==================== block 1
**src/rtl/rc4_pkg.sv**
```systemverilog
// ============================================================================
// rc4_pkg : shared types and constants for the RC4 decrypt pipeline
// Rev 1.0
// ============================================================================
`default_nettype none

package rc4_pkg;

    typedef logic [7:0] byte_t;

    typedef enum logic [3:0] {
        IDLE   = 4'd0,
        RD_I   = 4'd1,
        WAIT_I = 4'd2,
        SAVE_I = 4'd3,
        RD_J   = 4'd4,
        WAIT_J = 4'd5,
        SAVE_J = 4'd6,
        WR_I   = 4'd7,
        WR_J   = 4'd8,
        RD_F   = 4'd9,
        WAIT_F = 4'd10,
        SAVE_F = 4'd11,
        WR_PT  = 4'd12,
        DONE   = 4'd13
    } prga_state_t;

    localparam int    S_SIZE   = 256;
    localparam byte_t ASCII_LO = 8'h61;
    localparam byte_t ASCII_HI = 8'h7A;
    localparam byte_t ASCII_SP = 8'h20;

    // Lower-case letters or space are the only bytes a plausible plaintext may hold.
    function automatic logic is_plain_byte(input byte_t b);
        return ((b >= ASCII_LO) && (b <= ASCII_HI)) || (b == ASCII_SP);
    endfunction

endpackage

`default_nettype wire

```
**src/rtl/rc4_ascii_chk.sv**
```systemverilog
// ============================================================================
// rc4_ascii_chk : combinational plaintext byte validity check
// Rev 1.0
// ============================================================================
`default_nettype none

module rc4_ascii_chk
    import rc4_pkg::*;
(
    input  logic [7:0] data,
    output logic       valid
);

    assign valid = is_plain_byte(data);

endmodule

`default_nettype wire

```
**src/rtl/rc4_prga_decrypt.sv**
```systemverilog
// ============================================================================
// rc4_prga_decrypt : RC4 PRGA stage, XORs keystream with ciphertext ROM bytes
// Optional early abort on non-text plaintext: RC4_ASCII_CHECK_EN.  Rev 1.0
// ============================================================================
`default_nettype none

module rc4_prga_decrypt
    import rc4_pkg::*;
#(
    parameter int MSG_LEN = 32,
    parameter int RD_LAT  = 2
) (
    input  logic       clk,
    input  logic       rst_n,
    input  logic       start,
    output logic       done_flag,
    output logic [7:0] s_addr,
    input  logic [7:0] s_rddata,
    output logic [7:0] s_wrdata,
    output logic       s_wren,
    output logic [7:0] ct_addr,
    input  logic [7:0] ct_rddata,
    output logic [7:0] pt_addr,
    output logic [7:0] pt_wrdata,
    output logic       pt_wren,
    output logic       key_bad
);

    localparam int                WAIT_W    = (RD_LAT > 1) ? $clog2(RD_LAT) : 1;
    localparam logic [WAIT_W-1:0] WAIT_LAST = WAIT_W'(RD_LAT - 1);
    localparam byte_t             LAST_K    = 8'(MSG_LEN - 1);

    prga_state_t       state;
    prga_state_t       state_nxt;
    byte_t             i;
    byte_t             j;
    byte_t             k;
    byte_t             si;
    byte_t             sj;
    byte_t             f;
    byte_t             ct;
    logic [WAIT_W-1:0] wait_cnt;
    logic              wait_end;
    logic              pt_ok;
    logic              last_byte;

    assign wait_end  = (wait_cnt == WAIT_LAST);
    assign last_byte = (k == LAST_K);

`ifdef RC4_ASCII_CHECK_EN
    rc4_ascii_chk u_ascii_chk (
        .data  (pt_wrdata),
        .valid (pt_ok)
    );

    always_ff @(posedge clk or negedge rst_n) begin
        if (!rst_n) begin
            key_bad <= 1'b0;
        end else if ((state == WR_PT) && !pt_ok) begin
            key_bad <= 1'b1;
        end
    end
`else
    assign pt_ok   = 1'b1;
    assign key_bad = 1'b0;
`endif

    always_ff @(posedge clk or negedge rst_n) begin
        if (!rst_n) begin
            state <= IDLE;
        end else begin
            state <= state_nxt;
        end
    end

    always_comb begin
        state_nxt = state;
        case (state)
            IDLE:    if (start) state_nxt = RD_I;
            RD_I:    state_nxt = WAIT_I;
            WAIT_I:  if (wait_end) state_nxt = SAVE_I;
            SAVE_I:  state_nxt = RD_J;
            RD_J:    state_nxt = WAIT_J;
            WAIT_J:  if (wait_end) state_nxt = SAVE_J;
            SAVE_J:  state_nxt = WR_I;
            WR_I:    state_nxt = WR_J;
            WR_J:    state_nxt = RD_F;
            RD_F:    state_nxt = WAIT_F;
            WAIT_F:  if (wait_end) state_nxt = SAVE_F;
            SAVE_F:  state_nxt = WR_PT;
            WR_PT:   state_nxt = (last_byte || !pt_ok) ? DONE : RD_I;
            DONE:    state_nxt = DONE;
            default: state_nxt = IDLE;
        endcase
    end

    // Addresses are held through WAIT and SAVE so the read pipeline keeps
    // presenting the requested word until it is captured.
    always_comb begin
        s_addr    = 8'h00;
        s_wrdata  = 8'h00;
        s_wren    = 1'b0;
        ct_addr   = 8'h00;
        pt_addr   = 8'h00;
        pt_wrdata = 8'h00;
        pt_wren   = 1'b0;
        case (state)
            RD_I, WAIT_I, SAVE_I: s_addr = i;
            RD_J, WAIT_J, SAVE_J: s_addr = j;
            WR_I: begin
                s_addr   = i;
                s_wrdata = sj;
                s_wren   = 1'b1;
            end
            WR_J: begin
                s_addr   = j;
                s_wrdata = si;
                s_wren   = 1'b1;
            end
            RD_F, WAIT_F, SAVE_F: begin
                s_addr  = si + sj;
                ct_addr = k;
            end
            WR_PT: begin
                pt_addr   = k;
                pt_wrdata = f ^ ct;
                pt_wren   = 1'b1;
            end
            default: ;
        endcase
    end

    always_ff @(posedge clk or negedge rst_n) begin
        if (!rst_n) begin
            i         <= 8'h00;
            j         <= 8'h00;
            k         <= 8'h00;
            si        <= 8'h00;
            sj        <= 8'h00;
            f         <= 8'h00;
            ct        <= 8'h00;
            wait_cnt  <= '0;
            done_flag <= 1'b0;
        end else begin
            case (state)
                IDLE: begin
                    if (start) begin
                        i <= 8'h01;
                        j <= 8'h00;
                        k <= 8'h00;
                    end
                end
                WAIT_I, WAIT_J, WAIT_F: begin
                    wait_cnt <= wait_end ? '0 : wait_cnt + 1'b1;
                end
                SAVE_I: begin
                    si <= s_rddata;
                    j  <= j + s_rddata;
                end
                SAVE_J: sj <= s_rddata;
                SAVE_F: begin
                    f  <= s_rddata;
                    ct <= ct_rddata;
                end
                WR_PT: begin
                    if (!last_byte && pt_ok) begin
                        k <= k + 8'h01;
                        i <= i + 8'h01;
                    end
                end
                default: ;
            endcase
            done_flag <= done_flag | (state == DONE);
        end
    end

endmodule

`default_nettype wire

```
**config.mk**
```make
export PLATFORM = sky130hd
export DESIGN_NAME = rc4_prga_decrypt
export DESIGN_NICKNAME = d
export VERILOG_FILES = /design/src/rtl/rc4_pkg.sv /design/src/rtl/rc4_ascii_chk.sv /design/src/rtl/rc4_prga_decrypt.sv
export SDC_FILE = /design/constraint.sdc
export NUM_CORES = 1
export LEC_CHECK = 0
export CORE_ASPECT_RATIO = 0.7
export CORE_UTILIZATION = 49
export DETAILED_ROUTE_END_ITERATION = 12
export GPL_ROUTABILITY_DRIVEN = 0
export PLACE_DENSITY = 0.86
export REMOVE_ABC_BUFFERS = 1
export SYNTH_ARGS = -nofsm -noshare
export SYNTH_HDL_FRONTEND = slang
export SYNTH_SLANG_ARGS = --single-unit
```
**constraint.sdc**
```tcl
create_clock -name clk -period 2.2 [get_ports clk]
set_input_delay 0.22 -clock clk [delete_from_list [all_inputs] [get_ports clk]]
set_output_delay 0.22 -clock clk [all_outputs]
set_load 0.01 [all_outputs]
```
==================== block 2
[config.mk]
export PLATFORM = sky130hd
export DESIGN_NAME = shifter_seq_nb
export DESIGN_NICKNAME = d
export VERILOG_FILES = /design/src/rtl/shifter_pkg.sv /design/src/rtl/shifter_seq_nb_shift_step.sv /design/src/rtl/shifter_seq_nb.sv
export SDC_FILE = /design/constraint.sdc
export NUM_CORES = 1
export LEC_CHECK = 0
export CORE_ASPECT_RATIO = 0.6
export CORE_MARGIN = 8
export CORE_UTILIZATION = 25
export DETAILED_ROUTE_END_ITERATION = 12
export PLACE_DENSITY_LB_ADDON = 0.2
export SETUP_SLACK_MARGIN = 0.1
export SYNTH_ARGS = -nofsm -noshare
export SYNTH_HDL_FRONTEND = slang
export SYNTH_SLANG_ARGS = --single-unit
[constraint.sdc]
create_clock -name i_clk -period 3.55 [get_ports i_clk]
set_input_delay 0.355 -clock i_clk [delete_from_list [all_inputs] [get_ports i_clk]]
set_output_delay 0.355 -clock i_clk [all_outputs]
set_load 0.05 [all_outputs]
[src/rtl/shifter_pkg.sv]
// Shared encodings for the sequential barrel-less shifter: operation modes and FSM states.
package shifter_pkg;

  typedef enum logic [1:0] {
    MODE_LOGIC = 2'b00,
    MODE_ARITH = 2'b01,
    MODE_ROT   = 2'b10,
    MODE_FILL  = 2'b11
  } mode_e;

  typedef enum logic [1:0] {
    IDLE  = 2'b00,
    SHIFT = 2'b01,
    DONE  = 2'b10
  } state_e;

endpackage

[src/rtl/shifter_seq_nb_shift_step.sv]
// Combinational single-step shifter: moves data by 0..STEP positions in one cycle,
// reporting the last bit to leave the word and the OR of everything that left it.
module shift_step
  import shifter_pkg::*;
#(
  parameter int WIDTH = 32,
  parameter int STEP  = 2,
  localparam int CW   = $clog2(STEP + 1)
) (
  input  logic [WIDTH-1:0] data,
  input  logic [CW-1:0]    count,
  input  logic             right,
  input  mode_e            mode,
  input  logic             fill_bit,
  output logic [WIDTH-1:0] data_next,
  output logic             carry,
  output logic             sticky
);

  logic in_bit;
  logic out_bit;

  // Unrolled one-bit moves; carry ends up holding the bit from the final move.
  always_comb begin
    data_next = data;
    carry     = 1'b0;
    sticky    = 1'b0;
    in_bit    = 1'b0;
    out_bit   = 1'b0;
    for (int i = 0; i < STEP; i++) begin
      if (i < int'(count)) begin
        out_bit = right ? data_next[0] : data_next[WIDTH-1];
        case (mode)
          MODE_ROT:   in_bit = out_bit;
          MODE_FILL:  in_bit = fill_bit;
          MODE_ARITH: in_bit = right & fill_bit;
          default:    in_bit = 1'b0;
        endcase
        data_next = right ? {in_bit, data_next[WIDTH-1:1]}
                          : {data_next[WIDTH-2:0], in_bit};
        carry = out_bit;
        if (mode != MODE_ROT) sticky = sticky | out_bit;
      end
    end
  end

endmodule

[src/rtl/shifter_seq_nb.sv]
// Multi-cycle shifter moving up to STEP bits per clock; result valid ceil(amt/STEP) edges after start.
// Optional o_sticky output (OR of shifted-out bits) enabled by defining SHIFTER_SEQ_STICKY_EN.
module shifter_seq_nb
  import shifter_pkg::*;
#(
  parameter int WIDTH = 32,
  parameter int STEP  = 2,
  localparam int AW   = $clog2(WIDTH)
) (
  input  logic             i_clk,
  input  logic             i_clr_,
  input  logic             i_start,
  input  logic [WIDTH-1:0] i_data,
  input  logic [AW-1:0]    i_amt,
  input  logic             i_leftRight,
  input  logic [1:0]       i_mode,
  input  logic             i_bit,
  output logic [WIDTH-1:0] o_data,
  output logic             o_busy,
  output logic             o_done,
  output logic             o_carry
`ifdef SHIFTER_SEQ_STICKY_EN
  , output logic           o_sticky
`endif
);

  localparam int CW = $clog2(STEP + 1);

  state_e           state;
  state_e           state_nxt;
  logic [AW-1:0]    remaining;
  mode_e            mode_q;
  logic             right_q;
  logic             fill_q;
  logic [CW-1:0]    n;
  logic [WIDTH-1:0] step_data;
  logic             step_carry;
  logic             step_sticky;

  always_comb begin
    if (int'(remaining) > STEP) n = CW'(STEP);
    else                        n = CW'(remaining);
  end

  shift_step #(.WIDTH(WIDTH), .STEP(STEP)) u_step (
    .data      (o_data),
    .count     (n),
    .right     (right_q),
    .mode      (mode_q),
    .fill_bit  (fill_q),
    .data_next (step_data),
    .carry     (step_carry),
    .sticky    (step_sticky)
  );

  always_ff @(posedge i_clk or negedge i_clr_) begin
    if (!i_clr_) state <= IDLE;
    else         state <= state_nxt;
  end

  always_comb begin
    state_nxt = state;
    case (state)
      IDLE:    if (i_start) state_nxt = (i_amt != '0) ? SHIFT : DONE;
      SHIFT:   if (remaining == AW'(n)) state_nxt = DONE;
      DONE:    state_nxt = IDLE;
      default: state_nxt = IDLE;
    endcase
  end

  // fill_q carries the sign bit for arithmetic mode so the step only needs one fill source.
  always_ff @(posedge i_clk or negedge i_clr_) begin
    if (!i_clr_) begin
      o_data    <= '0;
      o_carry   <= 1'b0;
      remaining <= '0;
      mode_q    <= MODE_LOGIC;
      right_q   <= 1'b0;
      fill_q    <= 1'b0;
    end else begin
      case (state)
        IDLE: if (i_start) begin
          o_data    <= i_data;
          o_carry   <= 1'b0;
          remaining <= i_amt;
          mode_q    <= mode_e'(i_mode);
          right_q   <= i_leftRight;
          fill_q    <= (mode_e'(i_mode) == MODE_ARITH) ? i_data[WIDTH-1] : i_bit;
        end
        SHIFT: begin
          o_data    <= step_data;
          o_carry   <= step_carry;
          remaining <= remaining - AW'(n);
        end
        default: ;
      endcase
    end
  end

  assign o_busy = (state == SHIFT);
  assign o_done = (state == DONE);

`ifdef SHIFTER_SEQ_STICKY_EN
  always_ff @(posedge i_clk or negedge i_clr_) begin
    if (!i_clr_)                     o_sticky <= 1'b0;
    else if (state == IDLE && i_start) o_sticky <= 1'b0;
    else if (state == SHIFT)         o_sticky <= o_sticky | step_sticky;
  end
`else
  logic unused_sticky;
  assign unused_sticky = step_sticky;
`endif

endmodule

==================== block 3
## src/rtl/handshake_export_arbiter.sv

```systemverilog
// rtl/handshake_export_arbiter.sv - round-robin arbiter sharing one two-phase req/ack crossing channel
module handshake_export_arbiter #(
  parameter int SIZE  = 8,
  parameter int PORTS = 4,
  parameter int TAG_W = 2
) (
  input  logic                  clk,
  input  logic                  rst_n,
  input  logic [PORTS*SIZE-1:0] in_data,
  input  logic [PORTS-1:0]      in_valid,
  output logic [PORTS-1:0]      in_ready,
  output logic [SIZE-1:0]       handshake_data,
  output logic [TAG_W-1:0]      handshake_tag,
  output logic                  handshake_req,
  input  logic                  handshake_ack,
  output logic                  busy
);

  typedef enum logic [1:0] {IDLE, SEND, WAIT} state_t;

  localparam logic [TAG_W-1:0] LAST_IDX = TAG_W'(PORTS - 1);

  state_t           state, state_next;
  logic             ack_x, ack_s;
  logic [TAG_W-1:0] last_grant;
  logic [TAG_W-1:0] cand;
  logic [TAG_W-1:0] grant_idx;
  logic             grant_found;
  logic [SIZE-1:0]  grant_word;
  logic             grant;

  // handshake_ack is only ever observed through this two-flop chain
  always_ff @(posedge clk or negedge rst_n) begin
    if (!rst_n) begin
      ack_x <= 1'b0;
      ack_s <= 1'b0;
    end else begin
      ack_x <= handshake_ack;
      ack_s <= ack_x;
    end
  end

  // Scan last_grant+1, +2, ... with an explicit wrap so PORTS need not be a power of two
  always_comb begin
    cand        = last_grant;
    grant_idx   = '0;
    grant_found = 1'b0;
    for (int k = 0; k < PORTS; k++) begin
      cand = (cand == LAST_IDX) ? '0 : cand + TAG_W'(1);
      if (!grant_found && in_valid[cand]) begin
        grant_found = 1'b1;
        grant_idx   = cand;
      end
    end
  end

  always_comb begin
    grant_word = '0;
    for (int i = 0; i < PORTS; i++) begin
      if (grant_idx == TAG_W'(i)) grant_word = in_data[i*SIZE +: SIZE];
    end
  end

  // No grant while the channel is still unbalanced (e.g. peer left holding ack after our reset)
  always_comb begin
    in_ready = '0;
    if (state == IDLE && grant_found && (ack_s == handshake_req)) in_ready[grant_idx] = 1'b1;
  end

  assign grant = |in_ready;
  assign busy  = (state != IDLE);

  always_comb begin
    state_next = state;
    case (state)
      IDLE:    if (grant) state_next = SEND;
      SEND:    state_next = WAIT;
      WAIT:    if (ack_s == handshake_req) state_next = IDLE;
      default: state_next = IDLE;
    endcase
  end

  always_ff @(posedge clk or negedge rst_n) begin
    if (!rst_n) begin
      state          <= IDLE;
      last_grant     <= LAST_IDX;
      handshake_data <= '0;
      handshake_tag  <= '0;
      handshake_req  <= 1'b0;
    end else begin
      state <= state_next;
      if (grant) begin
        handshake_data <= grant_word;
        handshake_tag  <= grant_idx;
        last_grant     <= grant_idx;
      end
      // Data/tag were loaded one edge earlier, so they are settled before req moves
      if (state == SEND) handshake_req <= ~handshake_req;
    end
  end

endmodule

```

## config.mk

```make
export PLATFORM = sky130hd
export DESIGN_NAME = handshake_export_arbiter
export DESIGN_NICKNAME = d
export VERILOG_FILES = /design/src/rtl/handshake_export_arbiter.sv
export SDC_FILE = /design/constraint.sdc
export NUM_CORES = 1
export LEC_CHECK = 0
export ABC_AREA = 1
export CAP_MARGIN = 20
export CORE_MARGIN = 5
export CORE_UTILIZATION = 30
export DETAILED_ROUTE_END_ITERATION = 12
export PLACE_DENSITY = 0.64
export SLEW_MARGIN = 20
export SYNTH_ARGS = -nofsm -noshare
export SYNTH_HDL_FRONTEND = slang
export SYNTH_SLANG_ARGS = --single-unit
export TNS_END_PERCENT = 100
```

## constraint.sdc

```tcl
create_clock -name clk -period 2.66 [get_ports clk]
set_input_delay 0.665 -clock clk [delete_from_list [all_inputs] [get_ports clk]]
set_output_delay 0.665 -clock clk [all_outputs]
set_load 0.05 [all_outputs]
```

block_3/metal_stack.png
Two of the layers only.
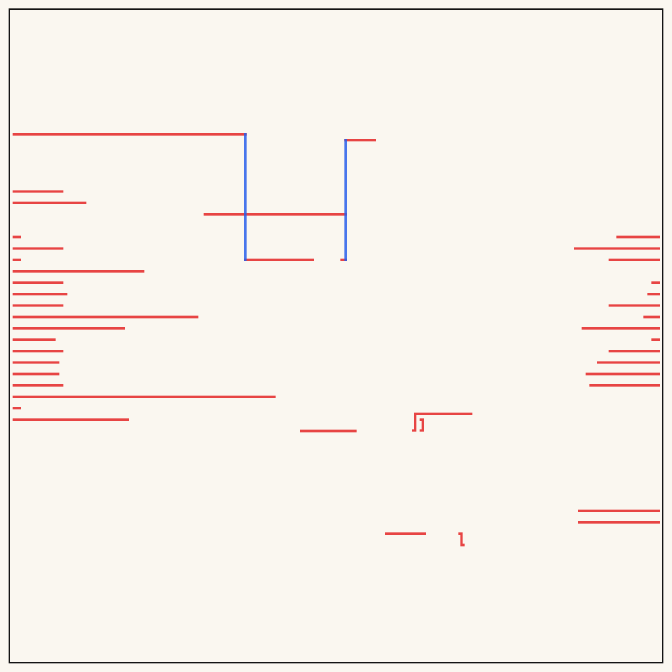
- blue: met4 (wire length 29.2 um)
- red: met3 (wire length 330 um)

==> out/results.md, block 3 <==
| Step | Result | Value |
|---|---|---|
| placement | Post-place setup slack | -426 ps |
| yosys | Avg Cell Area, Syn | 6.37 sq um |
| cells and area | Number of clock-tree buffers in the layout | 3 |
| clock tree | Count of H-tree levels built during CTS | 1 |
| yosys | Adder-Cell Fraction of Synth Area | 0.00909 |
| cells and area | Share of cell area taken by flip-flops and latches | 0.171 |
| worst setup path | Worst reg2reg path endpoint | handshake_data[0] |
| sta | RSZ-0062 raised after global routing | yes |
| floorplan | Standard-cell rows | 24 |
| routing | DR iter-0 viols | 54 |
| clock tree | Number of buffers on the longest clock path | 2 |
| outcome | Failing checks | setup timing |
| worst setup path | Worst setup path endpoint | in_ready[1] |
| cells and area | Fraction of layout cells with a size suffix above 1 | 0.322 |
| worst setup path | Register-to-register setup slack | 190 ps |
| cells and area | Non-clock inverter count in the final layout | 28 |
| yosys | Async S/R FF share, synth | 1.00 |
| routing | Number of vias after detailed routing | 1639 |
| cells and area | Non-clock buffer share of cell area | 0.342 |
| yosys | Simple share | 0.453 |
| yosys | Sequential-to-total area share from yosys stat | 0.311 |
| sta | Final setup violation count | 4 |
| sta | Post-layout minimum cycle time | 2940 ps |
| worst setup path | Cell family with the largest share of critical-path delay | simple AND/OR/NAND/NOR gates |
| outcome | Status | complete, but fails checks |
| sta | Fin worst setup slack | -284 ps |
| yosys | Register bit total from synthesis | 17 |
[block 3: metrics by stage]
| stage | std cells | hold slack, ps |
|---|---|---|
| floorplan | 216 | 331 |
| global placement | 339 | 335 |
| detailed placement | 339 | 340 |
| CTS | 349 | 357 |
| global route | 353 | 365 |
| finish | 353 | 352 |
[block 3: worst min-delay path by stage]
stage | startpoint | end | slack (ps) | cells past startpoint
detailed placement | ack_x | ack_s | 340 | 0
global placement | ack_x | ack_s | 330 | 0
floorplan | ack_x | ack_s | 330 | 0
global route | ack_x | ack_s | 370 | 0
CTS | ack_x | ack_s | 360 | 0
finish | ack_x | ack_s | 350 | 0
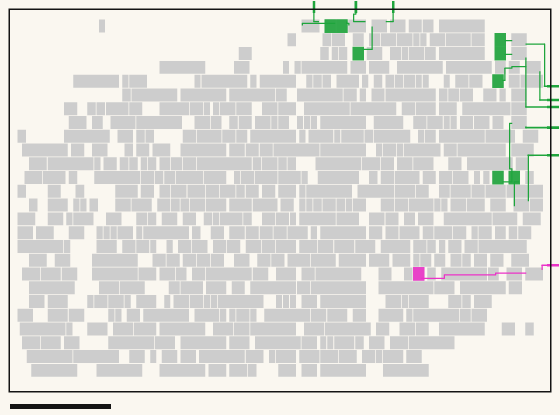
block_1/port_nets.png
The bar under the picture is 20 um long.
- magenta: s_wren (bits 1; direction output; edge east; end cells 1; buffers 1; wire 23.7 um)
- green: ct_addr (bits 8; direction output; edge 5 east, 3 north; end cells 8; buffers 8; wire 107 um)

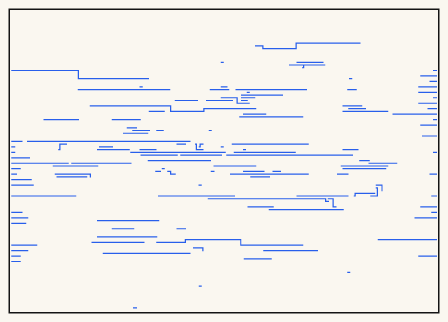
block_1/met3.png
- main direction: horizontal
- longest straight run: 40.5 um
- share of all routed wire: 8.4%

==> out/results.md, block 1 <==
| Step | Result | Value |
|---|---|---|
| cells and area | Total inserted antenna cells | 0 |
| outcome | Failing checks | setup timing |
| cells and area | Total number of nets in the final design | 554 |
| routing | Number of vias after detailed routing | 3634 |
| worst setup path | Arrival time at the worst endpoint | 2430 ps |
| routing | Routed Wire Length | 11700 um |
| sta | Fin worst setup slack | -453 ps |
| clock tree | Clock tree root buffer cell | sky130_fd_sc_hd__clkbuf_8 |
| run | Number of warnings the tools reported | 27 |
| clock tree | Number of sinks handled by clock tree synthesis | 62 |
| cells and area | Register area | 1560 sq um |
| floorplan | Tapcell count | 98 |
| yosys | Async S/R FF share, synth | 1.00 |
| yosys | YS chip area | 3760 sq um |
| routing | Drt drc | 0 |
| clock tree | Hold-fix buffers, CTS | 0 |
| cells and area | Logic cell area | 2210 sq um |
| floorplan | Ports | 63 |
| cells and area | Number of fill cells in the layout | 511 |
| sta | Max Freq | 377 MHz |
| routing | Total length of routed met2 wires | 5780 um |
| cells and area | Number of non-clock buffers | 146 |
| routing | Top Metal Used | met4 |
| floorplan | Floorplan core density | 0.511 |
| sta | Post-layout minimum cycle time | 2650 ps |
| routing | Sum of routed wire segments on met1 | 4610 um |
| outcome | Status | complete, but fails checks |
| global routing | Initial antenna violation count | 0 |
| floorplan | Y dimension of the die | 75.3 um |
| clock tree | Number of buffers on the longest clock path | 2 |
| sta | Final setup violation count | 8 |
-- block 1: state kept, by name, indices dropped and copies added (netlist names) --
register and cells:
done_flag 1, j 8, si 8, state 4
ct 8, k 8, f 8, i 8
sj 8, wait_cnt 1
-- block 1: metrics by stage --
step	worst slack [ps]	setup TNS, ps
detailed placement	-586	-2810
global route	-528	-2620
finish	-453	-1900
global placement	-576	-2280
CTS	-404	-1230
floorplan	-28.7	-28.7
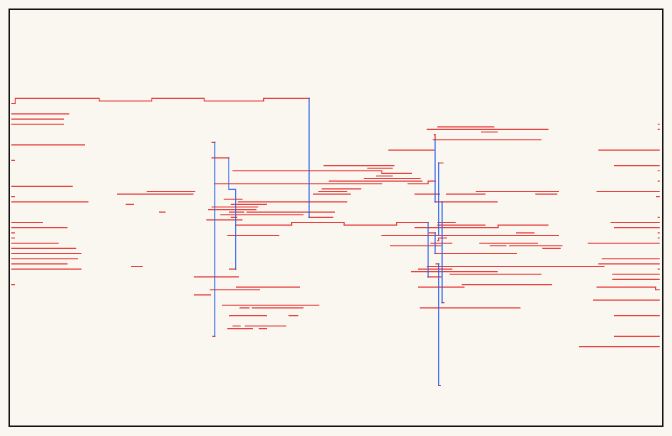
block_2/metal_stack.png
Two of the layers only.
- red: met3 (wire length 1590 um)
- blue: met4 (wire length 227 um)

==> out/results.md, block 2 <==
| Step | Result | Value |
|---|---|---|
| floorplan | Core footprint | 14300 sq um |
| routing | Avg Vias per Cell | 5.71 |
| cells and area | Fraction of layout cells with a size suffix above 1 | 0.0817 |
| worst setup path | Type of the setup path with the least slack | flop to output port |
| floorplan | Standard-cell rows | 34 |
| cells and area | Number of fill cells in the layout | 1524 |
| worst setup path | Levels on crit path | 4 |
| worst setup path | Worst r2r path cells | 4 |
| global routing | Initial antenna violation count | 0 |
| cells and area | Count of multi-input combinational gates | 357 |
| cells and area | Biggest regs | o_data (32), remaining (5) |
| yosys | Multiplexer share of the synthesized area | 0.0884 |
| yosys | Post-synth top flop | sky130_fd_sc_hd__dfrtp_1 |
| min path | Class of the worst hold path | input pin to asynchronous set/reset pin |
| routing | Number of vias after detailed routing | 4069 |
| cells and area | Logic cell area | 2310 sq um |
| worst setup path | Max Fanout on Critical Path | 11 |
| yosys | Number of nets produced by synthesis | 500 |
| worst setup path | Worst setup path endpoint | o_busy |
| cells and area | Register area | 1100 sq um |
| cells and area | Largest cell class | combinational gates |
| sta | Post-layout minimum cycle time | 2500 ps |
| worst setup path | Worst reg2reg path endpoint | o_data[9] |
| cells and area | Non-clock inverter count in the final layout | 9 |
| worst setup path | Arrival time at the worst endpoint | 2140 ps |
| outcome | Status | finished clean |
| yosys | Post-synth EDFFs | 0 |
[block 2: through the flow]
stage               hold WS [ps]
finish                       120
global placement             464
global route                 190
CTS                          154
detailed placement           466
floorplan                   59.4
[block 2: per-layer routing]
metal | up-vias | part of all wire
met5 | - | 0
met4 | 0 | 0.015
met3 | 21 | 0.10
met2 | 208 | 0.41
met1 | 1978 | 0.48
li1 | 1862 | -

==> layout pictures side by side <==
Congestion heat map.
shot_01.png
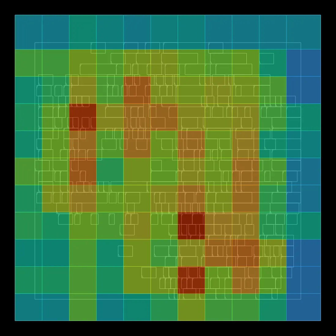
shot_02.png
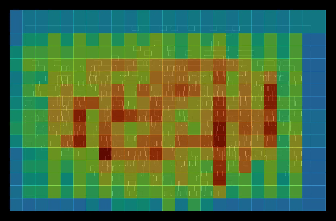
shot_03.png
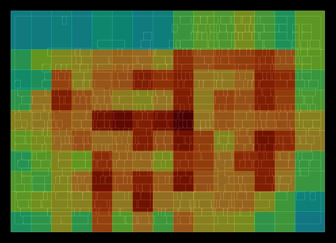
The one with the lowest utilization is shot_02.png.
shot_01.png -> block 3
shot_03.png -> block 1
shot_02.png -> block 2


==================== block 4
block_4/met3.png
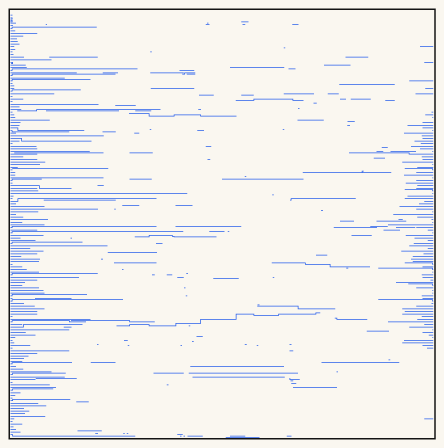

===== src/rtl/issue_pair_reg.sv =====
// Dual-lane issue register that splits a RAW-dependent pair over two cycles and forwards lane-1's result.
// Optional statistics counters are built when ISSUE_PAIR_STATS_EN is defined.
module issue_pair_reg #(
    parameter int DW = 32,
    parameter int RW = 5,
    parameter int CW = 16
) (
    input  logic          clk,
    input  logic          reset,
    input  logic          in_valid,
    output logic          in_ready,
    input  logic          flush,
    input  logic          ex_stall,
    input  logic [DW-1:0] ex_alu_1,
    input  logic          vld_1_i,
    input  logic [RW-1:0] rs_1_i,
    input  logic [RW-1:0] rt_1_i,
    input  logic [RW-1:0] rd_1_i,
    input  logic          wr_1_i,
    input  logic          use_rs_1_i,
    input  logic          use_rt_1_i,
    input  logic [DW-1:0] data_A_1_i,
    input  logic [DW-1:0] data_B_1_i,
    input  logic [DW-1:0] imm_1_i,
    input  logic [4:0]    shamt_1_i,
    input  logic [1:0]    mux_1_i,
    input  logic [3:0]    fun_1_i,
    input  logic          vld_2_i,
    input  logic [RW-1:0] rs_2_i,
    input  logic [RW-1:0] rt_2_i,
    input  logic [RW-1:0] rd_2_i,
    input  logic          wr_2_i,
    input  logic          use_rs_2_i,
    input  logic          use_rt_2_i,
    input  logic [DW-1:0] data_A_2_i,
    input  logic [DW-1:0] data_B_2_i,
    input  logic [DW-1:0] imm_2_i,
    input  logic [4:0]    shamt_2_i,
    input  logic [1:0]    mux_2_i,
    input  logic [3:0]    fun_2_i,
    output logic          valid_1,
    output logic [RW-1:0] rd_1,
    output logic          wr_1,
    output logic [DW-1:0] data_A_1,
    output logic [DW-1:0] data_B_1,
    output logic [DW-1:0] imm_1,
    output logic [4:0]    shamt_1,
    output logic [1:0]    mux_1,
    output logic [3:0]    fun_1,
    output logic          valid_2,
    output logic [RW-1:0] rd_2,
    output logic          wr_2,
    output logic [DW-1:0] data_A_2,
    output logic [DW-1:0] data_B_2,
    output logic [DW-1:0] imm_2,
    output logic [4:0]    shamt_2,
    output logic [1:0]    mux_2,
    output logic [3:0]    fun_2,
    output logic [CW-1:0] split_cnt,
    output logic [CW-1:0] issue_cnt
);

    typedef enum logic {PAIR = 1'b0, HOLD2 = 1'b1} state_t;
    state_t state;

    logic [RW-1:0] h_rd;
    logic          h_wr, h_ma, h_mb;
    logic [DW-1:0] h_data_A, h_data_B, h_imm;
    logic [4:0]    h_shamt;
    logic [1:0]    h_mux;
    logic [3:0]    h_fun;

    logic ma, mb, dep, accept;

    // Lane-1 source fields are never inspected; the dependency only looks one way.
    logic unused_lane1;
    assign unused_lane1 = ^{rs_1_i, rt_1_i, use_rs_1_i, use_rt_1_i};

    assign ma       = use_rs_2_i && (rs_2_i == rd_1_i);
    assign mb       = use_rt_2_i && (rt_2_i == rd_1_i);
    assign dep      = vld_1_i && vld_2_i && wr_1_i && (rd_1_i != '0) && (ma || mb);
    assign in_ready = (state == PAIR) && !ex_stall && !reset;
    assign accept   = in_valid && in_ready;

    always_ff @(posedge clk or posedge reset) begin
        if (reset) begin
            state    <= PAIR;
            valid_1  <= 1'b0;  rd_1 <= '0;  wr_1 <= 1'b0;
            data_A_1 <= '0;    data_B_1 <= '0;  imm_1 <= '0;
            shamt_1  <= '0;    mux_1 <= '0;  fun_1 <= '0;
            valid_2  <= 1'b0;  rd_2 <= '0;  wr_2 <= 1'b0;
            data_A_2 <= '0;    data_B_2 <= '0;  imm_2 <= '0;
            shamt_2  <= '0;    mux_2 <= '0;  fun_2 <= '0;
            h_rd     <= '0;    h_wr <= 1'b0;  h_ma <= 1'b0;  h_mb <= 1'b0;
            h_data_A <= '0;    h_data_B <= '0;  h_imm <= '0;
            h_shamt  <= '0;    h_mux <= '0;  h_fun <= '0;
        end else if (flush) begin
            valid_1 <= 1'b0;
            valid_2 <= 1'b0;
            state   <= PAIR;
        end else if (!ex_stall) begin
            case (state)
                PAIR: begin
                    if (in_valid) begin
                        valid_1  <= vld_1_i;     rd_1 <= rd_1_i;  wr_1 <= wr_1_i;
                        data_A_1 <= data_A_1_i;  data_B_1 <= data_B_1_i;
                        imm_1    <= imm_1_i;     shamt_1 <= shamt_1_i;
                        mux_1    <= mux_1_i;     fun_1 <= fun_1_i;
                        if (dep) begin
                            valid_2  <= 1'b0;
                            h_rd     <= rd_2_i;      h_wr <= wr_2_i;
                            h_ma     <= ma;          h_mb <= mb;
                            h_data_A <= data_A_2_i;  h_data_B <= data_B_2_i;
                            h_imm    <= imm_2_i;     h_shamt <= shamt_2_i;
                            h_mux    <= mux_2_i;     h_fun <= fun_2_i;
                            state    <= HOLD2;
                        end else begin
                            valid_2  <= vld_2_i;     rd_2 <= rd_2_i;  wr_2 <= wr_2_i;
                            data_A_2 <= data_A_2_i;  data_B_2 <= data_B_2_i;
                            imm_2    <= imm_2_i;     shamt_2 <= shamt_2_i;
                            mux_2    <= mux_2_i;     fun_2 <= fun_2_i;
                        end
                    end else begin
                        valid_1 <= 1'b0;
                        valid_2 <= 1'b0;
                    end
                end
                HOLD2: begin
                    // ex_alu_1 now carries the result of the lane-1 op issued last edge.
                    valid_1  <= 1'b0;
                    valid_2  <= 1'b1;
                    rd_2     <= h_rd;   wr_2 <= h_wr;
                    data_A_2 <= h_ma ? ex_alu_1 : h_data_A;
                    data_B_2 <= h_mb ? ex_alu_1 : h_data_B;
                    imm_2    <= h_imm;  shamt_2 <= h_shamt;
                    mux_2    <= h_mux;  fun_2 <= h_fun;
                    state    <= PAIR;
                end
                default: state <= PAIR;
            endcase
        end
    end

`ifdef ISSUE_PAIR_STATS_EN
    logic [1:0]  issue_inc;
    logic        split_inc;
    logic [CW:0] issue_sum, split_sum;

    always_comb begin
        issue_inc = 2'd0;
        split_inc = 1'b0;
        if (!flush && !ex_stall) begin
            if (state == HOLD2) begin
                issue_inc = 2'd1;
            end else if (in_valid) begin
                issue_inc = {1'b0, vld_1_i} + {1'b0, (vld_2_i && !dep)};
                split_inc = dep;
            end
        end
    end

    assign issue_sum = {1'b0, issue_cnt} + {{(CW - 1){1'b0}}, issue_inc};
    assign split_sum = {1'b0, split_cnt} + {{CW{1'b0}}, split_inc};

    always_ff @(posedge clk or posedge reset) begin
        if (reset) begin
            issue_cnt <= '0;
            split_cnt <= '0;
        end else begin
            issue_cnt <= issue_sum[CW] ? {CW{1'b1}} : issue_sum[CW-1:0];
            split_cnt <= split_sum[CW] ? {CW{1'b1}} : split_sum[CW-1:0];
        end
    end
`else
    assign issue_cnt = '0;
    assign split_cnt = '0;
`endif

endmodule


===== config.mk =====
export PLATFORM = sky130hd
export DESIGN_NAME = issue_pair_reg
export DESIGN_NICKNAME = d
export VERILOG_FILES = /design/src/rtl/issue_pair_reg.sv
export SDC_FILE = /design/constraint.sdc
export NUM_CORES = 1
export LEC_CHECK = 0
export CAP_MARGIN = 20
export CELL_PAD_IN_SITES_DETAIL_PLACEMENT = 1
export CELL_PAD_IN_SITES_GLOBAL_PLACEMENT = 1
export CORE_AREA = 2 2 218 220
export DETAILED_ROUTE_END_ITERATION = 8
export DIE_AREA = 0 0 220 222
export GPL_TIMING_DRIVEN = 0
export PLACE_DENSITY_LB_ADDON = 0.08
export SLEW_MARGIN = 20
export SYNTH_ARGS = -nofsm -noshare
export SYNTH_HDL_FRONTEND = slang
export SYNTH_SLANG_ARGS = --single-unit

===== constraint.sdc =====
create_clock -name clk -period 14.71 [get_ports clk]
set_input_delay 2.942 -clock clk [delete_from_list [all_inputs] [get_ports clk]]
set_output_delay 2.942 -clock clk [all_outputs]
set_load 0.005 [all_outputs]

==================== block 5
==> src/rtl/mem_pkg.sv <==
// Shared types and default sizing for the MMIO RAM block.
package mem_pkg;

    typedef enum logic {
        CLEAR = 1'b0,
        READY = 1'b1
    } state_t;

    localparam int DEF_DATA_W  = 16;
    localparam int DEF_ADDR_W  = 16;
    localparam int DEF_DEPTH   = 100;
    localparam int DEF_IO_REGS = 3;

endpackage

==> src/rtl/ram_array.sv <==
// Word storage: one registered read port and one byte-enabled write port.
// Reads return the pre-write contents; the parent handles collisions.
module ram_array #(
    parameter int DATA_W = 16,
    parameter int DEPTH  = 100,
    parameter int IDX_W  = 7
) (
    input  logic                clk,
    input  logic                rd_en,
    input  logic [IDX_W-1:0]    rd_idx,
    output logic [DATA_W-1:0]   rd_data,
    input  logic                wr_en,
    input  logic [IDX_W-1:0]    wr_idx,
    input  logic [DATA_W/8-1:0] wr_be,
    input  logic [DATA_W-1:0]   wr_data
);

    logic [DATA_W-1:0] mem [DEPTH];

    // Registered read and byte-lane write. No reset: the parent clears the array.
    always_ff @(posedge clk) begin
        if (rd_en) begin
            rd_data <= mem[rd_idx];
        end
        if (wr_en) begin
            for (int b = 0; b < DATA_W / 8; b++) begin
                if (wr_be[b]) begin
                    mem[wr_idx][8*b +: 8] <= wr_data[8*b +: 8];
                end
            end
        end
    end

endmodule

==> src/rtl/param_mmio_ram.sv <==
// MMIO RAM with a post-reset clear sequence, write-first forwarding,
// out-of-range detection and shadow registers mirroring the low words.
//
// state | meaning
// CLEAR | zeroing one word per cycle at ptr; requests ignored, busy=1
// READY | normal read/write service
module param_mmio_ram
    import mem_pkg::*;
#(
    parameter int DATA_W  = DEF_DATA_W,
    parameter int ADDR_W  = DEF_ADDR_W,
    parameter int DEPTH   = DEF_DEPTH,
    parameter int IO_REGS = DEF_IO_REGS
) (
    input  logic                      clk,
    input  logic                      rst_n,
    input  logic                      ro_port_enable,
    input  logic [ADDR_W-1:0]         ro_port_address,
    output logic [DATA_W-1:0]         ro_port_value,
    output logic                      ro_port_valid,
    input  logic                      wo_port_enable,
    input  logic [ADDR_W-1:0]         wo_port_address,
    input  logic [DATA_W-1:0]         wo_port_value,
    input  logic [DATA_W/8-1:0]       wo_port_be,
    output logic                      busy,
    output logic                      addr_err,
    input  logic                      err_clr,
    output logic [IO_REGS*DATA_W-1:0] io_output,
    output logic [IO_REGS-1:0]        io_update
);

    localparam int BE_W = DATA_W / 8;
    localparam int IDX_W = (DEPTH > 1) ? $clog2(DEPTH) : 1;
    // Compared with one extra bit so DEPTH == 2**ADDR_W does not wrap to zero.
    localparam logic [ADDR_W:0] DEPTH_X = (ADDR_W + 1)'(DEPTH);
    localparam logic [IDX_W-1:0] LAST_IDX = IDX_W'(DEPTH - 1);

    state_t state_q, state_d;
    logic [IDX_W-1:0] ptr_q, ptr_d;

    logic clearing;
    logic rd_acc, wr_acc, rd_ok, wr_ok, wr_do, err_set;
    logic [IDX_W-1:0] rd_idx, wr_idx;
    logic [DATA_W-1:0] wr_mask, fwd_mask_d;

    logic ram_wr_en;
    logic [IDX_W-1:0] ram_wr_idx;
    logic [BE_W-1:0] ram_wr_be;
    logic [DATA_W-1:0] ram_wr_data, ram_rd_data;

    logic valid_q, oor_q;
    logic [DATA_W-1:0] fwd_mask_q, fwd_data_q, hold_q;

    logic [IO_REGS-1:0][DATA_W-1:0] shadow_q;
    logic [IO_REGS-1:0] upd_q;
    logic err_q;

    // State register and clear pointer.
    always_ff @(posedge clk) begin
        if (!rst_n) begin
            state_q <= CLEAR;
            ptr_q   <= '0;
        end else begin
            state_q <= state_d;
            ptr_q   <= ptr_d;
        end
    end

    // Next state, request acceptance and array port steering.
    always_comb begin
        state_d     = state_q;
        ptr_d       = ptr_q;
        clearing    = (state_q == CLEAR);
        rd_acc      = (state_q == READY) && ro_port_enable;
        wr_acc      = (state_q == READY) && wo_port_enable;
        rd_ok       = ({1'b0, ro_port_address} < DEPTH_X);
        wr_ok       = ({1'b0, wo_port_address} < DEPTH_X);
        rd_idx      = ro_port_address[IDX_W-1:0];
        wr_idx      = wo_port_address[IDX_W-1:0];
        wr_do       = wr_acc && wr_ok && (|wo_port_be);
        err_set     = (rd_acc && !rd_ok) || (wr_acc && !wr_ok);
        ram_wr_en   = wr_do;
        ram_wr_idx  = wr_idx;
        ram_wr_be   = wo_port_be;
        ram_wr_data = wo_port_value;
        wr_mask     = '0;
        for (int b = 0; b < BE_W; b++) begin
            wr_mask[8*b +: 8] = {8{wo_port_be[b]}};
        end
        fwd_mask_d = (rd_acc && rd_ok && wr_acc && wr_ok && (rd_idx == wr_idx)) ? wr_mask : '0;
        if (clearing) begin
            ram_wr_en   = 1'b1;
            ram_wr_idx  = ptr_q;
            ram_wr_be   = '1;
            ram_wr_data = '0;
            if (ptr_q == LAST_IDX) begin
                state_d = READY;
                ptr_d   = '0;
            end else begin
                ptr_d = ptr_q + IDX_W'(1);
            end
        end
    end

    ram_array #(
        .DATA_W (DATA_W),
        .DEPTH  (DEPTH),
        .IDX_W  (IDX_W)
    ) u_ram (
        .clk     (clk),
        .rd_en   (rd_acc && rd_ok),
        .rd_idx  (rd_idx),
        .rd_data (ram_rd_data),
        .wr_en   (ram_wr_en),
        .wr_idx  (ram_wr_idx),
        .wr_be   (ram_wr_be),
        .wr_data (ram_wr_data)
    );

    // Read-side bookkeeping: which source supplies the word returned next cycle.
    always_ff @(posedge clk) begin
        if (!rst_n) begin
            valid_q    <= 1'b0;
            oor_q      <= 1'b0;
            fwd_mask_q <= '0;
            fwd_data_q <= '0;
            hold_q     <= '0;
        end else begin
            valid_q    <= rd_acc;
            oor_q      <= rd_acc && !rd_ok;
            fwd_mask_q <= fwd_mask_d;
            fwd_data_q <= wo_port_value;
            hold_q     <= ro_port_value;
        end
    end

    // Returned word: zero when out of range, merged with a colliding write, held otherwise.
    always_comb begin
        ro_port_value = hold_q;
        if (valid_q) begin
            if (oor_q) begin
                ro_port_value = '0;
            end else begin
                ro_port_value = (ram_rd_data & ~fwd_mask_q) | (fwd_data_q & fwd_mask_q);
            end
        end
    end

    // Shadow copies of the low words and their write-strobe pulses.
    always_ff @(posedge clk) begin
        if (!rst_n) begin
            shadow_q <= '0;
            upd_q    <= '0;
        end else begin
            upd_q <= '0;
            for (int k = 0; k < IO_REGS; k++) begin
                if (clearing) begin
                    if (ptr_q == IDX_W'(k)) begin
                        shadow_q[k] <= '0;
                    end
                end else if (wr_do && (wr_idx == IDX_W'(k))) begin
                    shadow_q[k] <= (shadow_q[k] & ~wr_mask) | (wo_port_value & wr_mask);
                    upd_q[k]    <= 1'b1;
                end
            end
        end
    end

    // Sticky range-error flag; a new error wins over a simultaneous clear.
    always_ff @(posedge clk) begin
        if (!rst_n) begin
            err_q <= 1'b0;
        end else if (err_set) begin
            err_q <= 1'b1;
        end else if (err_clr) begin
            err_q <= 1'b0;
        end
    end

    assign ro_port_valid = valid_q;
    assign busy          = (state_q == CLEAR);
    assign addr_err      = err_q;
    assign io_output     = shadow_q;
    assign io_update     = upd_q;

endmodule
==> config.mk <==
export PLATFORM = sky130hd
export DESIGN_NAME = param_mmio_ram
export DESIGN_NICKNAME = d
export VERILOG_FILES = /design/src/rtl/mem_pkg.sv /design/src/rtl/ram_array.sv /design/src/rtl/param_mmio_ram.sv
export SDC_FILE = /design/constraint.sdc
export NUM_CORES = 2
export LEC_CHECK = 0
export CORE_AREA = 10 10 339 341
export CTS_CLUSTER_DIAMETER = 50
export CTS_CLUSTER_SIZE = 24
export DETAILED_ROUTE_END_ITERATION = 16
export DIE_AREA = 0 0 349 351
export PLACE_DENSITY = 0.76
export SYNTH_ARGS = -nofsm -noshare
export SYNTH_HDL_FRONTEND = slang
export SYNTH_SLANG_ARGS = --single-unit
==> constraint.sdc <==
create_clock -name clk -period 4.6 [get_ports clk]
set_clock_uncertainty 0.15 [all_clocks]
set_input_delay 0.46 -clock clk [delete_from_list [all_inputs] [get_ports clk]]
set_output_delay 0.46 -clock clk [all_outputs]
set_load 0.01 [all_outputs]
==================== block 6
--- src/rtl/seg_display_pkg.sv ---
// rtl/seg_display_pkg.sv - shared seven-segment constants, encodings and sizing helpers
//   SEG_BLANK / SEG_MINUS : active-low {g,f,e,d,c,b,a} patterns
//   ANODES_OFF            : all anodes released (active-low), widest supported display
//   scroll_t              : offset update selected for the current cycle
//   hex_to_seg()          : hex nibble to active-low segment pattern
//   off_width()           : width of the offset register for a given digit count / window
package seg_display_pkg;

    localparam logic [6:0] SEG_BLANK = 7'b1111111;
    localparam logic [6:0] SEG_MINUS = 7'b0111111;

    localparam int MAX_ANODES = 16;
    localparam logic [MAX_ANODES-1:0] ANODES_OFF = '1;

    typedef enum logic [1:0] {
        SCROLL_HOLD,
        SCROLL_UP_SAT,
        SCROLL_DOWN_SAT,
        SCROLL_UP_WRAP
    } scroll_t;

    function automatic logic [6:0] hex_to_seg(input logic [3:0] d);
        logic [6:0] s;
        case (d)
            4'h0:    s = 7'b1000000;
            4'h1:    s = 7'b1111001;
            4'h2:    s = 7'b0100100;
            4'h3:    s = 7'b0110000;
            4'h4:    s = 7'b0011001;
            4'h5:    s = 7'b0010010;
            4'h6:    s = 7'b0000010;
            4'h7:    s = 7'b1111000;
            4'h8:    s = 7'b0000000;
            4'h9:    s = 7'b0010000;
            4'hA:    s = 7'b0001000;
            4'hB:    s = 7'b0000011;
            4'hC:    s = 7'b1000110;
            4'hD:    s = 7'b0100001;
            4'hE:    s = 7'b0000110;
            default: s = 7'b0001110;
        endcase
        return s;
    endfunction

    // Offset can take MAXOFF+1 values; a single-value range still needs one bit.
    function automatic int off_width(input int num_digits, input int window);
        int w;
        w = $clog2(num_digits - window + 1);
        return (w < 1) ? 1 : w;
    endfunction

endpackage

--- src/rtl/seg_window_scroller_if.sv ---
// rtl/seg_window_scroller_if.sv - display-side bundle of the scrolling hex driver
//   seg    : active-low segments {g,f,e,d,c,b,a}
//   an     : active-low anodes, an[WINDOW] is the sign digit
//   offset : LS digit index currently selected for display
//   master : driven by seg_window_scroller; slave : board pins / observers
interface seg_window_scroller_if
    import seg_display_pkg::*;
#(
    parameter int NUM_DIGITS = 5,
    parameter int WINDOW     = 3
);
    localparam int OFF_W = off_width(NUM_DIGITS, WINDOW);

    logic [6:0]       seg;
    logic [WINDOW:0]  an;
    logic [OFF_W-1:0] offset;

    modport master (output seg, output an, output offset);
    modport slave  (input  seg, input  an, input  offset);
endinterface

--- src/rtl/seven_seg_decoder.sv ---
// rtl/seven_seg_decoder.sv - hex nibble to active-low seven-segment pattern
//   en  : 0 forces the blank pattern
//   num : hex digit to show
//   seg : active-low segments {g,f,e,d,c,b,a}
module seven_seg_decoder
    import seg_display_pkg::*;
(
    input  logic       en,
    input  logic [3:0] num,
    output logic [6:0] seg
);
    assign seg = en ? hex_to_seg(num) : SEG_BLANK;
endmodule

--- src/rtl/seg_window_scroller.sv ---
// rtl/seg_window_scroller.sv - scrolling WINDOW-digit view of an N-digit hex value plus sign
//   slow_clock : scan clock (already divided)
//   reset      : asynchronous, active-high
//   btn_left   : clean level, rising edge moves the view toward MS digits
//   btn_right  : clean level, rising edge moves the view toward LS digits
//   auto_mode  : 1 = timed wrap-around scroll, buttons ignored
//   value      : hex value, digit i = value[4i+3:4i]
//   sign       : 1 = minus in the sign position
//   disp       : seg / an / offset outputs (seg_window_scroller_if.master)
// Optional build macro: LEADING_ZERO_BLANK_EN blanks digits above the most
// significant nonzero digit of the frame snapshot (digit 0 is never blanked).
module seg_window_scroller
    import seg_display_pkg::*;
#(
    parameter int NUM_DIGITS  = 5,
    parameter int WINDOW      = 3,
    parameter int AUTO_PERIOD = 500
)
(
    input  logic                    slow_clock,
    input  logic                    reset,
    input  logic                    btn_left,
    input  logic                    btn_right,
    input  logic                    auto_mode,
    input  logic [4*NUM_DIGITS-1:0] value,
    input  logic                    sign,
    seg_window_scroller_if.master   disp
);
    localparam int MAXOFF  = NUM_DIGITS - WINDOW;
    localparam int OFF_W   = off_width(NUM_DIGITS, WINDOW);
    localparam int POS_W   = $clog2(WINDOW + 1);
    localparam int AN_W    = WINDOW + 1;
    localparam int DWELL_W = $clog2(AUTO_PERIOD);
    // Wide enough for offset+pos up to NUM_DIGITS (reached on the sign slot).
    localparam int IDX_W   = $clog2(NUM_DIGITS + 1);

    localparam logic [POS_W-1:0]   POS_LAST   = POS_W'(WINDOW);
    localparam logic [OFF_W-1:0]   OFF_MAX    = OFF_W'(MAXOFF);
    localparam logic [DWELL_W-1:0] DWELL_LAST = DWELL_W'(AUTO_PERIOD - 1);

    logic [POS_W-1:0]        pos_q;
    logic [OFF_W-1:0]        off_q;
    logic [DWELL_W-1:0]      dwell_q;
    logic                    prev_left_q;
    logic                    prev_right_q;
    logic [4*NUM_DIGITS-1:0] snap_value_q;
    logic                    snap_sign_q;
    logic [OFF_W-1:0]        snap_off_q;
    logic [6:0]              seg_q;
    logic [AN_W-1:0]         an_q;

    logic [POS_W-1:0]        pos_d;
    logic [OFF_W-1:0]        off_d;
    logic [DWELL_W-1:0]      dwell_d;
    logic [AN_W-1:0]         an_d;
    logic [6:0]              seg_d;
    logic                    frame_end;
    logic                    rise_left;
    logic                    rise_right;
    scroll_t                 scroll;

    logic [IDX_W-1:0]        digit_idx;
    logic [3:0]              digit;
    logic                    lz_blank;
    logic                    dec_en;
    logic [6:0]              dec_seg;

    // ---------------------------------------------------------------
    // Scan position
    // ---------------------------------------------------------------
    assign frame_end = (pos_q == POS_LAST);
    assign pos_d     = frame_end ? '0 : pos_q + 1'b1;

    // ---------------------------------------------------------------
    // Scroll control
    // ---------------------------------------------------------------
    assign rise_left  = btn_left  & ~prev_left_q;
    assign rise_right = btn_right & ~prev_right_q;

    always_comb begin
        scroll  = SCROLL_HOLD;
        dwell_d = '0;
        if (auto_mode) begin
            if (dwell_q == DWELL_LAST) begin
                scroll = SCROLL_UP_WRAP;
            end else begin
                dwell_d = dwell_q + 1'b1;
            end
        end else if (rise_left && !rise_right) begin
            scroll = SCROLL_UP_SAT;
        end else if (rise_right && !rise_left) begin
            scroll = SCROLL_DOWN_SAT;
        end
    end

    always_comb begin
        off_d = off_q;
        case (scroll)
            SCROLL_UP_SAT:   if (off_q != OFF_MAX) off_d = off_q + 1'b1;
            SCROLL_DOWN_SAT: if (off_q != '0)      off_d = off_q - 1'b1;
            SCROLL_UP_WRAP:  off_d = (off_q == OFF_MAX) ? '0 : off_q + 1'b1;
            default:         off_d = off_q;
        endcase
    end

    // ---------------------------------------------------------------
    // Digit selection from the frame snapshot
    // ---------------------------------------------------------------
    assign digit_idx = IDX_W'(snap_off_q) + IDX_W'(pos_q);

    always_comb begin
        digit = 4'h0;
        for (int i = 0; i < NUM_DIGITS; i++) begin
            if (digit_idx == IDX_W'(i)) begin
                digit = snap_value_q[4*i +: 4];
            end
        end
    end

`ifdef LEADING_ZERO_BLANK_EN
    logic [IDX_W-1:0] msd_idx;

    // Highest nonzero nibble; stays 0 for an all-zero value so digit 0 shows.
    always_comb begin
        msd_idx = '0;
        for (int i = 0; i < NUM_DIGITS; i++) begin
            if (snap_value_q[4*i +: 4] != 4'h0) begin
                msd_idx = IDX_W'(i);
            end
        end
    end

    assign lz_blank = (digit_idx > msd_idx);
`else
    assign lz_blank = 1'b0;
`endif

    assign dec_en = !frame_end && !lz_blank;

    seven_seg_decoder u_decoder (
        .en  (dec_en),
        .num (digit),
        .seg (dec_seg)
    );

    // The sign slot closes the frame, so it uses the same snapshot as the digits.
    assign seg_d = frame_end ? (snap_sign_q ? SEG_MINUS : SEG_BLANK) : dec_seg;
    assign an_d  = ~(AN_W'(1) << pos_q);

    // ---------------------------------------------------------------
    // State
    // ---------------------------------------------------------------
    always_ff @(posedge slow_clock or posedge reset) begin
        if (reset) begin
            pos_q        <= '0;
            off_q        <= '0;
            dwell_q      <= '0;
            prev_left_q  <= 1'b0;
            prev_right_q <= 1'b0;
            snap_value_q <= '0;
            snap_sign_q  <= 1'b0;
            snap_off_q   <= '0;
            seg_q        <= SEG_BLANK;
            an_q         <= ANODES_OFF[AN_W-1:0];
        end else begin
            pos_q        <= pos_d;
            off_q        <= off_d;
            dwell_q      <= dwell_d;
            prev_left_q  <= btn_left;
            prev_right_q <= btn_right;
            seg_q        <= seg_d;
            an_q         <= an_d;
            // Capture at the last slot so the next frame is drawn from one consistent set.
            if (frame_end) begin
                snap_value_q <= value;
                snap_sign_q  <= sign;
                snap_off_q   <= off_q;
            end
        end
    end

    assign disp.seg    = seg_q;
    assign disp.an     = an_q;
    assign disp.offset = off_q;

endmodule
--- src/flat_wrapper.sv ---
// flat-port wrapper written by rule: the top's interface ports become plain ports
module seg_window_scroller_flat import seg_display_pkg::*;
#(
    parameter int NUM_DIGITS  = 5,
    parameter int WINDOW      = 3,
    parameter int AUTO_PERIOD = 500
)
  (slow_clock, reset, btn_left, btn_right, auto_mode, value, sign, disp_seg, disp_an, disp_offset);
  seg_window_scroller_if #(.NUM_DIGITS(NUM_DIGITS), .WINDOW(WINDOW)) disp_i ();
  input  logic slow_clock;
  input  logic reset;
  input  logic btn_left;
  input  logic btn_right;
  input  logic auto_mode;
  input  logic [4*NUM_DIGITS-1:0] value;
  input  logic sign;
  output wire logic [$bits(disp_i.seg)-1:0] disp_seg;
  output wire logic [$bits(disp_i.an)-1:0] disp_an;
  output wire logic [$bits(disp_i.offset)-1:0] disp_offset;
  assign disp_seg = disp_i.seg;
  assign disp_an = disp_i.an;
  assign disp_offset = disp_i.offset;
  seg_window_scroller #(.NUM_DIGITS(NUM_DIGITS), .WINDOW(WINDOW), .AUTO_PERIOD(AUTO_PERIOD)) u_core (.slow_clock(slow_clock), .reset(reset), .btn_left(btn_left), .btn_right(btn_right), .auto_mode(auto_mode), .value(value), .sign(sign), .disp(disp_i));
endmodule
--- config.mk ---
export PLATFORM = sky130hd
export DESIGN_NAME = seg_window_scroller_flat
export DESIGN_NICKNAME = d
export VERILOG_FILES = /design/src/rtl/seg_display_pkg.sv /design/src/rtl/seg_window_scroller_if.sv /design/src/rtl/seven_seg_decoder.sv /design/src/rtl/seg_window_scroller.sv /design/src/flat_wrapper.sv
export SDC_FILE = /design/constraint.sdc
export NUM_CORES = 1
export LEC_CHECK = 0
export CAP_MARGIN = 40
export CORE_MARGIN = 5
export CORE_UTILIZATION = 40
export DETAILED_ROUTE_END_ITERATION = 7
export RECOVER_POWER = 50
export SYNTH_ARGS = -nofsm -noshare
export SYNTH_HDL_FRONTEND = slang
export SYNTH_SLANG_ARGS = --single-unit
--- constraint.sdc ---
create_clock -name slow_clock -period 3.73 [get_ports slow_clock]
set_input_delay 0.9325 -clock slow_clock [delete_from_list [all_inputs] [get_ports slow_clock]]
set_output_delay 0.9325 -clock slow_clock [all_outputs]
set_load 0.01 [all_outputs]

==> notes/layouts.md <==
Pictures saved along the way, in no particular order.

Routed metal, one colour a layer.
Two of the layers only.
(a)
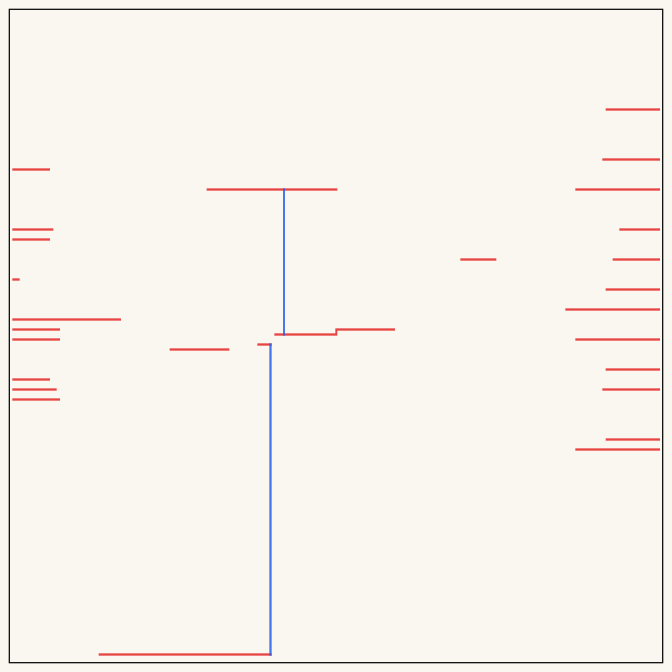
(b)
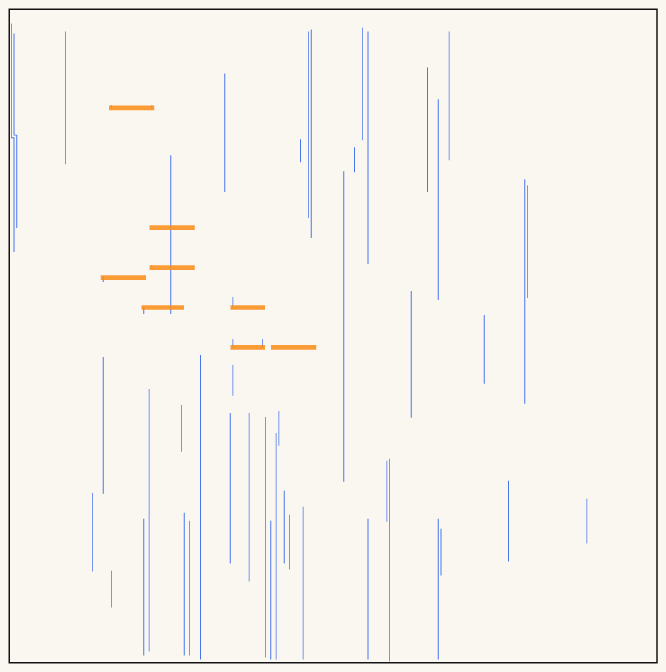
(c)
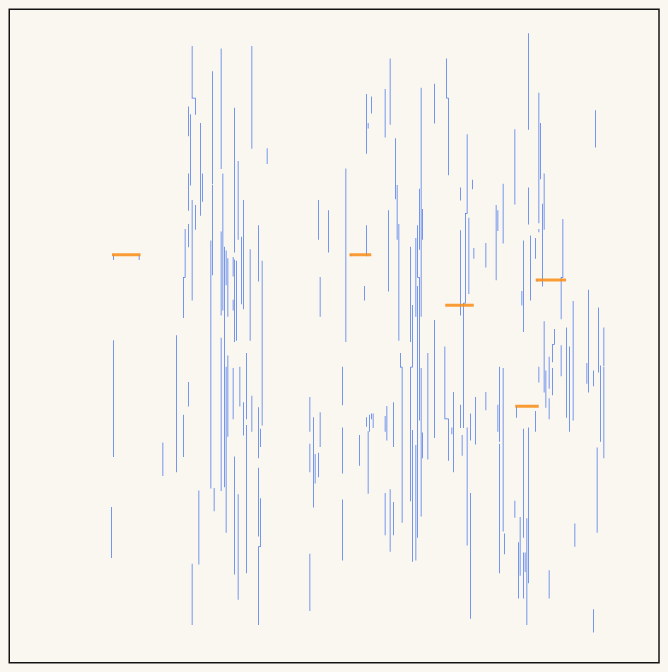
The one with the most wire is (c).
Block 6 is (a).
Block 4 is (b).
Block 5 is (c).

block_4/final_congestion.png
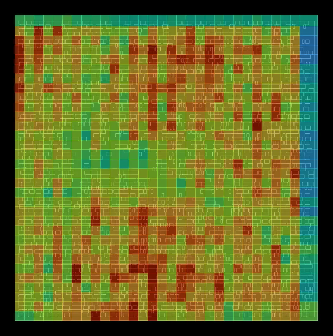
mean routed wirelength per cell: 25.3 um
global-route met2 utilization: 0.436
Most Crowded Layer GR: met2
gr usage total: 0.264
met3 GRT Util: 0.0931

About block_4/met3.png:
- longest straight run: 91.3 um
- main direction: horizontal
- wire length on this layer: 5180 um
- nets with wire on the layer: 317
- share of all routed wire: 8.0%

==> out/results.md, block 4 <==
| Step | Result | Value |
|---|---|---|
| clock tree | Number of buffers on the longest clock path | 3 |
| clock tree | Number of sinks handled by clock tree synthesis | 344 |
| worst setup path | Cell family with the largest share of critical-path delay | buffers and inverters |
| worst setup path | Type of the setup path with the least slack | input pin to output port |
| run | Number of warnings the tools reported | 38 |
| cells and area | Number of clock-tree buffers in the layout | 68 |
| yosys | Adder-Cell Fraction of Synth Area | 0 |
| floorplan | Ports | 550 |
| placement | HPWL after DPL | 47900 um |
| yosys | Instance count of the mapped netlist | 1341 |
| min path | Hold wc startpoint | h_data_A[30] |
| clock tree | Late-Pin Clk Latency | 570 ps |
| sta | Worst-case hold slack | 486 ps |
| sta | Worst Max-Slew Pin Slew | 914 ps |
| worst setup path | Element type at the critical path end | output port |
| routing | Post-route antenna net violation count | 0 |
| pwr | P_clk | 1100 uW |
| floorplan | Standard-cell rows | 79 |
| cells and area | Number of non-clock buffers | 674 |
| run | Max-cap check violation count | 0 |
| worst setup path | Peak per-stage delay on the critical path | 530 ps |
| pwr | Power share of the combinational group | 0.217 |
| cells and area | Synth-to-layout area growth | 45.6% |
| pwr | Power after layout | 2890 uW |
| global routing | First-pass GRT wire length | 97700 um |
| cells and area | Number of fill cells in the layout | 4887 |
| worst setup path | Worst reg2reg path endpoint | data_A_1[2] |
| pwr | Switching pwr | 749 uW |
| cells and area | Fraction of area in multi-input gates | 0.301 |
| min path | Hold path depth | 1 |
| sta | Setup Skew | 14.6 ps |
| yosys | Post-synth EDFFs | 0 |
| floorplan | Floorplan core density | 0.357 |
| outcome | Status | finished clean |
| worst setup path | Startpoint Class | input pin |
| cells and area | FFs & Latches | 344 |
| placement | Gp weighted congestion | 0.801 |
block 4: routing by layer:
layer	wire, um	vias to the layer above	share of wire
met1	26200	7292	0.40
met4	2110	16	0.032
met2	31600	443	0.48
met3	5180	116	0.079
li1	-	6329	-
met5	102	-	0.0016
block 4: metrics by stage:
stage / setup WS [ps] / TNS [ps]
2_1_floorplan: 2230 / 0
3_3_place_gp: -3150 / -1072460
3_5_place_dp: 7540 / 0
4_1_cts: 7550 / 0
5_1_grt: 7510 / 0
6_report: 7560 / 0
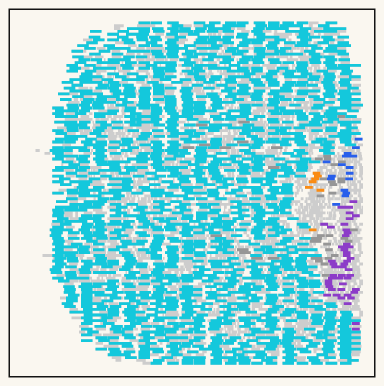
block_5/registers.png
Other sequential cells in the stronger grey, the rest of the logic in the fainter grey.
- cyan: u_ram.mem (flops 1600; where all over the die)
- orange: ptr_q (flops 7; where east)
- purple: io_output (flops 48)
- blue: hold_q (flops 16; where east)
- not coloured: 41

==> out/results.md, block 5 <==
| Step | Result | Value |
|---|---|---|
| outcome | Status | finished clean |
| routing | Post-route antenna net violation count | 0 |
| yosys | Top cell type by total area after synthesis | sky130_fd_sc_hd__edfxtp_1 |
| placement | Post-Place Cells | 5036 |
| cells and area | Synth-to-layout area growth | 13.8% |
| cells and area | Non-clock buffer share of cell area | 0.0500 |
| pwr | Lkg Pwr | 0.0256 uW |
| yosys | Most common cell in the synthesized netlist | sky130_fd_sc_hd__edfxtp_1 |
| yosys | Multiplexer share of the synthesized area | 0.142 |
| worst setup path | Max Fanout on Critical Path | 20 |
| floorplan | Standard-cell rows | 121 |
| yosys | Largest type area fraction | 0.730 |
| cells and area | Logic cell area | 14900 sq um |
| routing | Avg Vias per Cell | 6.89 |
| pwr | Relative contribution of sequential cells to total power | 0.552 |
| global routing | Gr usage total | 0.281 |
| pwr | Switching part of the total | 0.214 |
| placement | Gp weighted congestion | 0.940 |
| global routing | Initial antenna violation count | 7 |
| routing | Total iterations of the first detailed-routing run | 7 |
| run | Max-cap check violation count | 0 |
| placement | Post-place instance area | 71000 sq um |
| pwr | Power share of the combinational group | 0.046 |
| floorplan | Tapcell count | 1414 |
| worst setup path | Element type at the critical path end | flop |
| min path | Sink of the worst hold path | fwd_data_q[5] |
| sta | RSZ-0062 raised after global routing | no |
| yosys | Async S/R FF share, synth | 0 |
| global routing | GRT overflow | 0 |
| yosys | Dominant combinational family | multiplexers |
==> block 5: state kept, by name (all words and copies together) (netlist names) <==
register	cells
fwd_data_q	16
u_ram.mem	1600
ptr_q	7
ro_port_valid	1
state_q	1
oor_q	1
u_ram.rd_data	16
io_update	3
addr_err	1
io_output	48
fwd_mask_q	2
hold_q	16
==> block 5: per-layer routing <==
layer	up-vias	part of all wire	GRT usage
li1	14600	-	-
met1	18600	0.36	0.383
met2	2693	0.48	0.440
met3	442	0.12	0.0708
met4	10	0.039	0.107
met5	-	0.00037	0
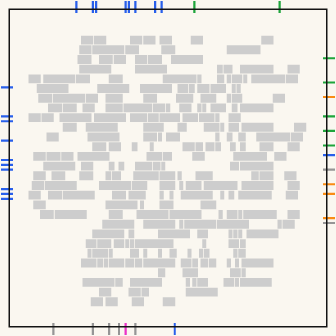
block_6/pins.png
Pins as bars across the die edge, other pins in grey.
- magenta: auto_mode (pins 1; direction input; edge south)
- orange: disp_an (pins 4; direction output; edge east)
- green: disp_seg (pins 7; direction output; edge 5 east, 2 north)
- blue: value (pins 20; direction input; edge 10 west, 8 north, 1 east, 1 south)
- all pins by edge: 12 east, 10 north, 10 west, 7 south

==> out/results.md, block 6 <==
| Step | Result | Value |
|---|---|---|
| floorplan | Standard-cell rows | 28 |
| yosys | Post-synth top flop | sky130_fd_sc_hd__dfrtp_1 |
| sta | Final setup violation count | 0 |
| cells and area | Total non-filler cell area in the finished layout | 3030 sq um |
| sta | Max Freq | 362 MHz |
| cells and area | Most used cells in the layout excluding fill and tap cells | sky130_fd_sc_hd__dfrtp_1 (38), sky130_fd_sc_hd__clkdlybuf4s50_1 (34), sky130_fd_sc_hd__mux2_2 (24) |
| sta | Final Cycle Share | 0.740 |
| clock tree | Count of H-tree levels built during CTS | 2 |
| yosys | Share of the synthesized netlist area taken by xor and xnor gates | 0.0283 |
| worst setup path | Launch point of the critical path | u_core.pos_q[0] |
| pwr | P_clk | 392 uW |
| worst setup path | Max Fanout on Critical Path | 10 |
| cells and area | Fraction of area in multi-input gates | 0.370 |
| pwr | Power after layout | 2120 uW |
| cells and area | Largest cell class | sequential cells |
| placement | Post-place instance area | 2910 sq um |
| clock tree | Number of sinks handled by clock tree synthesis | 49 |
| cells and area | Most common library cell in the layout ignoring fill and taps | sky130_fd_sc_hd__dfrtp_1 |
| clock tree | Number of buffers inserted during clock tree synthesis | 5 |
| yosys | Sequential-to-total area share from yosys stat | 0.501 |
| worst setup path | Cell-by-cell trace of the critical path | ha_1 > fa_1 > nand3b_1 > o21ai_0 > o21ai_0 > buf_4 > inv_1 > ha_1 > and4_2 > a211oi_1 > o31ai_1 |
| sta | Final number of max-transition violations | 0 |
| worst setup path | Arrival time at the worst endpoint | 2970 ps |
| floorplan | Ports | 39 |
| yosys | Multiplexer share of the synthesized area | 0.147 |
| worst setup path | Element type at the critical path end | flop |
| pwr | Lkg Pwr | 0.00129 uW |
| cells and area | Synth-to-layout area growth | 22.2% |
| floorplan | Full die area | 7860 sq um |
| cells and area | Number of non-clock buffers | 41 |
| run | Max-cap check violation count | 0 |
| sta | Final tally of hold violations | 0 |
| routing | Total length of routed met2 wires | 1890 um |
| pwr | Comb pwr | 1050 uW |
| outcome | Status | finished clean |
| placement | Gp weighted congestion | 0.789 |
| pwr | Fraction of power consumed by the clock network | 0.185 |
| routing | Drt drc | 0 |
| pwr | Power share of the combinational group | 0.496 |
| routing | Total iterations of the first detailed-routing run | 4 |
| routing | Number of vias after detailed routing | 1588 |
| cells and area | Non-clock inverter count in the final layout | 15 |
| routing | DR WL met3 | 232 um |
## block 6: critical path, delay by kind of cell (launching register included)
kind	cells	cell delay, ps
DFF	1	440
and+or+nand+nor	2	340
buffers and inverters	2	260
adders and majority gates	3	1010
AOI/OAI and AO/OA	4	610
## block 6: flip-flops by register name, indices dropped and copies added (netlist names)
signal,flops
u_core.snap_value_q,20
u_core.dwell_q,9
u_core.disp.seg,7
u_core.disp.an,4
u_core.disp.offset,2
u_core.pos_q,2
u_core.snap_off_q,2
u_core.prev_left_q,1
u_core.prev_right_q,1
u_core.snap_sign_q,1

==================== block 7
==> src/rtl/count_display_driver.sv <==
// Seconds-counter display driver: double-dabble BCD conversion of the counter value
// feeding a two-digit multiplexed active-low seven-segment display with end-of-phase blink.
module count_display_driver #(
    parameter int unsigned pSCAN_DIV     = 1000,
    parameter int unsigned pBLINK_FRAMES = 50
) (
    input  logic       clk,
    input  logic       rst,
    input  logic       en,
    input  logic [6:0] count,
    input  logic       pre_last,
    input  logic       last,
    output logic [6:0] seg_n,
    output logic [1:0] an_n,
    output logic [3:0] bcd_tens,
    output logic [3:0] bcd_ones,
    output logic       busy
);
    localparam int unsigned SW = $clog2(pSCAN_DIV);
    localparam int unsigned FW = (pBLINK_FRAMES > 1) ? $clog2(pBLINK_FRAMES) : 1;
    localparam logic [SW-1:0] SCAN_LAST  = SW'(pSCAN_DIV - 1);
    localparam logic [FW-1:0] FRAME_LAST = FW'(pBLINK_FRAMES - 1);

    typedef enum logic {IDLE, SHIFT} state_t;

    state_t        state_q, state_d;
    logic [6:0]    val_q, val_d;
    logic [14:0]   scr_q, scr_d;
    logic [2:0]    it_q, it_d;
    logic [3:0]    tens_q, tens_d;
    logic [3:0]    ones_q, ones_d;
    logic [14:0]   adj, shifted;

    logic [SW-1:0] scan_q, scan_d;
    logic          dig_q, dig_d;
    logic [FW-1:0] frame_q, frame_d;
    logic          blink_q, blink_d;
    logic [6:0]    seg_q, seg_d;
    logic [1:0]    an_q, an_d;
    logic          blink_on;

    function automatic logic [6:0] seg_decode(input logic [3:0] d);
        case (d)
            4'd0:    return 7'h40;
            4'd1:    return 7'h79;
            4'd2:    return 7'h24;
            4'd3:    return 7'h30;
            4'd4:    return 7'h19;
            4'd5:    return 7'h12;
            4'd6:    return 7'h02;
            4'd7:    return 7'h78;
            4'd8:    return 7'h00;
            4'd9:    return 7'h10;
            4'hF:    return 7'h3F;
            default: return 7'h7F;
        endcase
    endfunction

    // Scratch register layout is {tens, ones, binary}; one add-3/shift step per clock.
    always_comb begin
        adj = scr_q;
        if (scr_q[14:11] >= 4'd5) adj[14:11] = scr_q[14:11] + 4'd3;
        if (scr_q[10:7]  >= 4'd5) adj[10:7]  = scr_q[10:7]  + 4'd3;
        shifted = adj << 1;

        state_d = state_q;
        val_d   = val_q;
        scr_d   = scr_q;
        it_d    = it_q;
        tens_d  = tens_q;
        ones_d  = ones_q;
        case (state_q)
            IDLE: begin
                if (count != val_q) begin
                    state_d = SHIFT;
                    val_d   = count;
                    scr_d   = {8'h00, count};
                    it_d    = '0;
                end
            end
            SHIFT: begin
                scr_d = shifted;
                it_d  = it_q + 3'd1;
                if (it_q == 3'd6) begin
                    state_d = IDLE;
                    if (val_q > 7'd99) begin
                        tens_d = 4'hF;
                        ones_d = 4'hF;
                    end else begin
                        tens_d = shifted[14:11];
                        ones_d = shifted[10:7];
                    end
                end
            end
            default: state_d = IDLE;
        endcase
    end

    always_comb begin
        blink_on = pre_last | last;
        scan_d   = scan_q;
        dig_d    = dig_q;
        frame_d  = frame_q;
        blink_d  = blink_q;
        if (en) begin
            if (scan_q == SCAN_LAST) begin
                scan_d = '0;
                dig_d  = ~dig_q;
                if (dig_q) begin
                    if (frame_q == FRAME_LAST) begin
                        frame_d = '0;
                        blink_d = ~blink_q;
                    end else begin
                        frame_d = frame_q + FW'(1);
                    end
                end
            end else begin
                scan_d = scan_q + SW'(1);
            end
        end
        // Outside the ending phase the blink timer restarts so the first blank is a full half-period away.
        if (!blink_on) begin
            frame_d = '0;
            blink_d = 1'b0;
        end

        an_d  = 2'b11;
        seg_d = 7'h7F;
        if (en) begin
            an_d = dig_q ? 2'b01 : 2'b10;
            if (!(blink_on && blink_q)) begin
                if (dig_q) seg_d = (tens_q == 4'd0) ? 7'h7F : seg_decode(tens_q);
                else       seg_d = seg_decode(ones_q);
            end
        end
    end

    always_ff @(posedge clk or posedge rst) begin
        if (rst) begin
            state_q <= IDLE;
            val_q   <= '0;
            scr_q   <= '0;
            it_q    <= '0;
            tens_q  <= '0;
            ones_q  <= '0;
            scan_q  <= '0;
            dig_q   <= 1'b0;
            frame_q <= '0;
            blink_q <= 1'b0;
            seg_q   <= '1;
            an_q    <= '1;
        end else begin
            state_q <= state_d;
            val_q   <= val_d;
            scr_q   <= scr_d;
            it_q    <= it_d;
            tens_q  <= tens_d;
            ones_q  <= ones_d;
            scan_q  <= scan_d;
            dig_q   <= dig_d;
            frame_q <= frame_d;
            blink_q <= blink_d;
            seg_q   <= seg_d;
            an_q    <= an_d;
        end
    end

    assign seg_n    = seg_q;
    assign an_n     = an_q;
    assign bcd_tens = tens_q;
    assign bcd_ones = ones_q;
    assign busy     = (state_q == SHIFT);

endmodule

==> config.mk <==
export PLATFORM = sky130hd
export DESIGN_NAME = count_display_driver
export DESIGN_NICKNAME = d
export VERILOG_FILES = /design/src/rtl/count_display_driver.sv
export SDC_FILE = /design/constraint.sdc
export NUM_CORES = 1
export LEC_CHECK = 0
export CAP_MARGIN = 30
export CORE_AREA = 3 3 85 87
export CTS_CLUSTER_DIAMETER = 40
export CTS_CLUSTER_SIZE = 40
export DETAILED_ROUTE_END_ITERATION = 8
export DIE_AREA = 0 0 88 90
export PLACE_DENSITY = 0.84
export RECOVER_POWER = 25
export SYNTH_ARGS = -nofsm -noshare
export SYNTH_HDL_FRONTEND = slang
export SYNTH_SLANG_ARGS = --single-unit
==> constraint.sdc <==
create_clock -name clk -period 2.05 [get_ports clk]
set_input_delay 0.5125 -clock clk [delete_from_list [all_inputs] [get_ports clk]]
set_output_delay 0.5125 -clock clk [all_outputs]
set_load 0.01 [all_outputs]
==================== block 8
[src/rtl/hazard_ctrl_unit_if.sv]
// Signal bundle between the hazard unit and the pipeline / cache side.
// The hazard unit connects through the slave modport; whoever drives the
// pipeline status (datapath or testbench) uses the master modport.
interface hazard_ctrl_unit_if #(
    parameter int REG_W = 5,
    parameter int CNT_W = 16
);
    // Pipeline and cache status
    logic             ihit;
    logic             dhit;
    logic             mem_dren;
    logic             mem_dwen;
    logic [1:0]       pc_src;
    logic [REG_W-1:0] rsel1;
    logic [REG_W-1:0] rsel2;
    logic [REG_W-1:0] ex_rs;
    logic [REG_W-1:0] ex_rt;
    logic [REG_W-1:0] ex_wsel;
    logic             ex_dren;
    logic [REG_W-1:0] mem_wsel;
    logic             mem_wen;
    logic [REG_W-1:0] wb_wsel;
    logic             wb_wen;

    // Latch control, forwarding and performance counters
    logic             pc_en;
    logic             ifid_en;
    logic             idex_en;
    logic             exmem_en;
    logic             memwb_en;
    logic             ifid_flush;
    logic             idex_flush;
    logic             memwb_flush;
    logic [1:0]       fwd_a;
    logic [1:0]       fwd_b;
    logic             flushed;
    logic [CNT_W-1:0] stall_cnt;
    logic [CNT_W-1:0] flush_cnt;

    modport slave (
        input  ihit, dhit, mem_dren, mem_dwen, pc_src, rsel1, rsel2,
               ex_rs, ex_rt, ex_wsel, ex_dren, mem_wsel, mem_wen,
               wb_wsel, wb_wen,
        output pc_en, ifid_en, idex_en, exmem_en, memwb_en,
               ifid_flush, idex_flush, memwb_flush, fwd_a, fwd_b,
               flushed, stall_cnt, flush_cnt
    );

    modport master (
        output ihit, dhit, mem_dren, mem_dwen, pc_src, rsel1, rsel2,
               ex_rs, ex_rt, ex_wsel, ex_dren, mem_wsel, mem_wen,
               wb_wsel, wb_wen,
        input  pc_en, ifid_en, idex_en, exmem_en, memwb_en,
               ifid_flush, idex_flush, memwb_flush, fwd_a, fwd_b,
               flushed, stall_cnt, flush_cnt
    );
endinterface

[src/rtl/hazard_ctrl_unit.sv]
// Hazard control for the 5-stage pipeline: latch enables/flushes, EX-stage
// forwarding selects, multi-cycle load-use stalls, branch squash, data-miss
// freeze, plus saturating stall/flush counters.
// Priority each cycle: data miss > control transfer > load-use > fetch miss.
module hazard_ctrl_unit #(
    parameter int REG_W    = 5,
    parameter int LOAD_LAT = 1,
    parameter int BR_FLUSH = 2,
    parameter int CNT_W    = 16
) (
    input logic               CLK,
    input logic               nRST,
    hazard_ctrl_unit_if.slave hz
);

    typedef enum logic [1:0] {
        RUN     = 2'd0,
        LDSTALL = 2'd1,
        DWAIT   = 2'd2
    } state_e;

    // Remaining bubbles loaded when a load-use hazard first appears; the
    // detection cycle itself is the first bubble.
    localparam logic [2:0] LAT_INIT = 3'(LOAD_LAT - 1);

    state_e           state_q, state_d;
    state_e           ret_q, ret_d;    // state to resume once a data miss clears
    state_e           eff;             // state whose rules apply this cycle
    logic [2:0]       lat_q, lat_d;
    logic [CNT_W-1:0] stall_cnt_q, flush_cnt_q;

    logic dmiss, luse, br;
    logic pc_en, ifid_en, idex_en, exmem_en, memwb_en;
    logic ifid_flush, idex_flush, memwb_flush, flushed;
    logic [1:0] fwd_a, fwd_b;

    // MEM result wins over WB; register 0 is never forwarded.
    function automatic logic [1:0] fwd_sel(
        input logic [REG_W-1:0] src,
        input logic             m_wen,
        input logic [REG_W-1:0] m_wsel,
        input logic             w_wen,
        input logic [REG_W-1:0] w_wsel
    );
        if (m_wen && (m_wsel != '0) && (m_wsel == src)) begin
            return 2'd1;
        end else if (w_wen && (w_wsel != '0) && (w_wsel == src)) begin
            return 2'd2;
        end
        return 2'd0;
    endfunction

    assign dmiss = (hz.mem_dren | hz.mem_dwen) & ~hz.dhit;
    assign luse  = hz.ex_dren & (hz.ex_wsel != '0) &
                   ((hz.ex_wsel == hz.rsel1) | (hz.ex_wsel == hz.rsel2));
    assign br    = (hz.pc_src != 2'd0);

    // Forwarding selects are independent of the stall state machine.
    always_comb begin
        fwd_a = 2'd0;
        fwd_b = 2'd0;
        if (nRST) begin
            fwd_a = fwd_sel(hz.ex_rs, hz.mem_wen, hz.mem_wsel, hz.wb_wen, hz.wb_wsel);
            fwd_b = fwd_sel(hz.ex_rt, hz.mem_wen, hz.mem_wsel, hz.wb_wen, hz.wb_wsel);
        end
    end

    // Next-state and latch control; a data miss freezes everything upstream
    // of MEM/WB and keeps the interrupted stall (state + lat_cnt) intact.
    always_comb begin
        state_d     = state_q;
        ret_d       = ret_q;
        lat_d       = lat_q;
        pc_en       = 1'b0;
        ifid_en     = 1'b0;
        idex_en     = 1'b0;
        exmem_en    = 1'b0;
        memwb_en    = 1'b0;
        ifid_flush  = 1'b0;
        idex_flush  = 1'b0;
        memwb_flush = 1'b0;
        flushed     = 1'b0;

        case (state_q)
            LDSTALL: eff = LDSTALL;
            DWAIT:   eff = (ret_q == LDSTALL) ? LDSTALL : RUN;
            default: eff = RUN;
        endcase

        if (dmiss) begin
            memwb_en    = 1'b1;
            memwb_flush = 1'b1;
            state_d     = DWAIT;
            ret_d       = eff;
        end else if (br) begin
            {pc_en, ifid_en, idex_en, exmem_en, memwb_en} = 5'b11111;
            ifid_flush = 1'b1;
            idex_flush = (BR_FLUSH >= 2);
            flushed    = 1'b1;
            state_d    = RUN;
            lat_d      = 3'd0;
        end else if (eff == LDSTALL) begin
            {idex_en, exmem_en, memwb_en} = 3'b111;
            idex_flush = 1'b1;
            if (lat_q <= 3'd1) begin
                state_d = RUN;
                lat_d   = 3'd0;
            end else begin
                state_d = LDSTALL;
                lat_d   = lat_q - 3'd1;
            end
        end else if (luse) begin
            {idex_en, exmem_en, memwb_en} = 3'b111;
            idex_flush = 1'b1;
            if (LOAD_LAT > 1) begin
                state_d = LDSTALL;
                lat_d   = LAT_INIT;
            end else begin
                state_d = RUN;
            end
        end else if (!hz.ihit) begin
            {ifid_en, idex_en, exmem_en, memwb_en} = 4'b1111;
            ifid_flush = 1'b1;
            state_d    = RUN;
        end else begin
            {pc_en, ifid_en, idex_en, exmem_en, memwb_en} = 5'b11111;
            state_d = RUN;
        end

        if (!nRST) begin
            {pc_en, ifid_en, idex_en, exmem_en, memwb_en} = 5'b00000;
            {ifid_flush, idex_flush, memwb_flush, flushed} = 4'b0000;
        end
    end

    // State register; reset abandons any stall or miss in progress.
    always_ff @(posedge CLK or negedge nRST) begin
        if (!nRST) begin
            state_q <= RUN;
            ret_q   <= RUN;
            lat_q   <= 3'd0;
        end else begin
            state_q <= state_d;
            ret_q   <= ret_d;
            lat_q   <= lat_d;
        end
    end

    // Saturating performance counters: stalled PC cycles and taken transfers.
    always_ff @(posedge CLK or negedge nRST) begin
        if (!nRST) begin
            stall_cnt_q <= '0;
            flush_cnt_q <= '0;
        end else begin
            if (!pc_en && (stall_cnt_q != '1)) begin
                stall_cnt_q <= stall_cnt_q + CNT_W'(1);
            end
            if (flushed && (flush_cnt_q != '1)) begin
                flush_cnt_q <= flush_cnt_q + CNT_W'(1);
            end
        end
    end

    assign hz.pc_en       = pc_en;
    assign hz.ifid_en     = ifid_en;
    assign hz.idex_en     = idex_en;
    assign hz.exmem_en    = exmem_en;
    assign hz.memwb_en    = memwb_en;
    assign hz.ifid_flush  = ifid_flush;
    assign hz.idex_flush  = idex_flush;
    assign hz.memwb_flush = memwb_flush;
    assign hz.flushed     = flushed;
    assign hz.fwd_a       = fwd_a;
    assign hz.fwd_b       = fwd_b;
    assign hz.stall_cnt   = stall_cnt_q;
    assign hz.flush_cnt   = flush_cnt_q;

endmodule

[src/flat_wrapper.sv]
// flat-port wrapper written by rule: the top's interface ports become plain ports
module hazard_ctrl_unit_flat 
#(
    parameter int REG_W    = 5,
    parameter int LOAD_LAT = 1,
    parameter int BR_FLUSH = 2,
    parameter int CNT_W    = 16
)
  (CLK, nRST, hz_ihit, hz_dhit, hz_mem_dren, hz_mem_dwen, hz_pc_src, hz_rsel1, hz_rsel2, hz_ex_rs, hz_ex_rt, hz_ex_wsel, hz_ex_dren, hz_mem_wsel, hz_mem_wen, hz_wb_wsel, hz_wb_wen, hz_pc_en, hz_ifid_en, hz_idex_en, hz_exmem_en, hz_memwb_en, hz_ifid_flush, hz_idex_flush, hz_memwb_flush, hz_fwd_a, hz_fwd_b, hz_flushed, hz_stall_cnt, hz_flush_cnt);
  hazard_ctrl_unit_if #(.REG_W(REG_W), .CNT_W(CNT_W)) hz_i ();
  input logic CLK;
  input logic nRST;
  input wire logic [$bits(hz_i.ihit)-1:0] hz_ihit;
  input wire logic [$bits(hz_i.dhit)-1:0] hz_dhit;
  input wire logic [$bits(hz_i.mem_dren)-1:0] hz_mem_dren;
  input wire logic [$bits(hz_i.mem_dwen)-1:0] hz_mem_dwen;
  input wire logic [$bits(hz_i.pc_src)-1:0] hz_pc_src;
  input wire logic [$bits(hz_i.rsel1)-1:0] hz_rsel1;
  input wire logic [$bits(hz_i.rsel2)-1:0] hz_rsel2;
  input wire logic [$bits(hz_i.ex_rs)-1:0] hz_ex_rs;
  input wire logic [$bits(hz_i.ex_rt)-1:0] hz_ex_rt;
  input wire logic [$bits(hz_i.ex_wsel)-1:0] hz_ex_wsel;
  input wire logic [$bits(hz_i.ex_dren)-1:0] hz_ex_dren;
  input wire logic [$bits(hz_i.mem_wsel)-1:0] hz_mem_wsel;
  input wire logic [$bits(hz_i.mem_wen)-1:0] hz_mem_wen;
  input wire logic [$bits(hz_i.wb_wsel)-1:0] hz_wb_wsel;
  input wire logic [$bits(hz_i.wb_wen)-1:0] hz_wb_wen;
  output wire logic [$bits(hz_i.pc_en)-1:0] hz_pc_en;
  output wire logic [$bits(hz_i.ifid_en)-1:0] hz_ifid_en;
  output wire logic [$bits(hz_i.idex_en)-1:0] hz_idex_en;
  output wire logic [$bits(hz_i.exmem_en)-1:0] hz_exmem_en;
  output wire logic [$bits(hz_i.memwb_en)-1:0] hz_memwb_en;
  output wire logic [$bits(hz_i.ifid_flush)-1:0] hz_ifid_flush;
  output wire logic [$bits(hz_i.idex_flush)-1:0] hz_idex_flush;
  output wire logic [$bits(hz_i.memwb_flush)-1:0] hz_memwb_flush;
  output wire logic [$bits(hz_i.fwd_a)-1:0] hz_fwd_a;
  output wire logic [$bits(hz_i.fwd_b)-1:0] hz_fwd_b;
  output wire logic [$bits(hz_i.flushed)-1:0] hz_flushed;
  output wire logic [$bits(hz_i.stall_cnt)-1:0] hz_stall_cnt;
  output wire logic [$bits(hz_i.flush_cnt)-1:0] hz_flush_cnt;
  assign hz_i.ihit = hz_ihit;
  assign hz_i.dhit = hz_dhit;
  assign hz_i.mem_dren = hz_mem_dren;
  assign hz_i.mem_dwen = hz_mem_dwen;
  assign hz_i.pc_src = hz_pc_src;
  assign hz_i.rsel1 = hz_rsel1;
  assign hz_i.rsel2 = hz_rsel2;
  assign hz_i.ex_rs = hz_ex_rs;
  assign hz_i.ex_rt = hz_ex_rt;
  assign hz_i.ex_wsel = hz_ex_wsel;
  assign hz_i.ex_dren = hz_ex_dren;
  assign hz_i.mem_wsel = hz_mem_wsel;
  assign hz_i.mem_wen = hz_mem_wen;
  assign hz_i.wb_wsel = hz_wb_wsel;
  assign hz_i.wb_wen = hz_wb_wen;
  assign hz_pc_en = hz_i.pc_en;
  assign hz_ifid_en = hz_i.ifid_en;
  assign hz_idex_en = hz_i.idex_en;
  assign hz_exmem_en = hz_i.exmem_en;
  assign hz_memwb_en = hz_i.memwb_en;
  assign hz_ifid_flush = hz_i.ifid_flush;
  assign hz_idex_flush = hz_i.idex_flush;
  assign hz_memwb_flush = hz_i.memwb_flush;
  assign hz_fwd_a = hz_i.fwd_a;
  assign hz_fwd_b = hz_i.fwd_b;
  assign hz_flushed = hz_i.flushed;
  assign hz_stall_cnt = hz_i.stall_cnt;
  assign hz_flush_cnt = hz_i.flush_cnt;
  hazard_ctrl_unit #(.REG_W(REG_W), .LOAD_LAT(LOAD_LAT), .BR_FLUSH(BR_FLUSH), .CNT_W(CNT_W)) u_core (.CLK(CLK), .nRST(nRST), .hz(hz_i));
endmodule
[config.mk]
export PLATFORM = sky130hd
export DESIGN_NAME = hazard_ctrl_unit_flat
export DESIGN_NICKNAME = d
export VERILOG_FILES = /design/src/rtl/hazard_ctrl_unit_if.sv /design/src/rtl/hazard_ctrl_unit.sv /design/src/flat_wrapper.sv
export SDC_FILE = /design/constraint.sdc
export NUM_CORES = 1
export LEC_CHECK = 0
export CORE_UTILIZATION = 45
export DETAILED_ROUTE_END_ITERATION = 10
export PLACE_DENSITY = 0.81
export SKIP_CTS_REPAIR_TIMING = 1
export SYNTH_ARGS = -nofsm -noshare
export SYNTH_HDL_FRONTEND = slang
export SYNTH_SLANG_ARGS = --single-unit
[constraint.sdc]
create_clock -name CLK -period 2.34 [get_ports CLK]
set_input_delay 0.351 -clock CLK [delete_from_list [all_inputs] [get_ports CLK]]
set_output_delay 0.351 -clock CLK [all_outputs]
set_load 0.02 [all_outputs]
==================== block 9
[src/rtl/bcd.sv]
// 4-bit ripple-carry adder/subtractor with registered sum and carry-out.
// Optional signed-overflow output Ovf is enabled by defining BCD_OVF_EN.
module bcd (
  input  logic       clk,
  input  logic       rst,
  input  logic       op,
  input  logic [3:0] a,
  input  logic [3:0] b,
  output logic [3:0] sum,
`ifdef BCD_OVF_EN
  output logic       Ovf,
`endif
  output logic       Cout
);

  logic [4:0] c;
  logic [3:0] bx;
  logic [3:0] sum_d;

  // Subtract as a + ~b + 1: invert b and feed op in as carry-in.
  always_comb begin
    c     = '0;
    sum_d = '0;
    bx    = b ^ {4{op}};
    c[0]  = op;
    for (int i = 0; i < 4; i++) begin
      sum_d[i] = a[i] ^ bx[i] ^ c[i];
      c[i+1]   = (a[i] & bx[i]) | (c[i] & (a[i] ^ bx[i]));
    end
  end

  always_ff @(posedge clk or posedge rst) begin
    if (rst) begin
      sum  <= 4'h0;
      Cout <= 1'b0;
    end else begin
      sum  <= sum_d;
      Cout <= c[4];
    end
  end

`ifdef BCD_OVF_EN
  always_ff @(posedge clk or posedge rst) begin
    if (rst) begin
      Ovf <= 1'b0;
    end else begin
      Ovf <= c[3] ^ c[4];
    end
  end
`endif

endmodule

[config.mk]
export PLATFORM = sky130hd
export DESIGN_NAME = bcd
export DESIGN_NICKNAME = d
export VERILOG_FILES = /design/src/rtl/bcd.sv
export SDC_FILE = /design/constraint.sdc
export NUM_CORES = 1
export LEC_CHECK = 0
export CAP_MARGIN = 20
export CORE_AREA = 2 2 39 41
export DETAILED_ROUTE_END_ITERATION = 6
export DIE_AREA = 0 0 41 43
export MAX_ROUTING_LAYER = met4
export SYNTH_ARGS = -nofsm -noshare
export SYNTH_HDL_FRONTEND = slang
export SYNTH_SLANG_ARGS = --single-unit
[constraint.sdc]
create_clock -name clk -period 1 [get_ports clk]
set_input_delay 0.2 -clock clk [delete_from_list [all_inputs] [get_ports clk]]
set_output_delay 0.2 -clock clk [all_outputs]
set_load 0.01 [all_outputs]
==================== block 10
<file path="config.mk">
export PLATFORM = sky130hd
export DESIGN_NAME = rotate_rows
export DESIGN_NICKNAME = d
export VERILOG_FILES = /design/src/rtl/aes_pkg.sv /design/src/rtl/rotate_row.sv /design/src/rtl/rotate_rows.sv
export SDC_FILE = /design/constraint.sdc
export NUM_CORES = 1
export LEC_CHECK = 0
export CAP_MARGIN = 10
export CORE_MARGIN = 2
export CORE_UTILIZATION = 38
export DETAILED_ROUTE_END_ITERATION = 16
export PLACE_DENSITY = 0.79
export SYNTH_ARGS = -nofsm -noshare
export SYNTH_HDL_FRONTEND = slang
export SYNTH_SLANG_ARGS = --single-unit
</file>
<file path="constraint.sdc">
create_clock -name clk -period 1 [get_ports clk]
set_input_delay 0.15 -clock clk [delete_from_list [all_inputs] [get_ports clk]]
set_output_delay 0.15 -clock clk [all_outputs]
set_load 0.02 [all_outputs]
</file>
<file path="src/rtl/aes_pkg.sv">
// Shared AES-128 datapath definitions: state geometry, byte/state types and
// the column-major byte index helper.
package aes_pkg;

    localparam int unsigned AES_NB    = 4;
    localparam int unsigned AES_BYTES = 16;

    typedef logic [7:0]   aes_byte_t;
    typedef logic [127:0] aes_state_t;

    // Byte position of state element (row r, column c); byte 0 sits in the MSBs.
    function automatic int unsigned byte_idx(input int unsigned r, input int unsigned c);
        return AES_NB * c + r;
    endfunction

endpackage

</file>
<file path="src/rtl/rotate_row.sv">
// Cyclic left rotation of one 4-byte AES state row.
// Ports:
//   row_in  : bytes of the row, column 0 in the MSBs
//   amt     : rotate amount 0..3
//   inv     : 1 = rotate right instead (only with ROTATE_INV_EN)
//   row_out : rotated row, column 0 in the MSBs
// Configuration macro: ROTATE_INV_EN adds the inv port and the inverse direction.
module rotate_row
    import aes_pkg::*;
(
    input  logic [31:0] row_in,
    input  logic [1:0]  amt,
`ifdef ROTATE_INV_EN
    input  logic        inv,
`endif
    output logic [31:0] row_out
);

    aes_byte_t  b_in [AES_NB];
    logic [1:0] sel  [AES_NB];

    for (genvar c = 0; c < AES_NB; c++) begin : g_col
        assign b_in[c] = row_in[31-8*c -: 8];
        // Source column wraps modulo 4 through the 2-bit arithmetic.
`ifdef ROTATE_INV_EN
        assign sel[c] = inv ? (2'(c) - amt) : (2'(c) + amt);
`else
        assign sel[c] = 2'(c) + amt;
`endif
        assign row_out[31-8*c -: 8] = b_in[sel[c]];
    end

endmodule

</file>
<file path="src/rtl/rotate_rows.sv">
// Registered AES ShiftRows stage: rotates state row r left by r bytes and
// presents the result one cycle later with a valid flag.
// Ports:
//   clk, rst  : clock, synchronous active-high reset
//   in_valid  : in carries a state this cycle
//   in        : input state (column-major, byte 0 in MSBs)
//   inv       : select inverse rotation (only with ROTATE_INV_EN)
//   out_valid : out holds a transformed state
//   out       : rotated state, registered; holds when in_valid is low
// Configuration macro: ROTATE_INV_EN.
module rotate_rows
    import aes_pkg::*;
(
    input  logic       clk,
    input  logic       rst,
    input  logic       in_valid,
    input  aes_state_t in,
`ifdef ROTATE_INV_EN
    input  logic       inv,
`endif
    output logic       out_valid,
    output aes_state_t out
);

    aes_state_t perm_c;

    // Gather each row, rotate it by its row index, scatter it back.
    for (genvar r = 0; r < AES_NB; r++) begin : g_row
        logic [31:0] row_in;
        logic [31:0] row_out;

        for (genvar c = 0; c < AES_NB; c++) begin : g_col
            assign row_in[31-8*c -: 8]                    = in[127-8*byte_idx(r, c) -: 8];
            assign perm_c[127-8*byte_idx(r, c) -: 8]      = row_out[31-8*c -: 8];
        end

        rotate_row u_rotate_row (
            .row_in  (row_in),
            .amt     (2'(r)),
`ifdef ROTATE_INV_EN
            .inv     (inv),
`endif
            .row_out (row_out)
        );
    end

    // Output and valid registers; data holds while no valid input arrives.
    always_ff @(posedge clk) begin
        if (rst) begin
            out       <= '0;
            out_valid <= 1'b0;
        end else begin
            out_valid <= in_valid;
            if (in_valid) begin
                out <= perm_c;
            end
        end
    end

endmodule

</file>

==> notes/layouts.md <==
Pictures saved along the way, in no particular order.

Signal wires on met3.
panel A
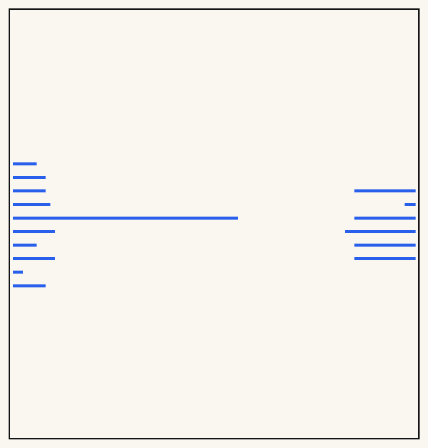
panel B
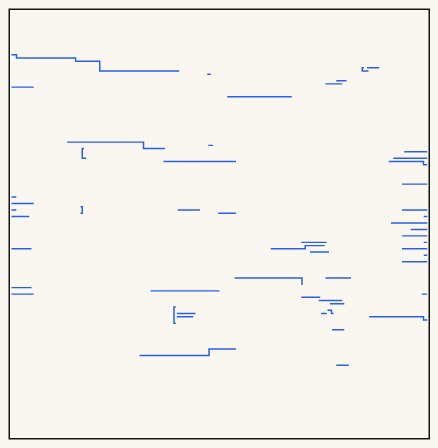
panel C
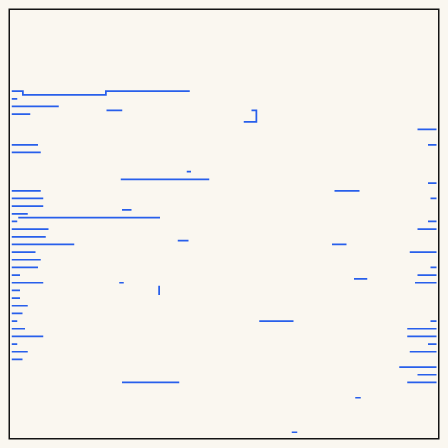
panel D
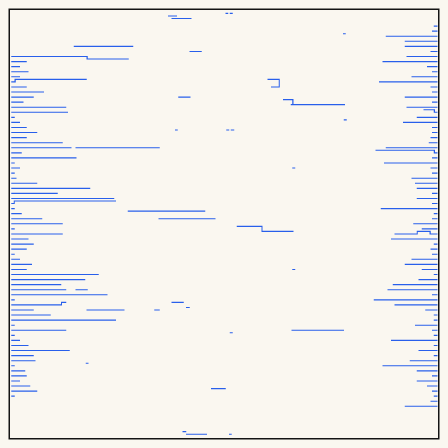
Panel B is block 7.
Panel A is block 9.
Panel D is block 10.
Panel C is block 8.

Key to panel C:
- share of all routed wire: 4.3%
- longest straight run: 24.8 um
- main direction: horizontal
- wire length on this layer: 265 um

block_10/metal_stack.png
Two of the layers only.
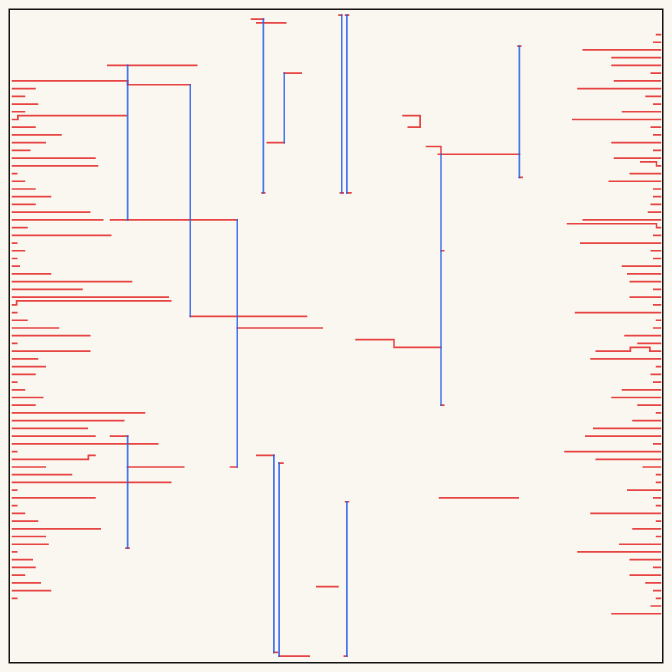
- blue: met4 (wire length 400 um)
- red: met3 (wire length 1160 um)

==> out/results.md, block 10 <==
| Step | Result | Value |
|---|---|---|
| outcome | Status | complete, but fails checks |
| outcome | Failing checks | setup timing |
| clock tree | Clock transition time at the flip-flop clock pins of the worst setup and hold paths | 50 ps |
| worst setup path | Arrival time at the worst endpoint | 870 ps |
| yosys | Avg Cell Area, Syn | 11.2 sq um |
| worst setup path | Max Fanout on Critical Path | 2 |
| routing | Avg Vias per Cell | 4.65 |
| clock tree | CTS tree | yes |
| cells and area | Final core utilization | 0.689 |
| yosys | Top cell type by total area after synthesis | sky130_fd_sc_hd__dfxtp_1 |
| pwr | Lkg Pwr | 0.00382 uW |
| yosys | Share of the synthesized netlist area taken by xor and xnor gates | 0 |
| sta | Tightest slew margin relative to the limit | 0.826 |
| min path | Hold path depth | 3 |
| sta | Fin worst setup slack | -24.5 ps |
| sta | Sum of negative setup slack | -579 ps |
| sta | Final setup violation count | 97 |
-- block 10: power by group --
part | switching, uW | total (uW) | internal [uW]
clock | 2050 | 6300 | 4250
sequential | 218 | 5740 | 5520
combinational | 1000 | 2370 | 1370
-- block 10: per-layer routing --
layer	vias up	wire, um
met5	-	0
met3	31	1160
met1	1804	4980
met4	0	399
met2	181	6640
li1	1907	-
-- block 10: registers in the layout, summed over array words and instances (netlist names) --
signal,cells
out,128
out_valid,1
-- block 10: cells in the mapped netlist (all sizes together) --
cell type / number
dfxtp: 129
mux2i: 128
nor2: 128
buf: 17
clkbuf: 12
nor2b: 1
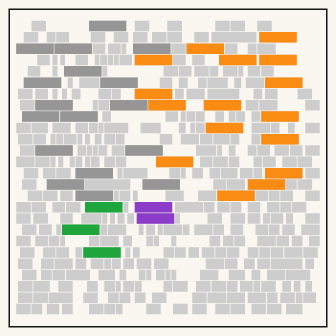
block_8/registers.png
Other sequential cells in the stronger grey, the rest of the logic in the fainter grey.
- orange: u_core.hz.stall_cnt (flops 16)
- purple: u_core.state_q (flops 2)
- green: u_core.lat_q (flops 3)

==> out/results.md, block 8 <==
| Step | Result | Value |
|---|---|---|
| outcome | Status | finished clean |
| cells and area | Number of fill cells in the layout | 390 |
| worst setup path | Beginning of the worst register-to-register path | u_core.state_q[0] |
| global routing | First-pass GRT wire length | 10600 um |
| pwr | Relative contribution of sequential cells to total power | 0.374 |
| yosys | Avg Cell Area, Syn | 10.0 sq um |
| global routing | Number of global-route vias before repair | 2278 |
| yosys | Adder-Cell Fraction of Synth Area | 0.0305 |
| worst setup path | Register-to-register setup slack | 240 ps |
| placement | HPWL after DPL | 4780 um |
| yosys | Multiplexer share of the synthesized area | 0.0137 |
| yosys | Number of cells in the yosys synthesis report | 246 |
| floorplan | Core footprint | 5170 sq um |
| placement | Post-place instance area | 3670 sq um |
| cells and area | Filler-free cell count of the finished design | 444 |
| routing | DR iter-0 viols | 97 |
| yosys | Cell area leaders | sky130_fd_sc_hd__dfrtp_1 (39%), sky130_fd_sc_hd__xor2_1 (11%), sky130_fd_sc_hd__xnor2_1 (10%) |
| placement | Post-place setup slack | -548 ps |
| yosys | Sequential-to-total area share from yosys stat | 0.387 |
| placement | Number of buffers inserted by port buffering | 90 |
block 8: critical path, cell delays in order:
cell and delay, ps:
sky130_fd_sc_hd__clkdlybuf4s50_1 440, sky130_fd_sc_hd__xor2_1 160, sky130_fd_sc_hd__or4_4 540, sky130_fd_sc_hd__nor4_2 280, sky130_fd_sc_hd__buf_2 210
block 8: area by class of cell:
type / instances / share of cell area
clock buffers: 5 / 0.0178
flip-flops and latches: 38 / 0.246
well taps: 70 / 0.0227
repair buffers: 125 / 0.297
multi-input cells: 194 / 0.390
clock inverters: 3 / 0.0178
inverters: 9 / 0.00875
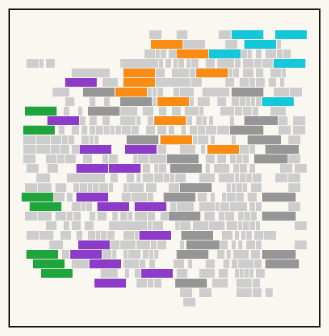
block_7/registers.png
Other sequential cells in the stronger grey, the rest of the logic in the fainter grey.
- purple: scr_q (flops 15)
- green: val_q (flops 7)
- cyan: frame_q (flops 6; where north-east)
- orange: scan_q (flops 10; where north)
- not coloured: 23

==> out/results.md, block 7 <==
| Step | Result | Value |
|---|---|---|
| worst setup path | Startpoint Class | flop |
| worst setup path | Worst reg2reg path endpoint | seg_n[0] |
| floorplan | Y dimension of the die | 90 um |
| worst setup path | Beginning of the worst register-to-register path | bcd_tens[0] |
| pwr | Sequential group power | 2090 uW |
| routing | Post-route antenna net violation count | 0 |
| sta | Final number of max-transition violations | 0 |
| min path | Hold path depth | 1 |
| cells and area | Non-clock buffer share of cell area | 0.120 |
| yosys | Yosys warning total | 0 |
| clock tree | Count of H-tree levels built during CTS | 3 |
| cells and area | Register area | 1540 sq um |
| pwr | Peak supply drop | 0.000902 V |
| worst setup path | Critical path's slowest cell | sky130_fd_sc_hd__clkdlybuf4s50_1 |
| pwr | Fraction of power consumed by the clock network | 0.238 |
| clock tree | PostCTS Resize Cnt | 0 |
| yosys | Async S/R FF share, synth | 1.00 |
| sta | Tightest slew margin relative to the limit | 0.463 |
| yosys | Register bit total from synthesis | 61 |
| outcome | Status | finished clean |
| pwr | Power share of the combinational group | 0.410 |
| worst setup path | Launch point of the critical path | bcd_tens[3] |
| min path | Class of the worst hold path | flop to flop |
| sta | Sum of negative setup slack | 0 ps |
| clock tree | Number of sinks handled by clock tree synthesis | 61 |
| yosys | Avg Cell Area, Syn | 9.86 sq um |
| sta | RSZ-0062 raised after global routing | no |
| floorplan | Standard-cell rows | 29 |
| clock tree | Late-Pin Clk Latency | 340 ps |
| pwr | Total power density per cell area | 1420 nW/um^2 |
| worst setup path | Peak per-stage delay on the critical path | 590 ps |
| worst setup path | Max Fanout on Critical Path | 8 |
| placement | HPWL after DPL | 4930 um |
| global routing | First-pass GRT wire length | 11800 um |
| cells and area | Synth-to-layout area growth | 24.3% |
| yosys | Share of the synthesized netlist area taken by xor and xnor gates | 0.0366 |
| yosys | Number of nets produced by synthesis | 373 |
| clock tree | Hold-fix buffers, CTS | 0 |
| cells and area | Fraction of area in multi-input gates | 0.406 |
| floorplan | Tapcell count | 77 |
| yosys | Simple share | 0.177 |
| pwr | Lkg Pwr | 0.00180 uW |
| yosys | Number of cells in the yosys synthesis report | 340 |
| cells and area | Fraction of layout cells with a size suffix above 1 | 0.180 |
-- block 7: stage by stage --
stage               total power [uW]  worst slack [ps]  area, sq um  instances  utilization
global placement                4380              8.06         3920        462        0.610
detailed placement              4520             -54.9         3920        462        0.610
finish                          5930               117         4170        478        0.649
global route                    6350              56.9         4170        478        0.649
floorplan                       3640              39.3         3350        340            -
CTS                             5960              31.0         4180        478        0.650
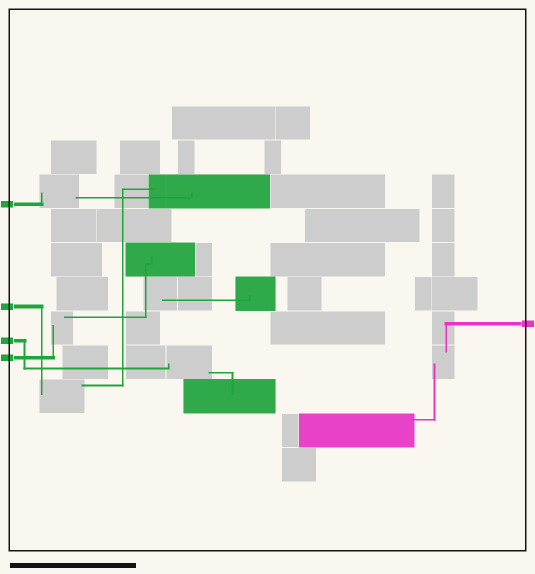
block_9/port_nets.png
The bar under the picture is 10 um long.
- green: a (bits 4; direction input; edge west; end cells 5; buffers 5; wire 85.6 um)
- magenta: Cout (bits 1; direction output; edge east; end cells 1; buffers 1; wire 14.3 um)

==> out/results.md, block 9 <==
| Step | Result | Value |
|---|---|---|
| cells and area | Total number of nets in the final design | 56 |
| cells and area | Largest cell class | non-clock buffers |
| worst setup path | Startpoint Class | input pin |
| yosys | Number of cells in the yosys synthesis report | 18 |
| sta | Final setup violation count | 3 |
| cells and area | Filler-free cell count of the finished design | 57 |
| floorplan | Standard-cell rows | 14 |
| outcome | Status | complete, but fails checks |
| cells and area | Count of multi-input combinational gates | 8 |
| clock tree | Clock tree root buffer cell | sky130_fd_sc_hd__clkbuf_4 |
| sta | Fin worst setup slack | -570 ps |
| min path | Class of the worst hold path | input pin to asynchronous set/reset pin |
| cells and area | Number of clock-tree buffers in the layout | 4 |
| cells and area | Final core utilization | 0.335 |
| floorplan | Ports | 16 |
| yosys | Largest type area fraction | 0.500 |
| pwr | Sequential group power | 251 uW |
| pwr | Comb pwr | 193 uW |
| sta | Final tally of hold violations | 0 |
| sta | Max Freq | 637 MHz |
| outcome | Failing checks | setup timing |
| yosys | Post-synth top flop | sky130_fd_sc_hd__dfrtp_1 |
| pwr | P_clk | 224 uW |
-- block 9: per-stage QoR --
step / hold slack [ps] / cell area [sq um] / setup slack (ps)
floorplan: -21.5 / 256 / -598
global placement: 406 / 457 / -1210
detailed placement: 410 / 457 / -1240
CTS: 160 / 464 / -602
global route: 187 / 464 / -605
finish: 159 / 464 / -570
-- block 9: metal layers --
metal,up-vias,share of wire
met5,-,0
met4,0,0
met3,0,0.18
met2,16,0.46
met1,80,0.35
li1,94,-
-- block 9: critical path: cells and delay by family --
family	cells	cell delay (ps)
adder cells (fa/ha/maj)	3	990
buffers and inverters	3	190
multiplexers	1	300


==> layout pictures side by side <==
Routed metal, one colour a layer.
Two of the layers only.
Plate I
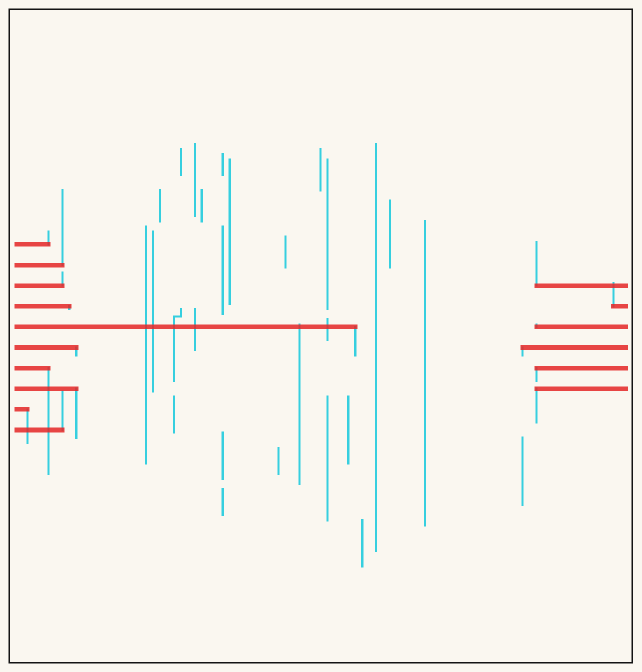
Plate II
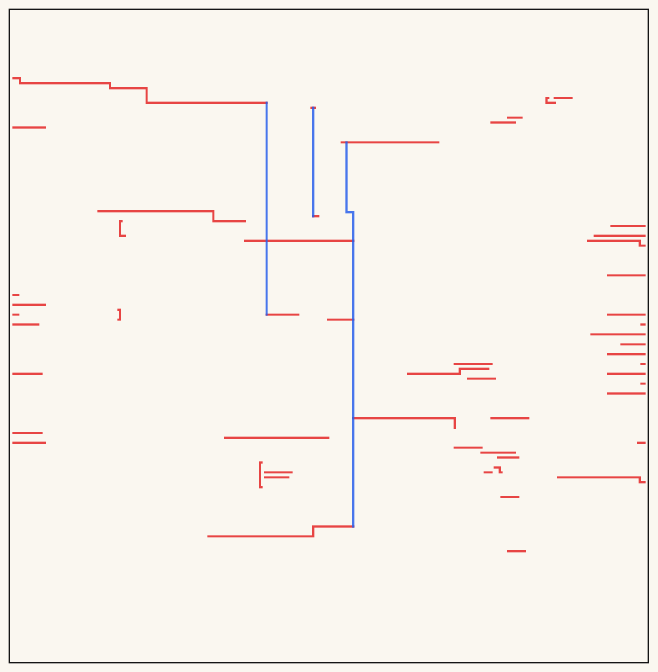
Plate III
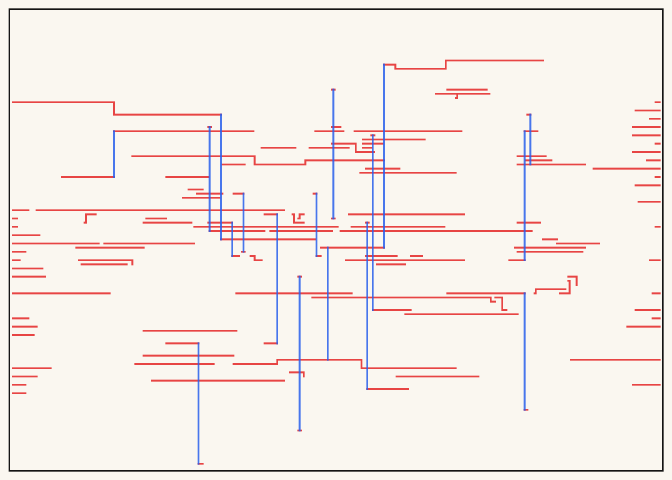
Plate IV
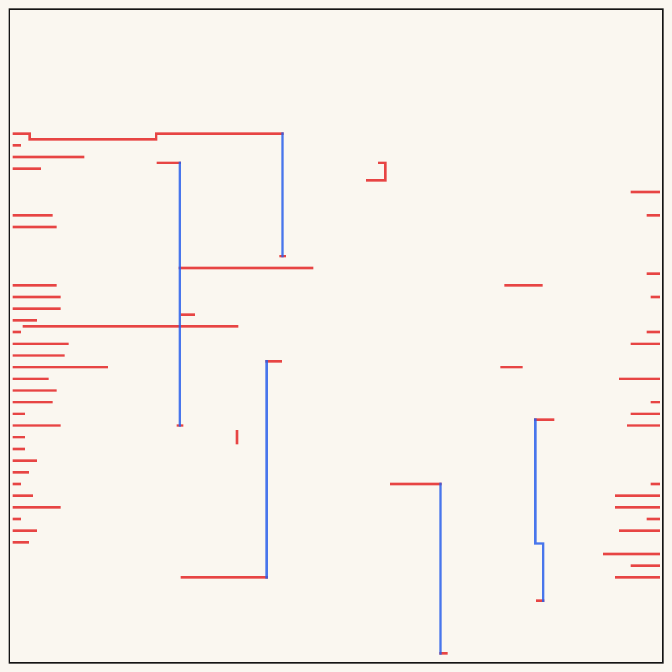
| picture | from |
|---|---|
| Plate II | block 7 |
| Plate I | block 9 |
| Plate IV | block 8 |
| Plate III | block 1 |
The one with the least wire is Plate I.

Key to Plate IV:
- blue: met4 (wire length 112 um)
- red: met3 (wire length 265 um)


==> layout pictures side by side <==
Signal wires on met3.
picture 1
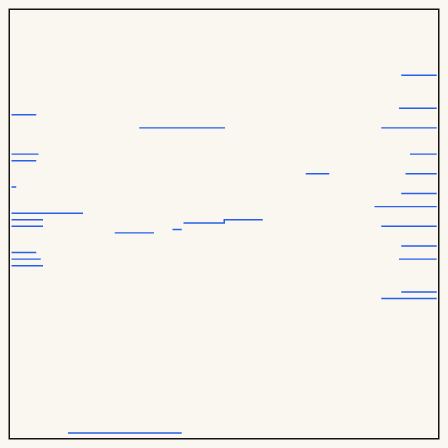
picture 2
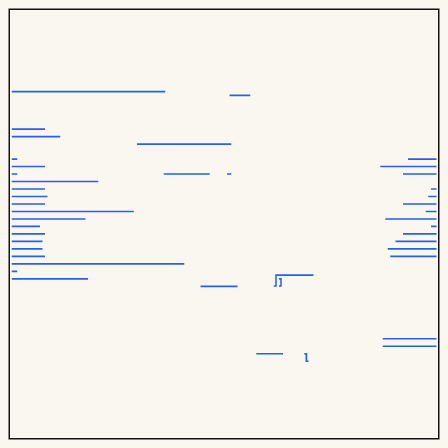
picture 3
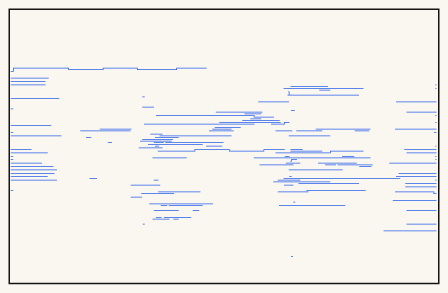
picture 4
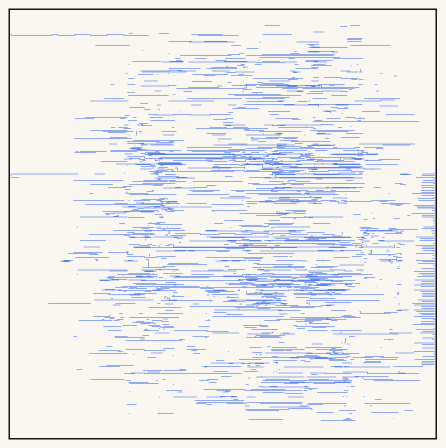
Block 5 is picture 4.
Block 6 is picture 1.
Block 3 is picture 2.
Block 2 is picture 3.

Power and IR drop assume default switching activity.
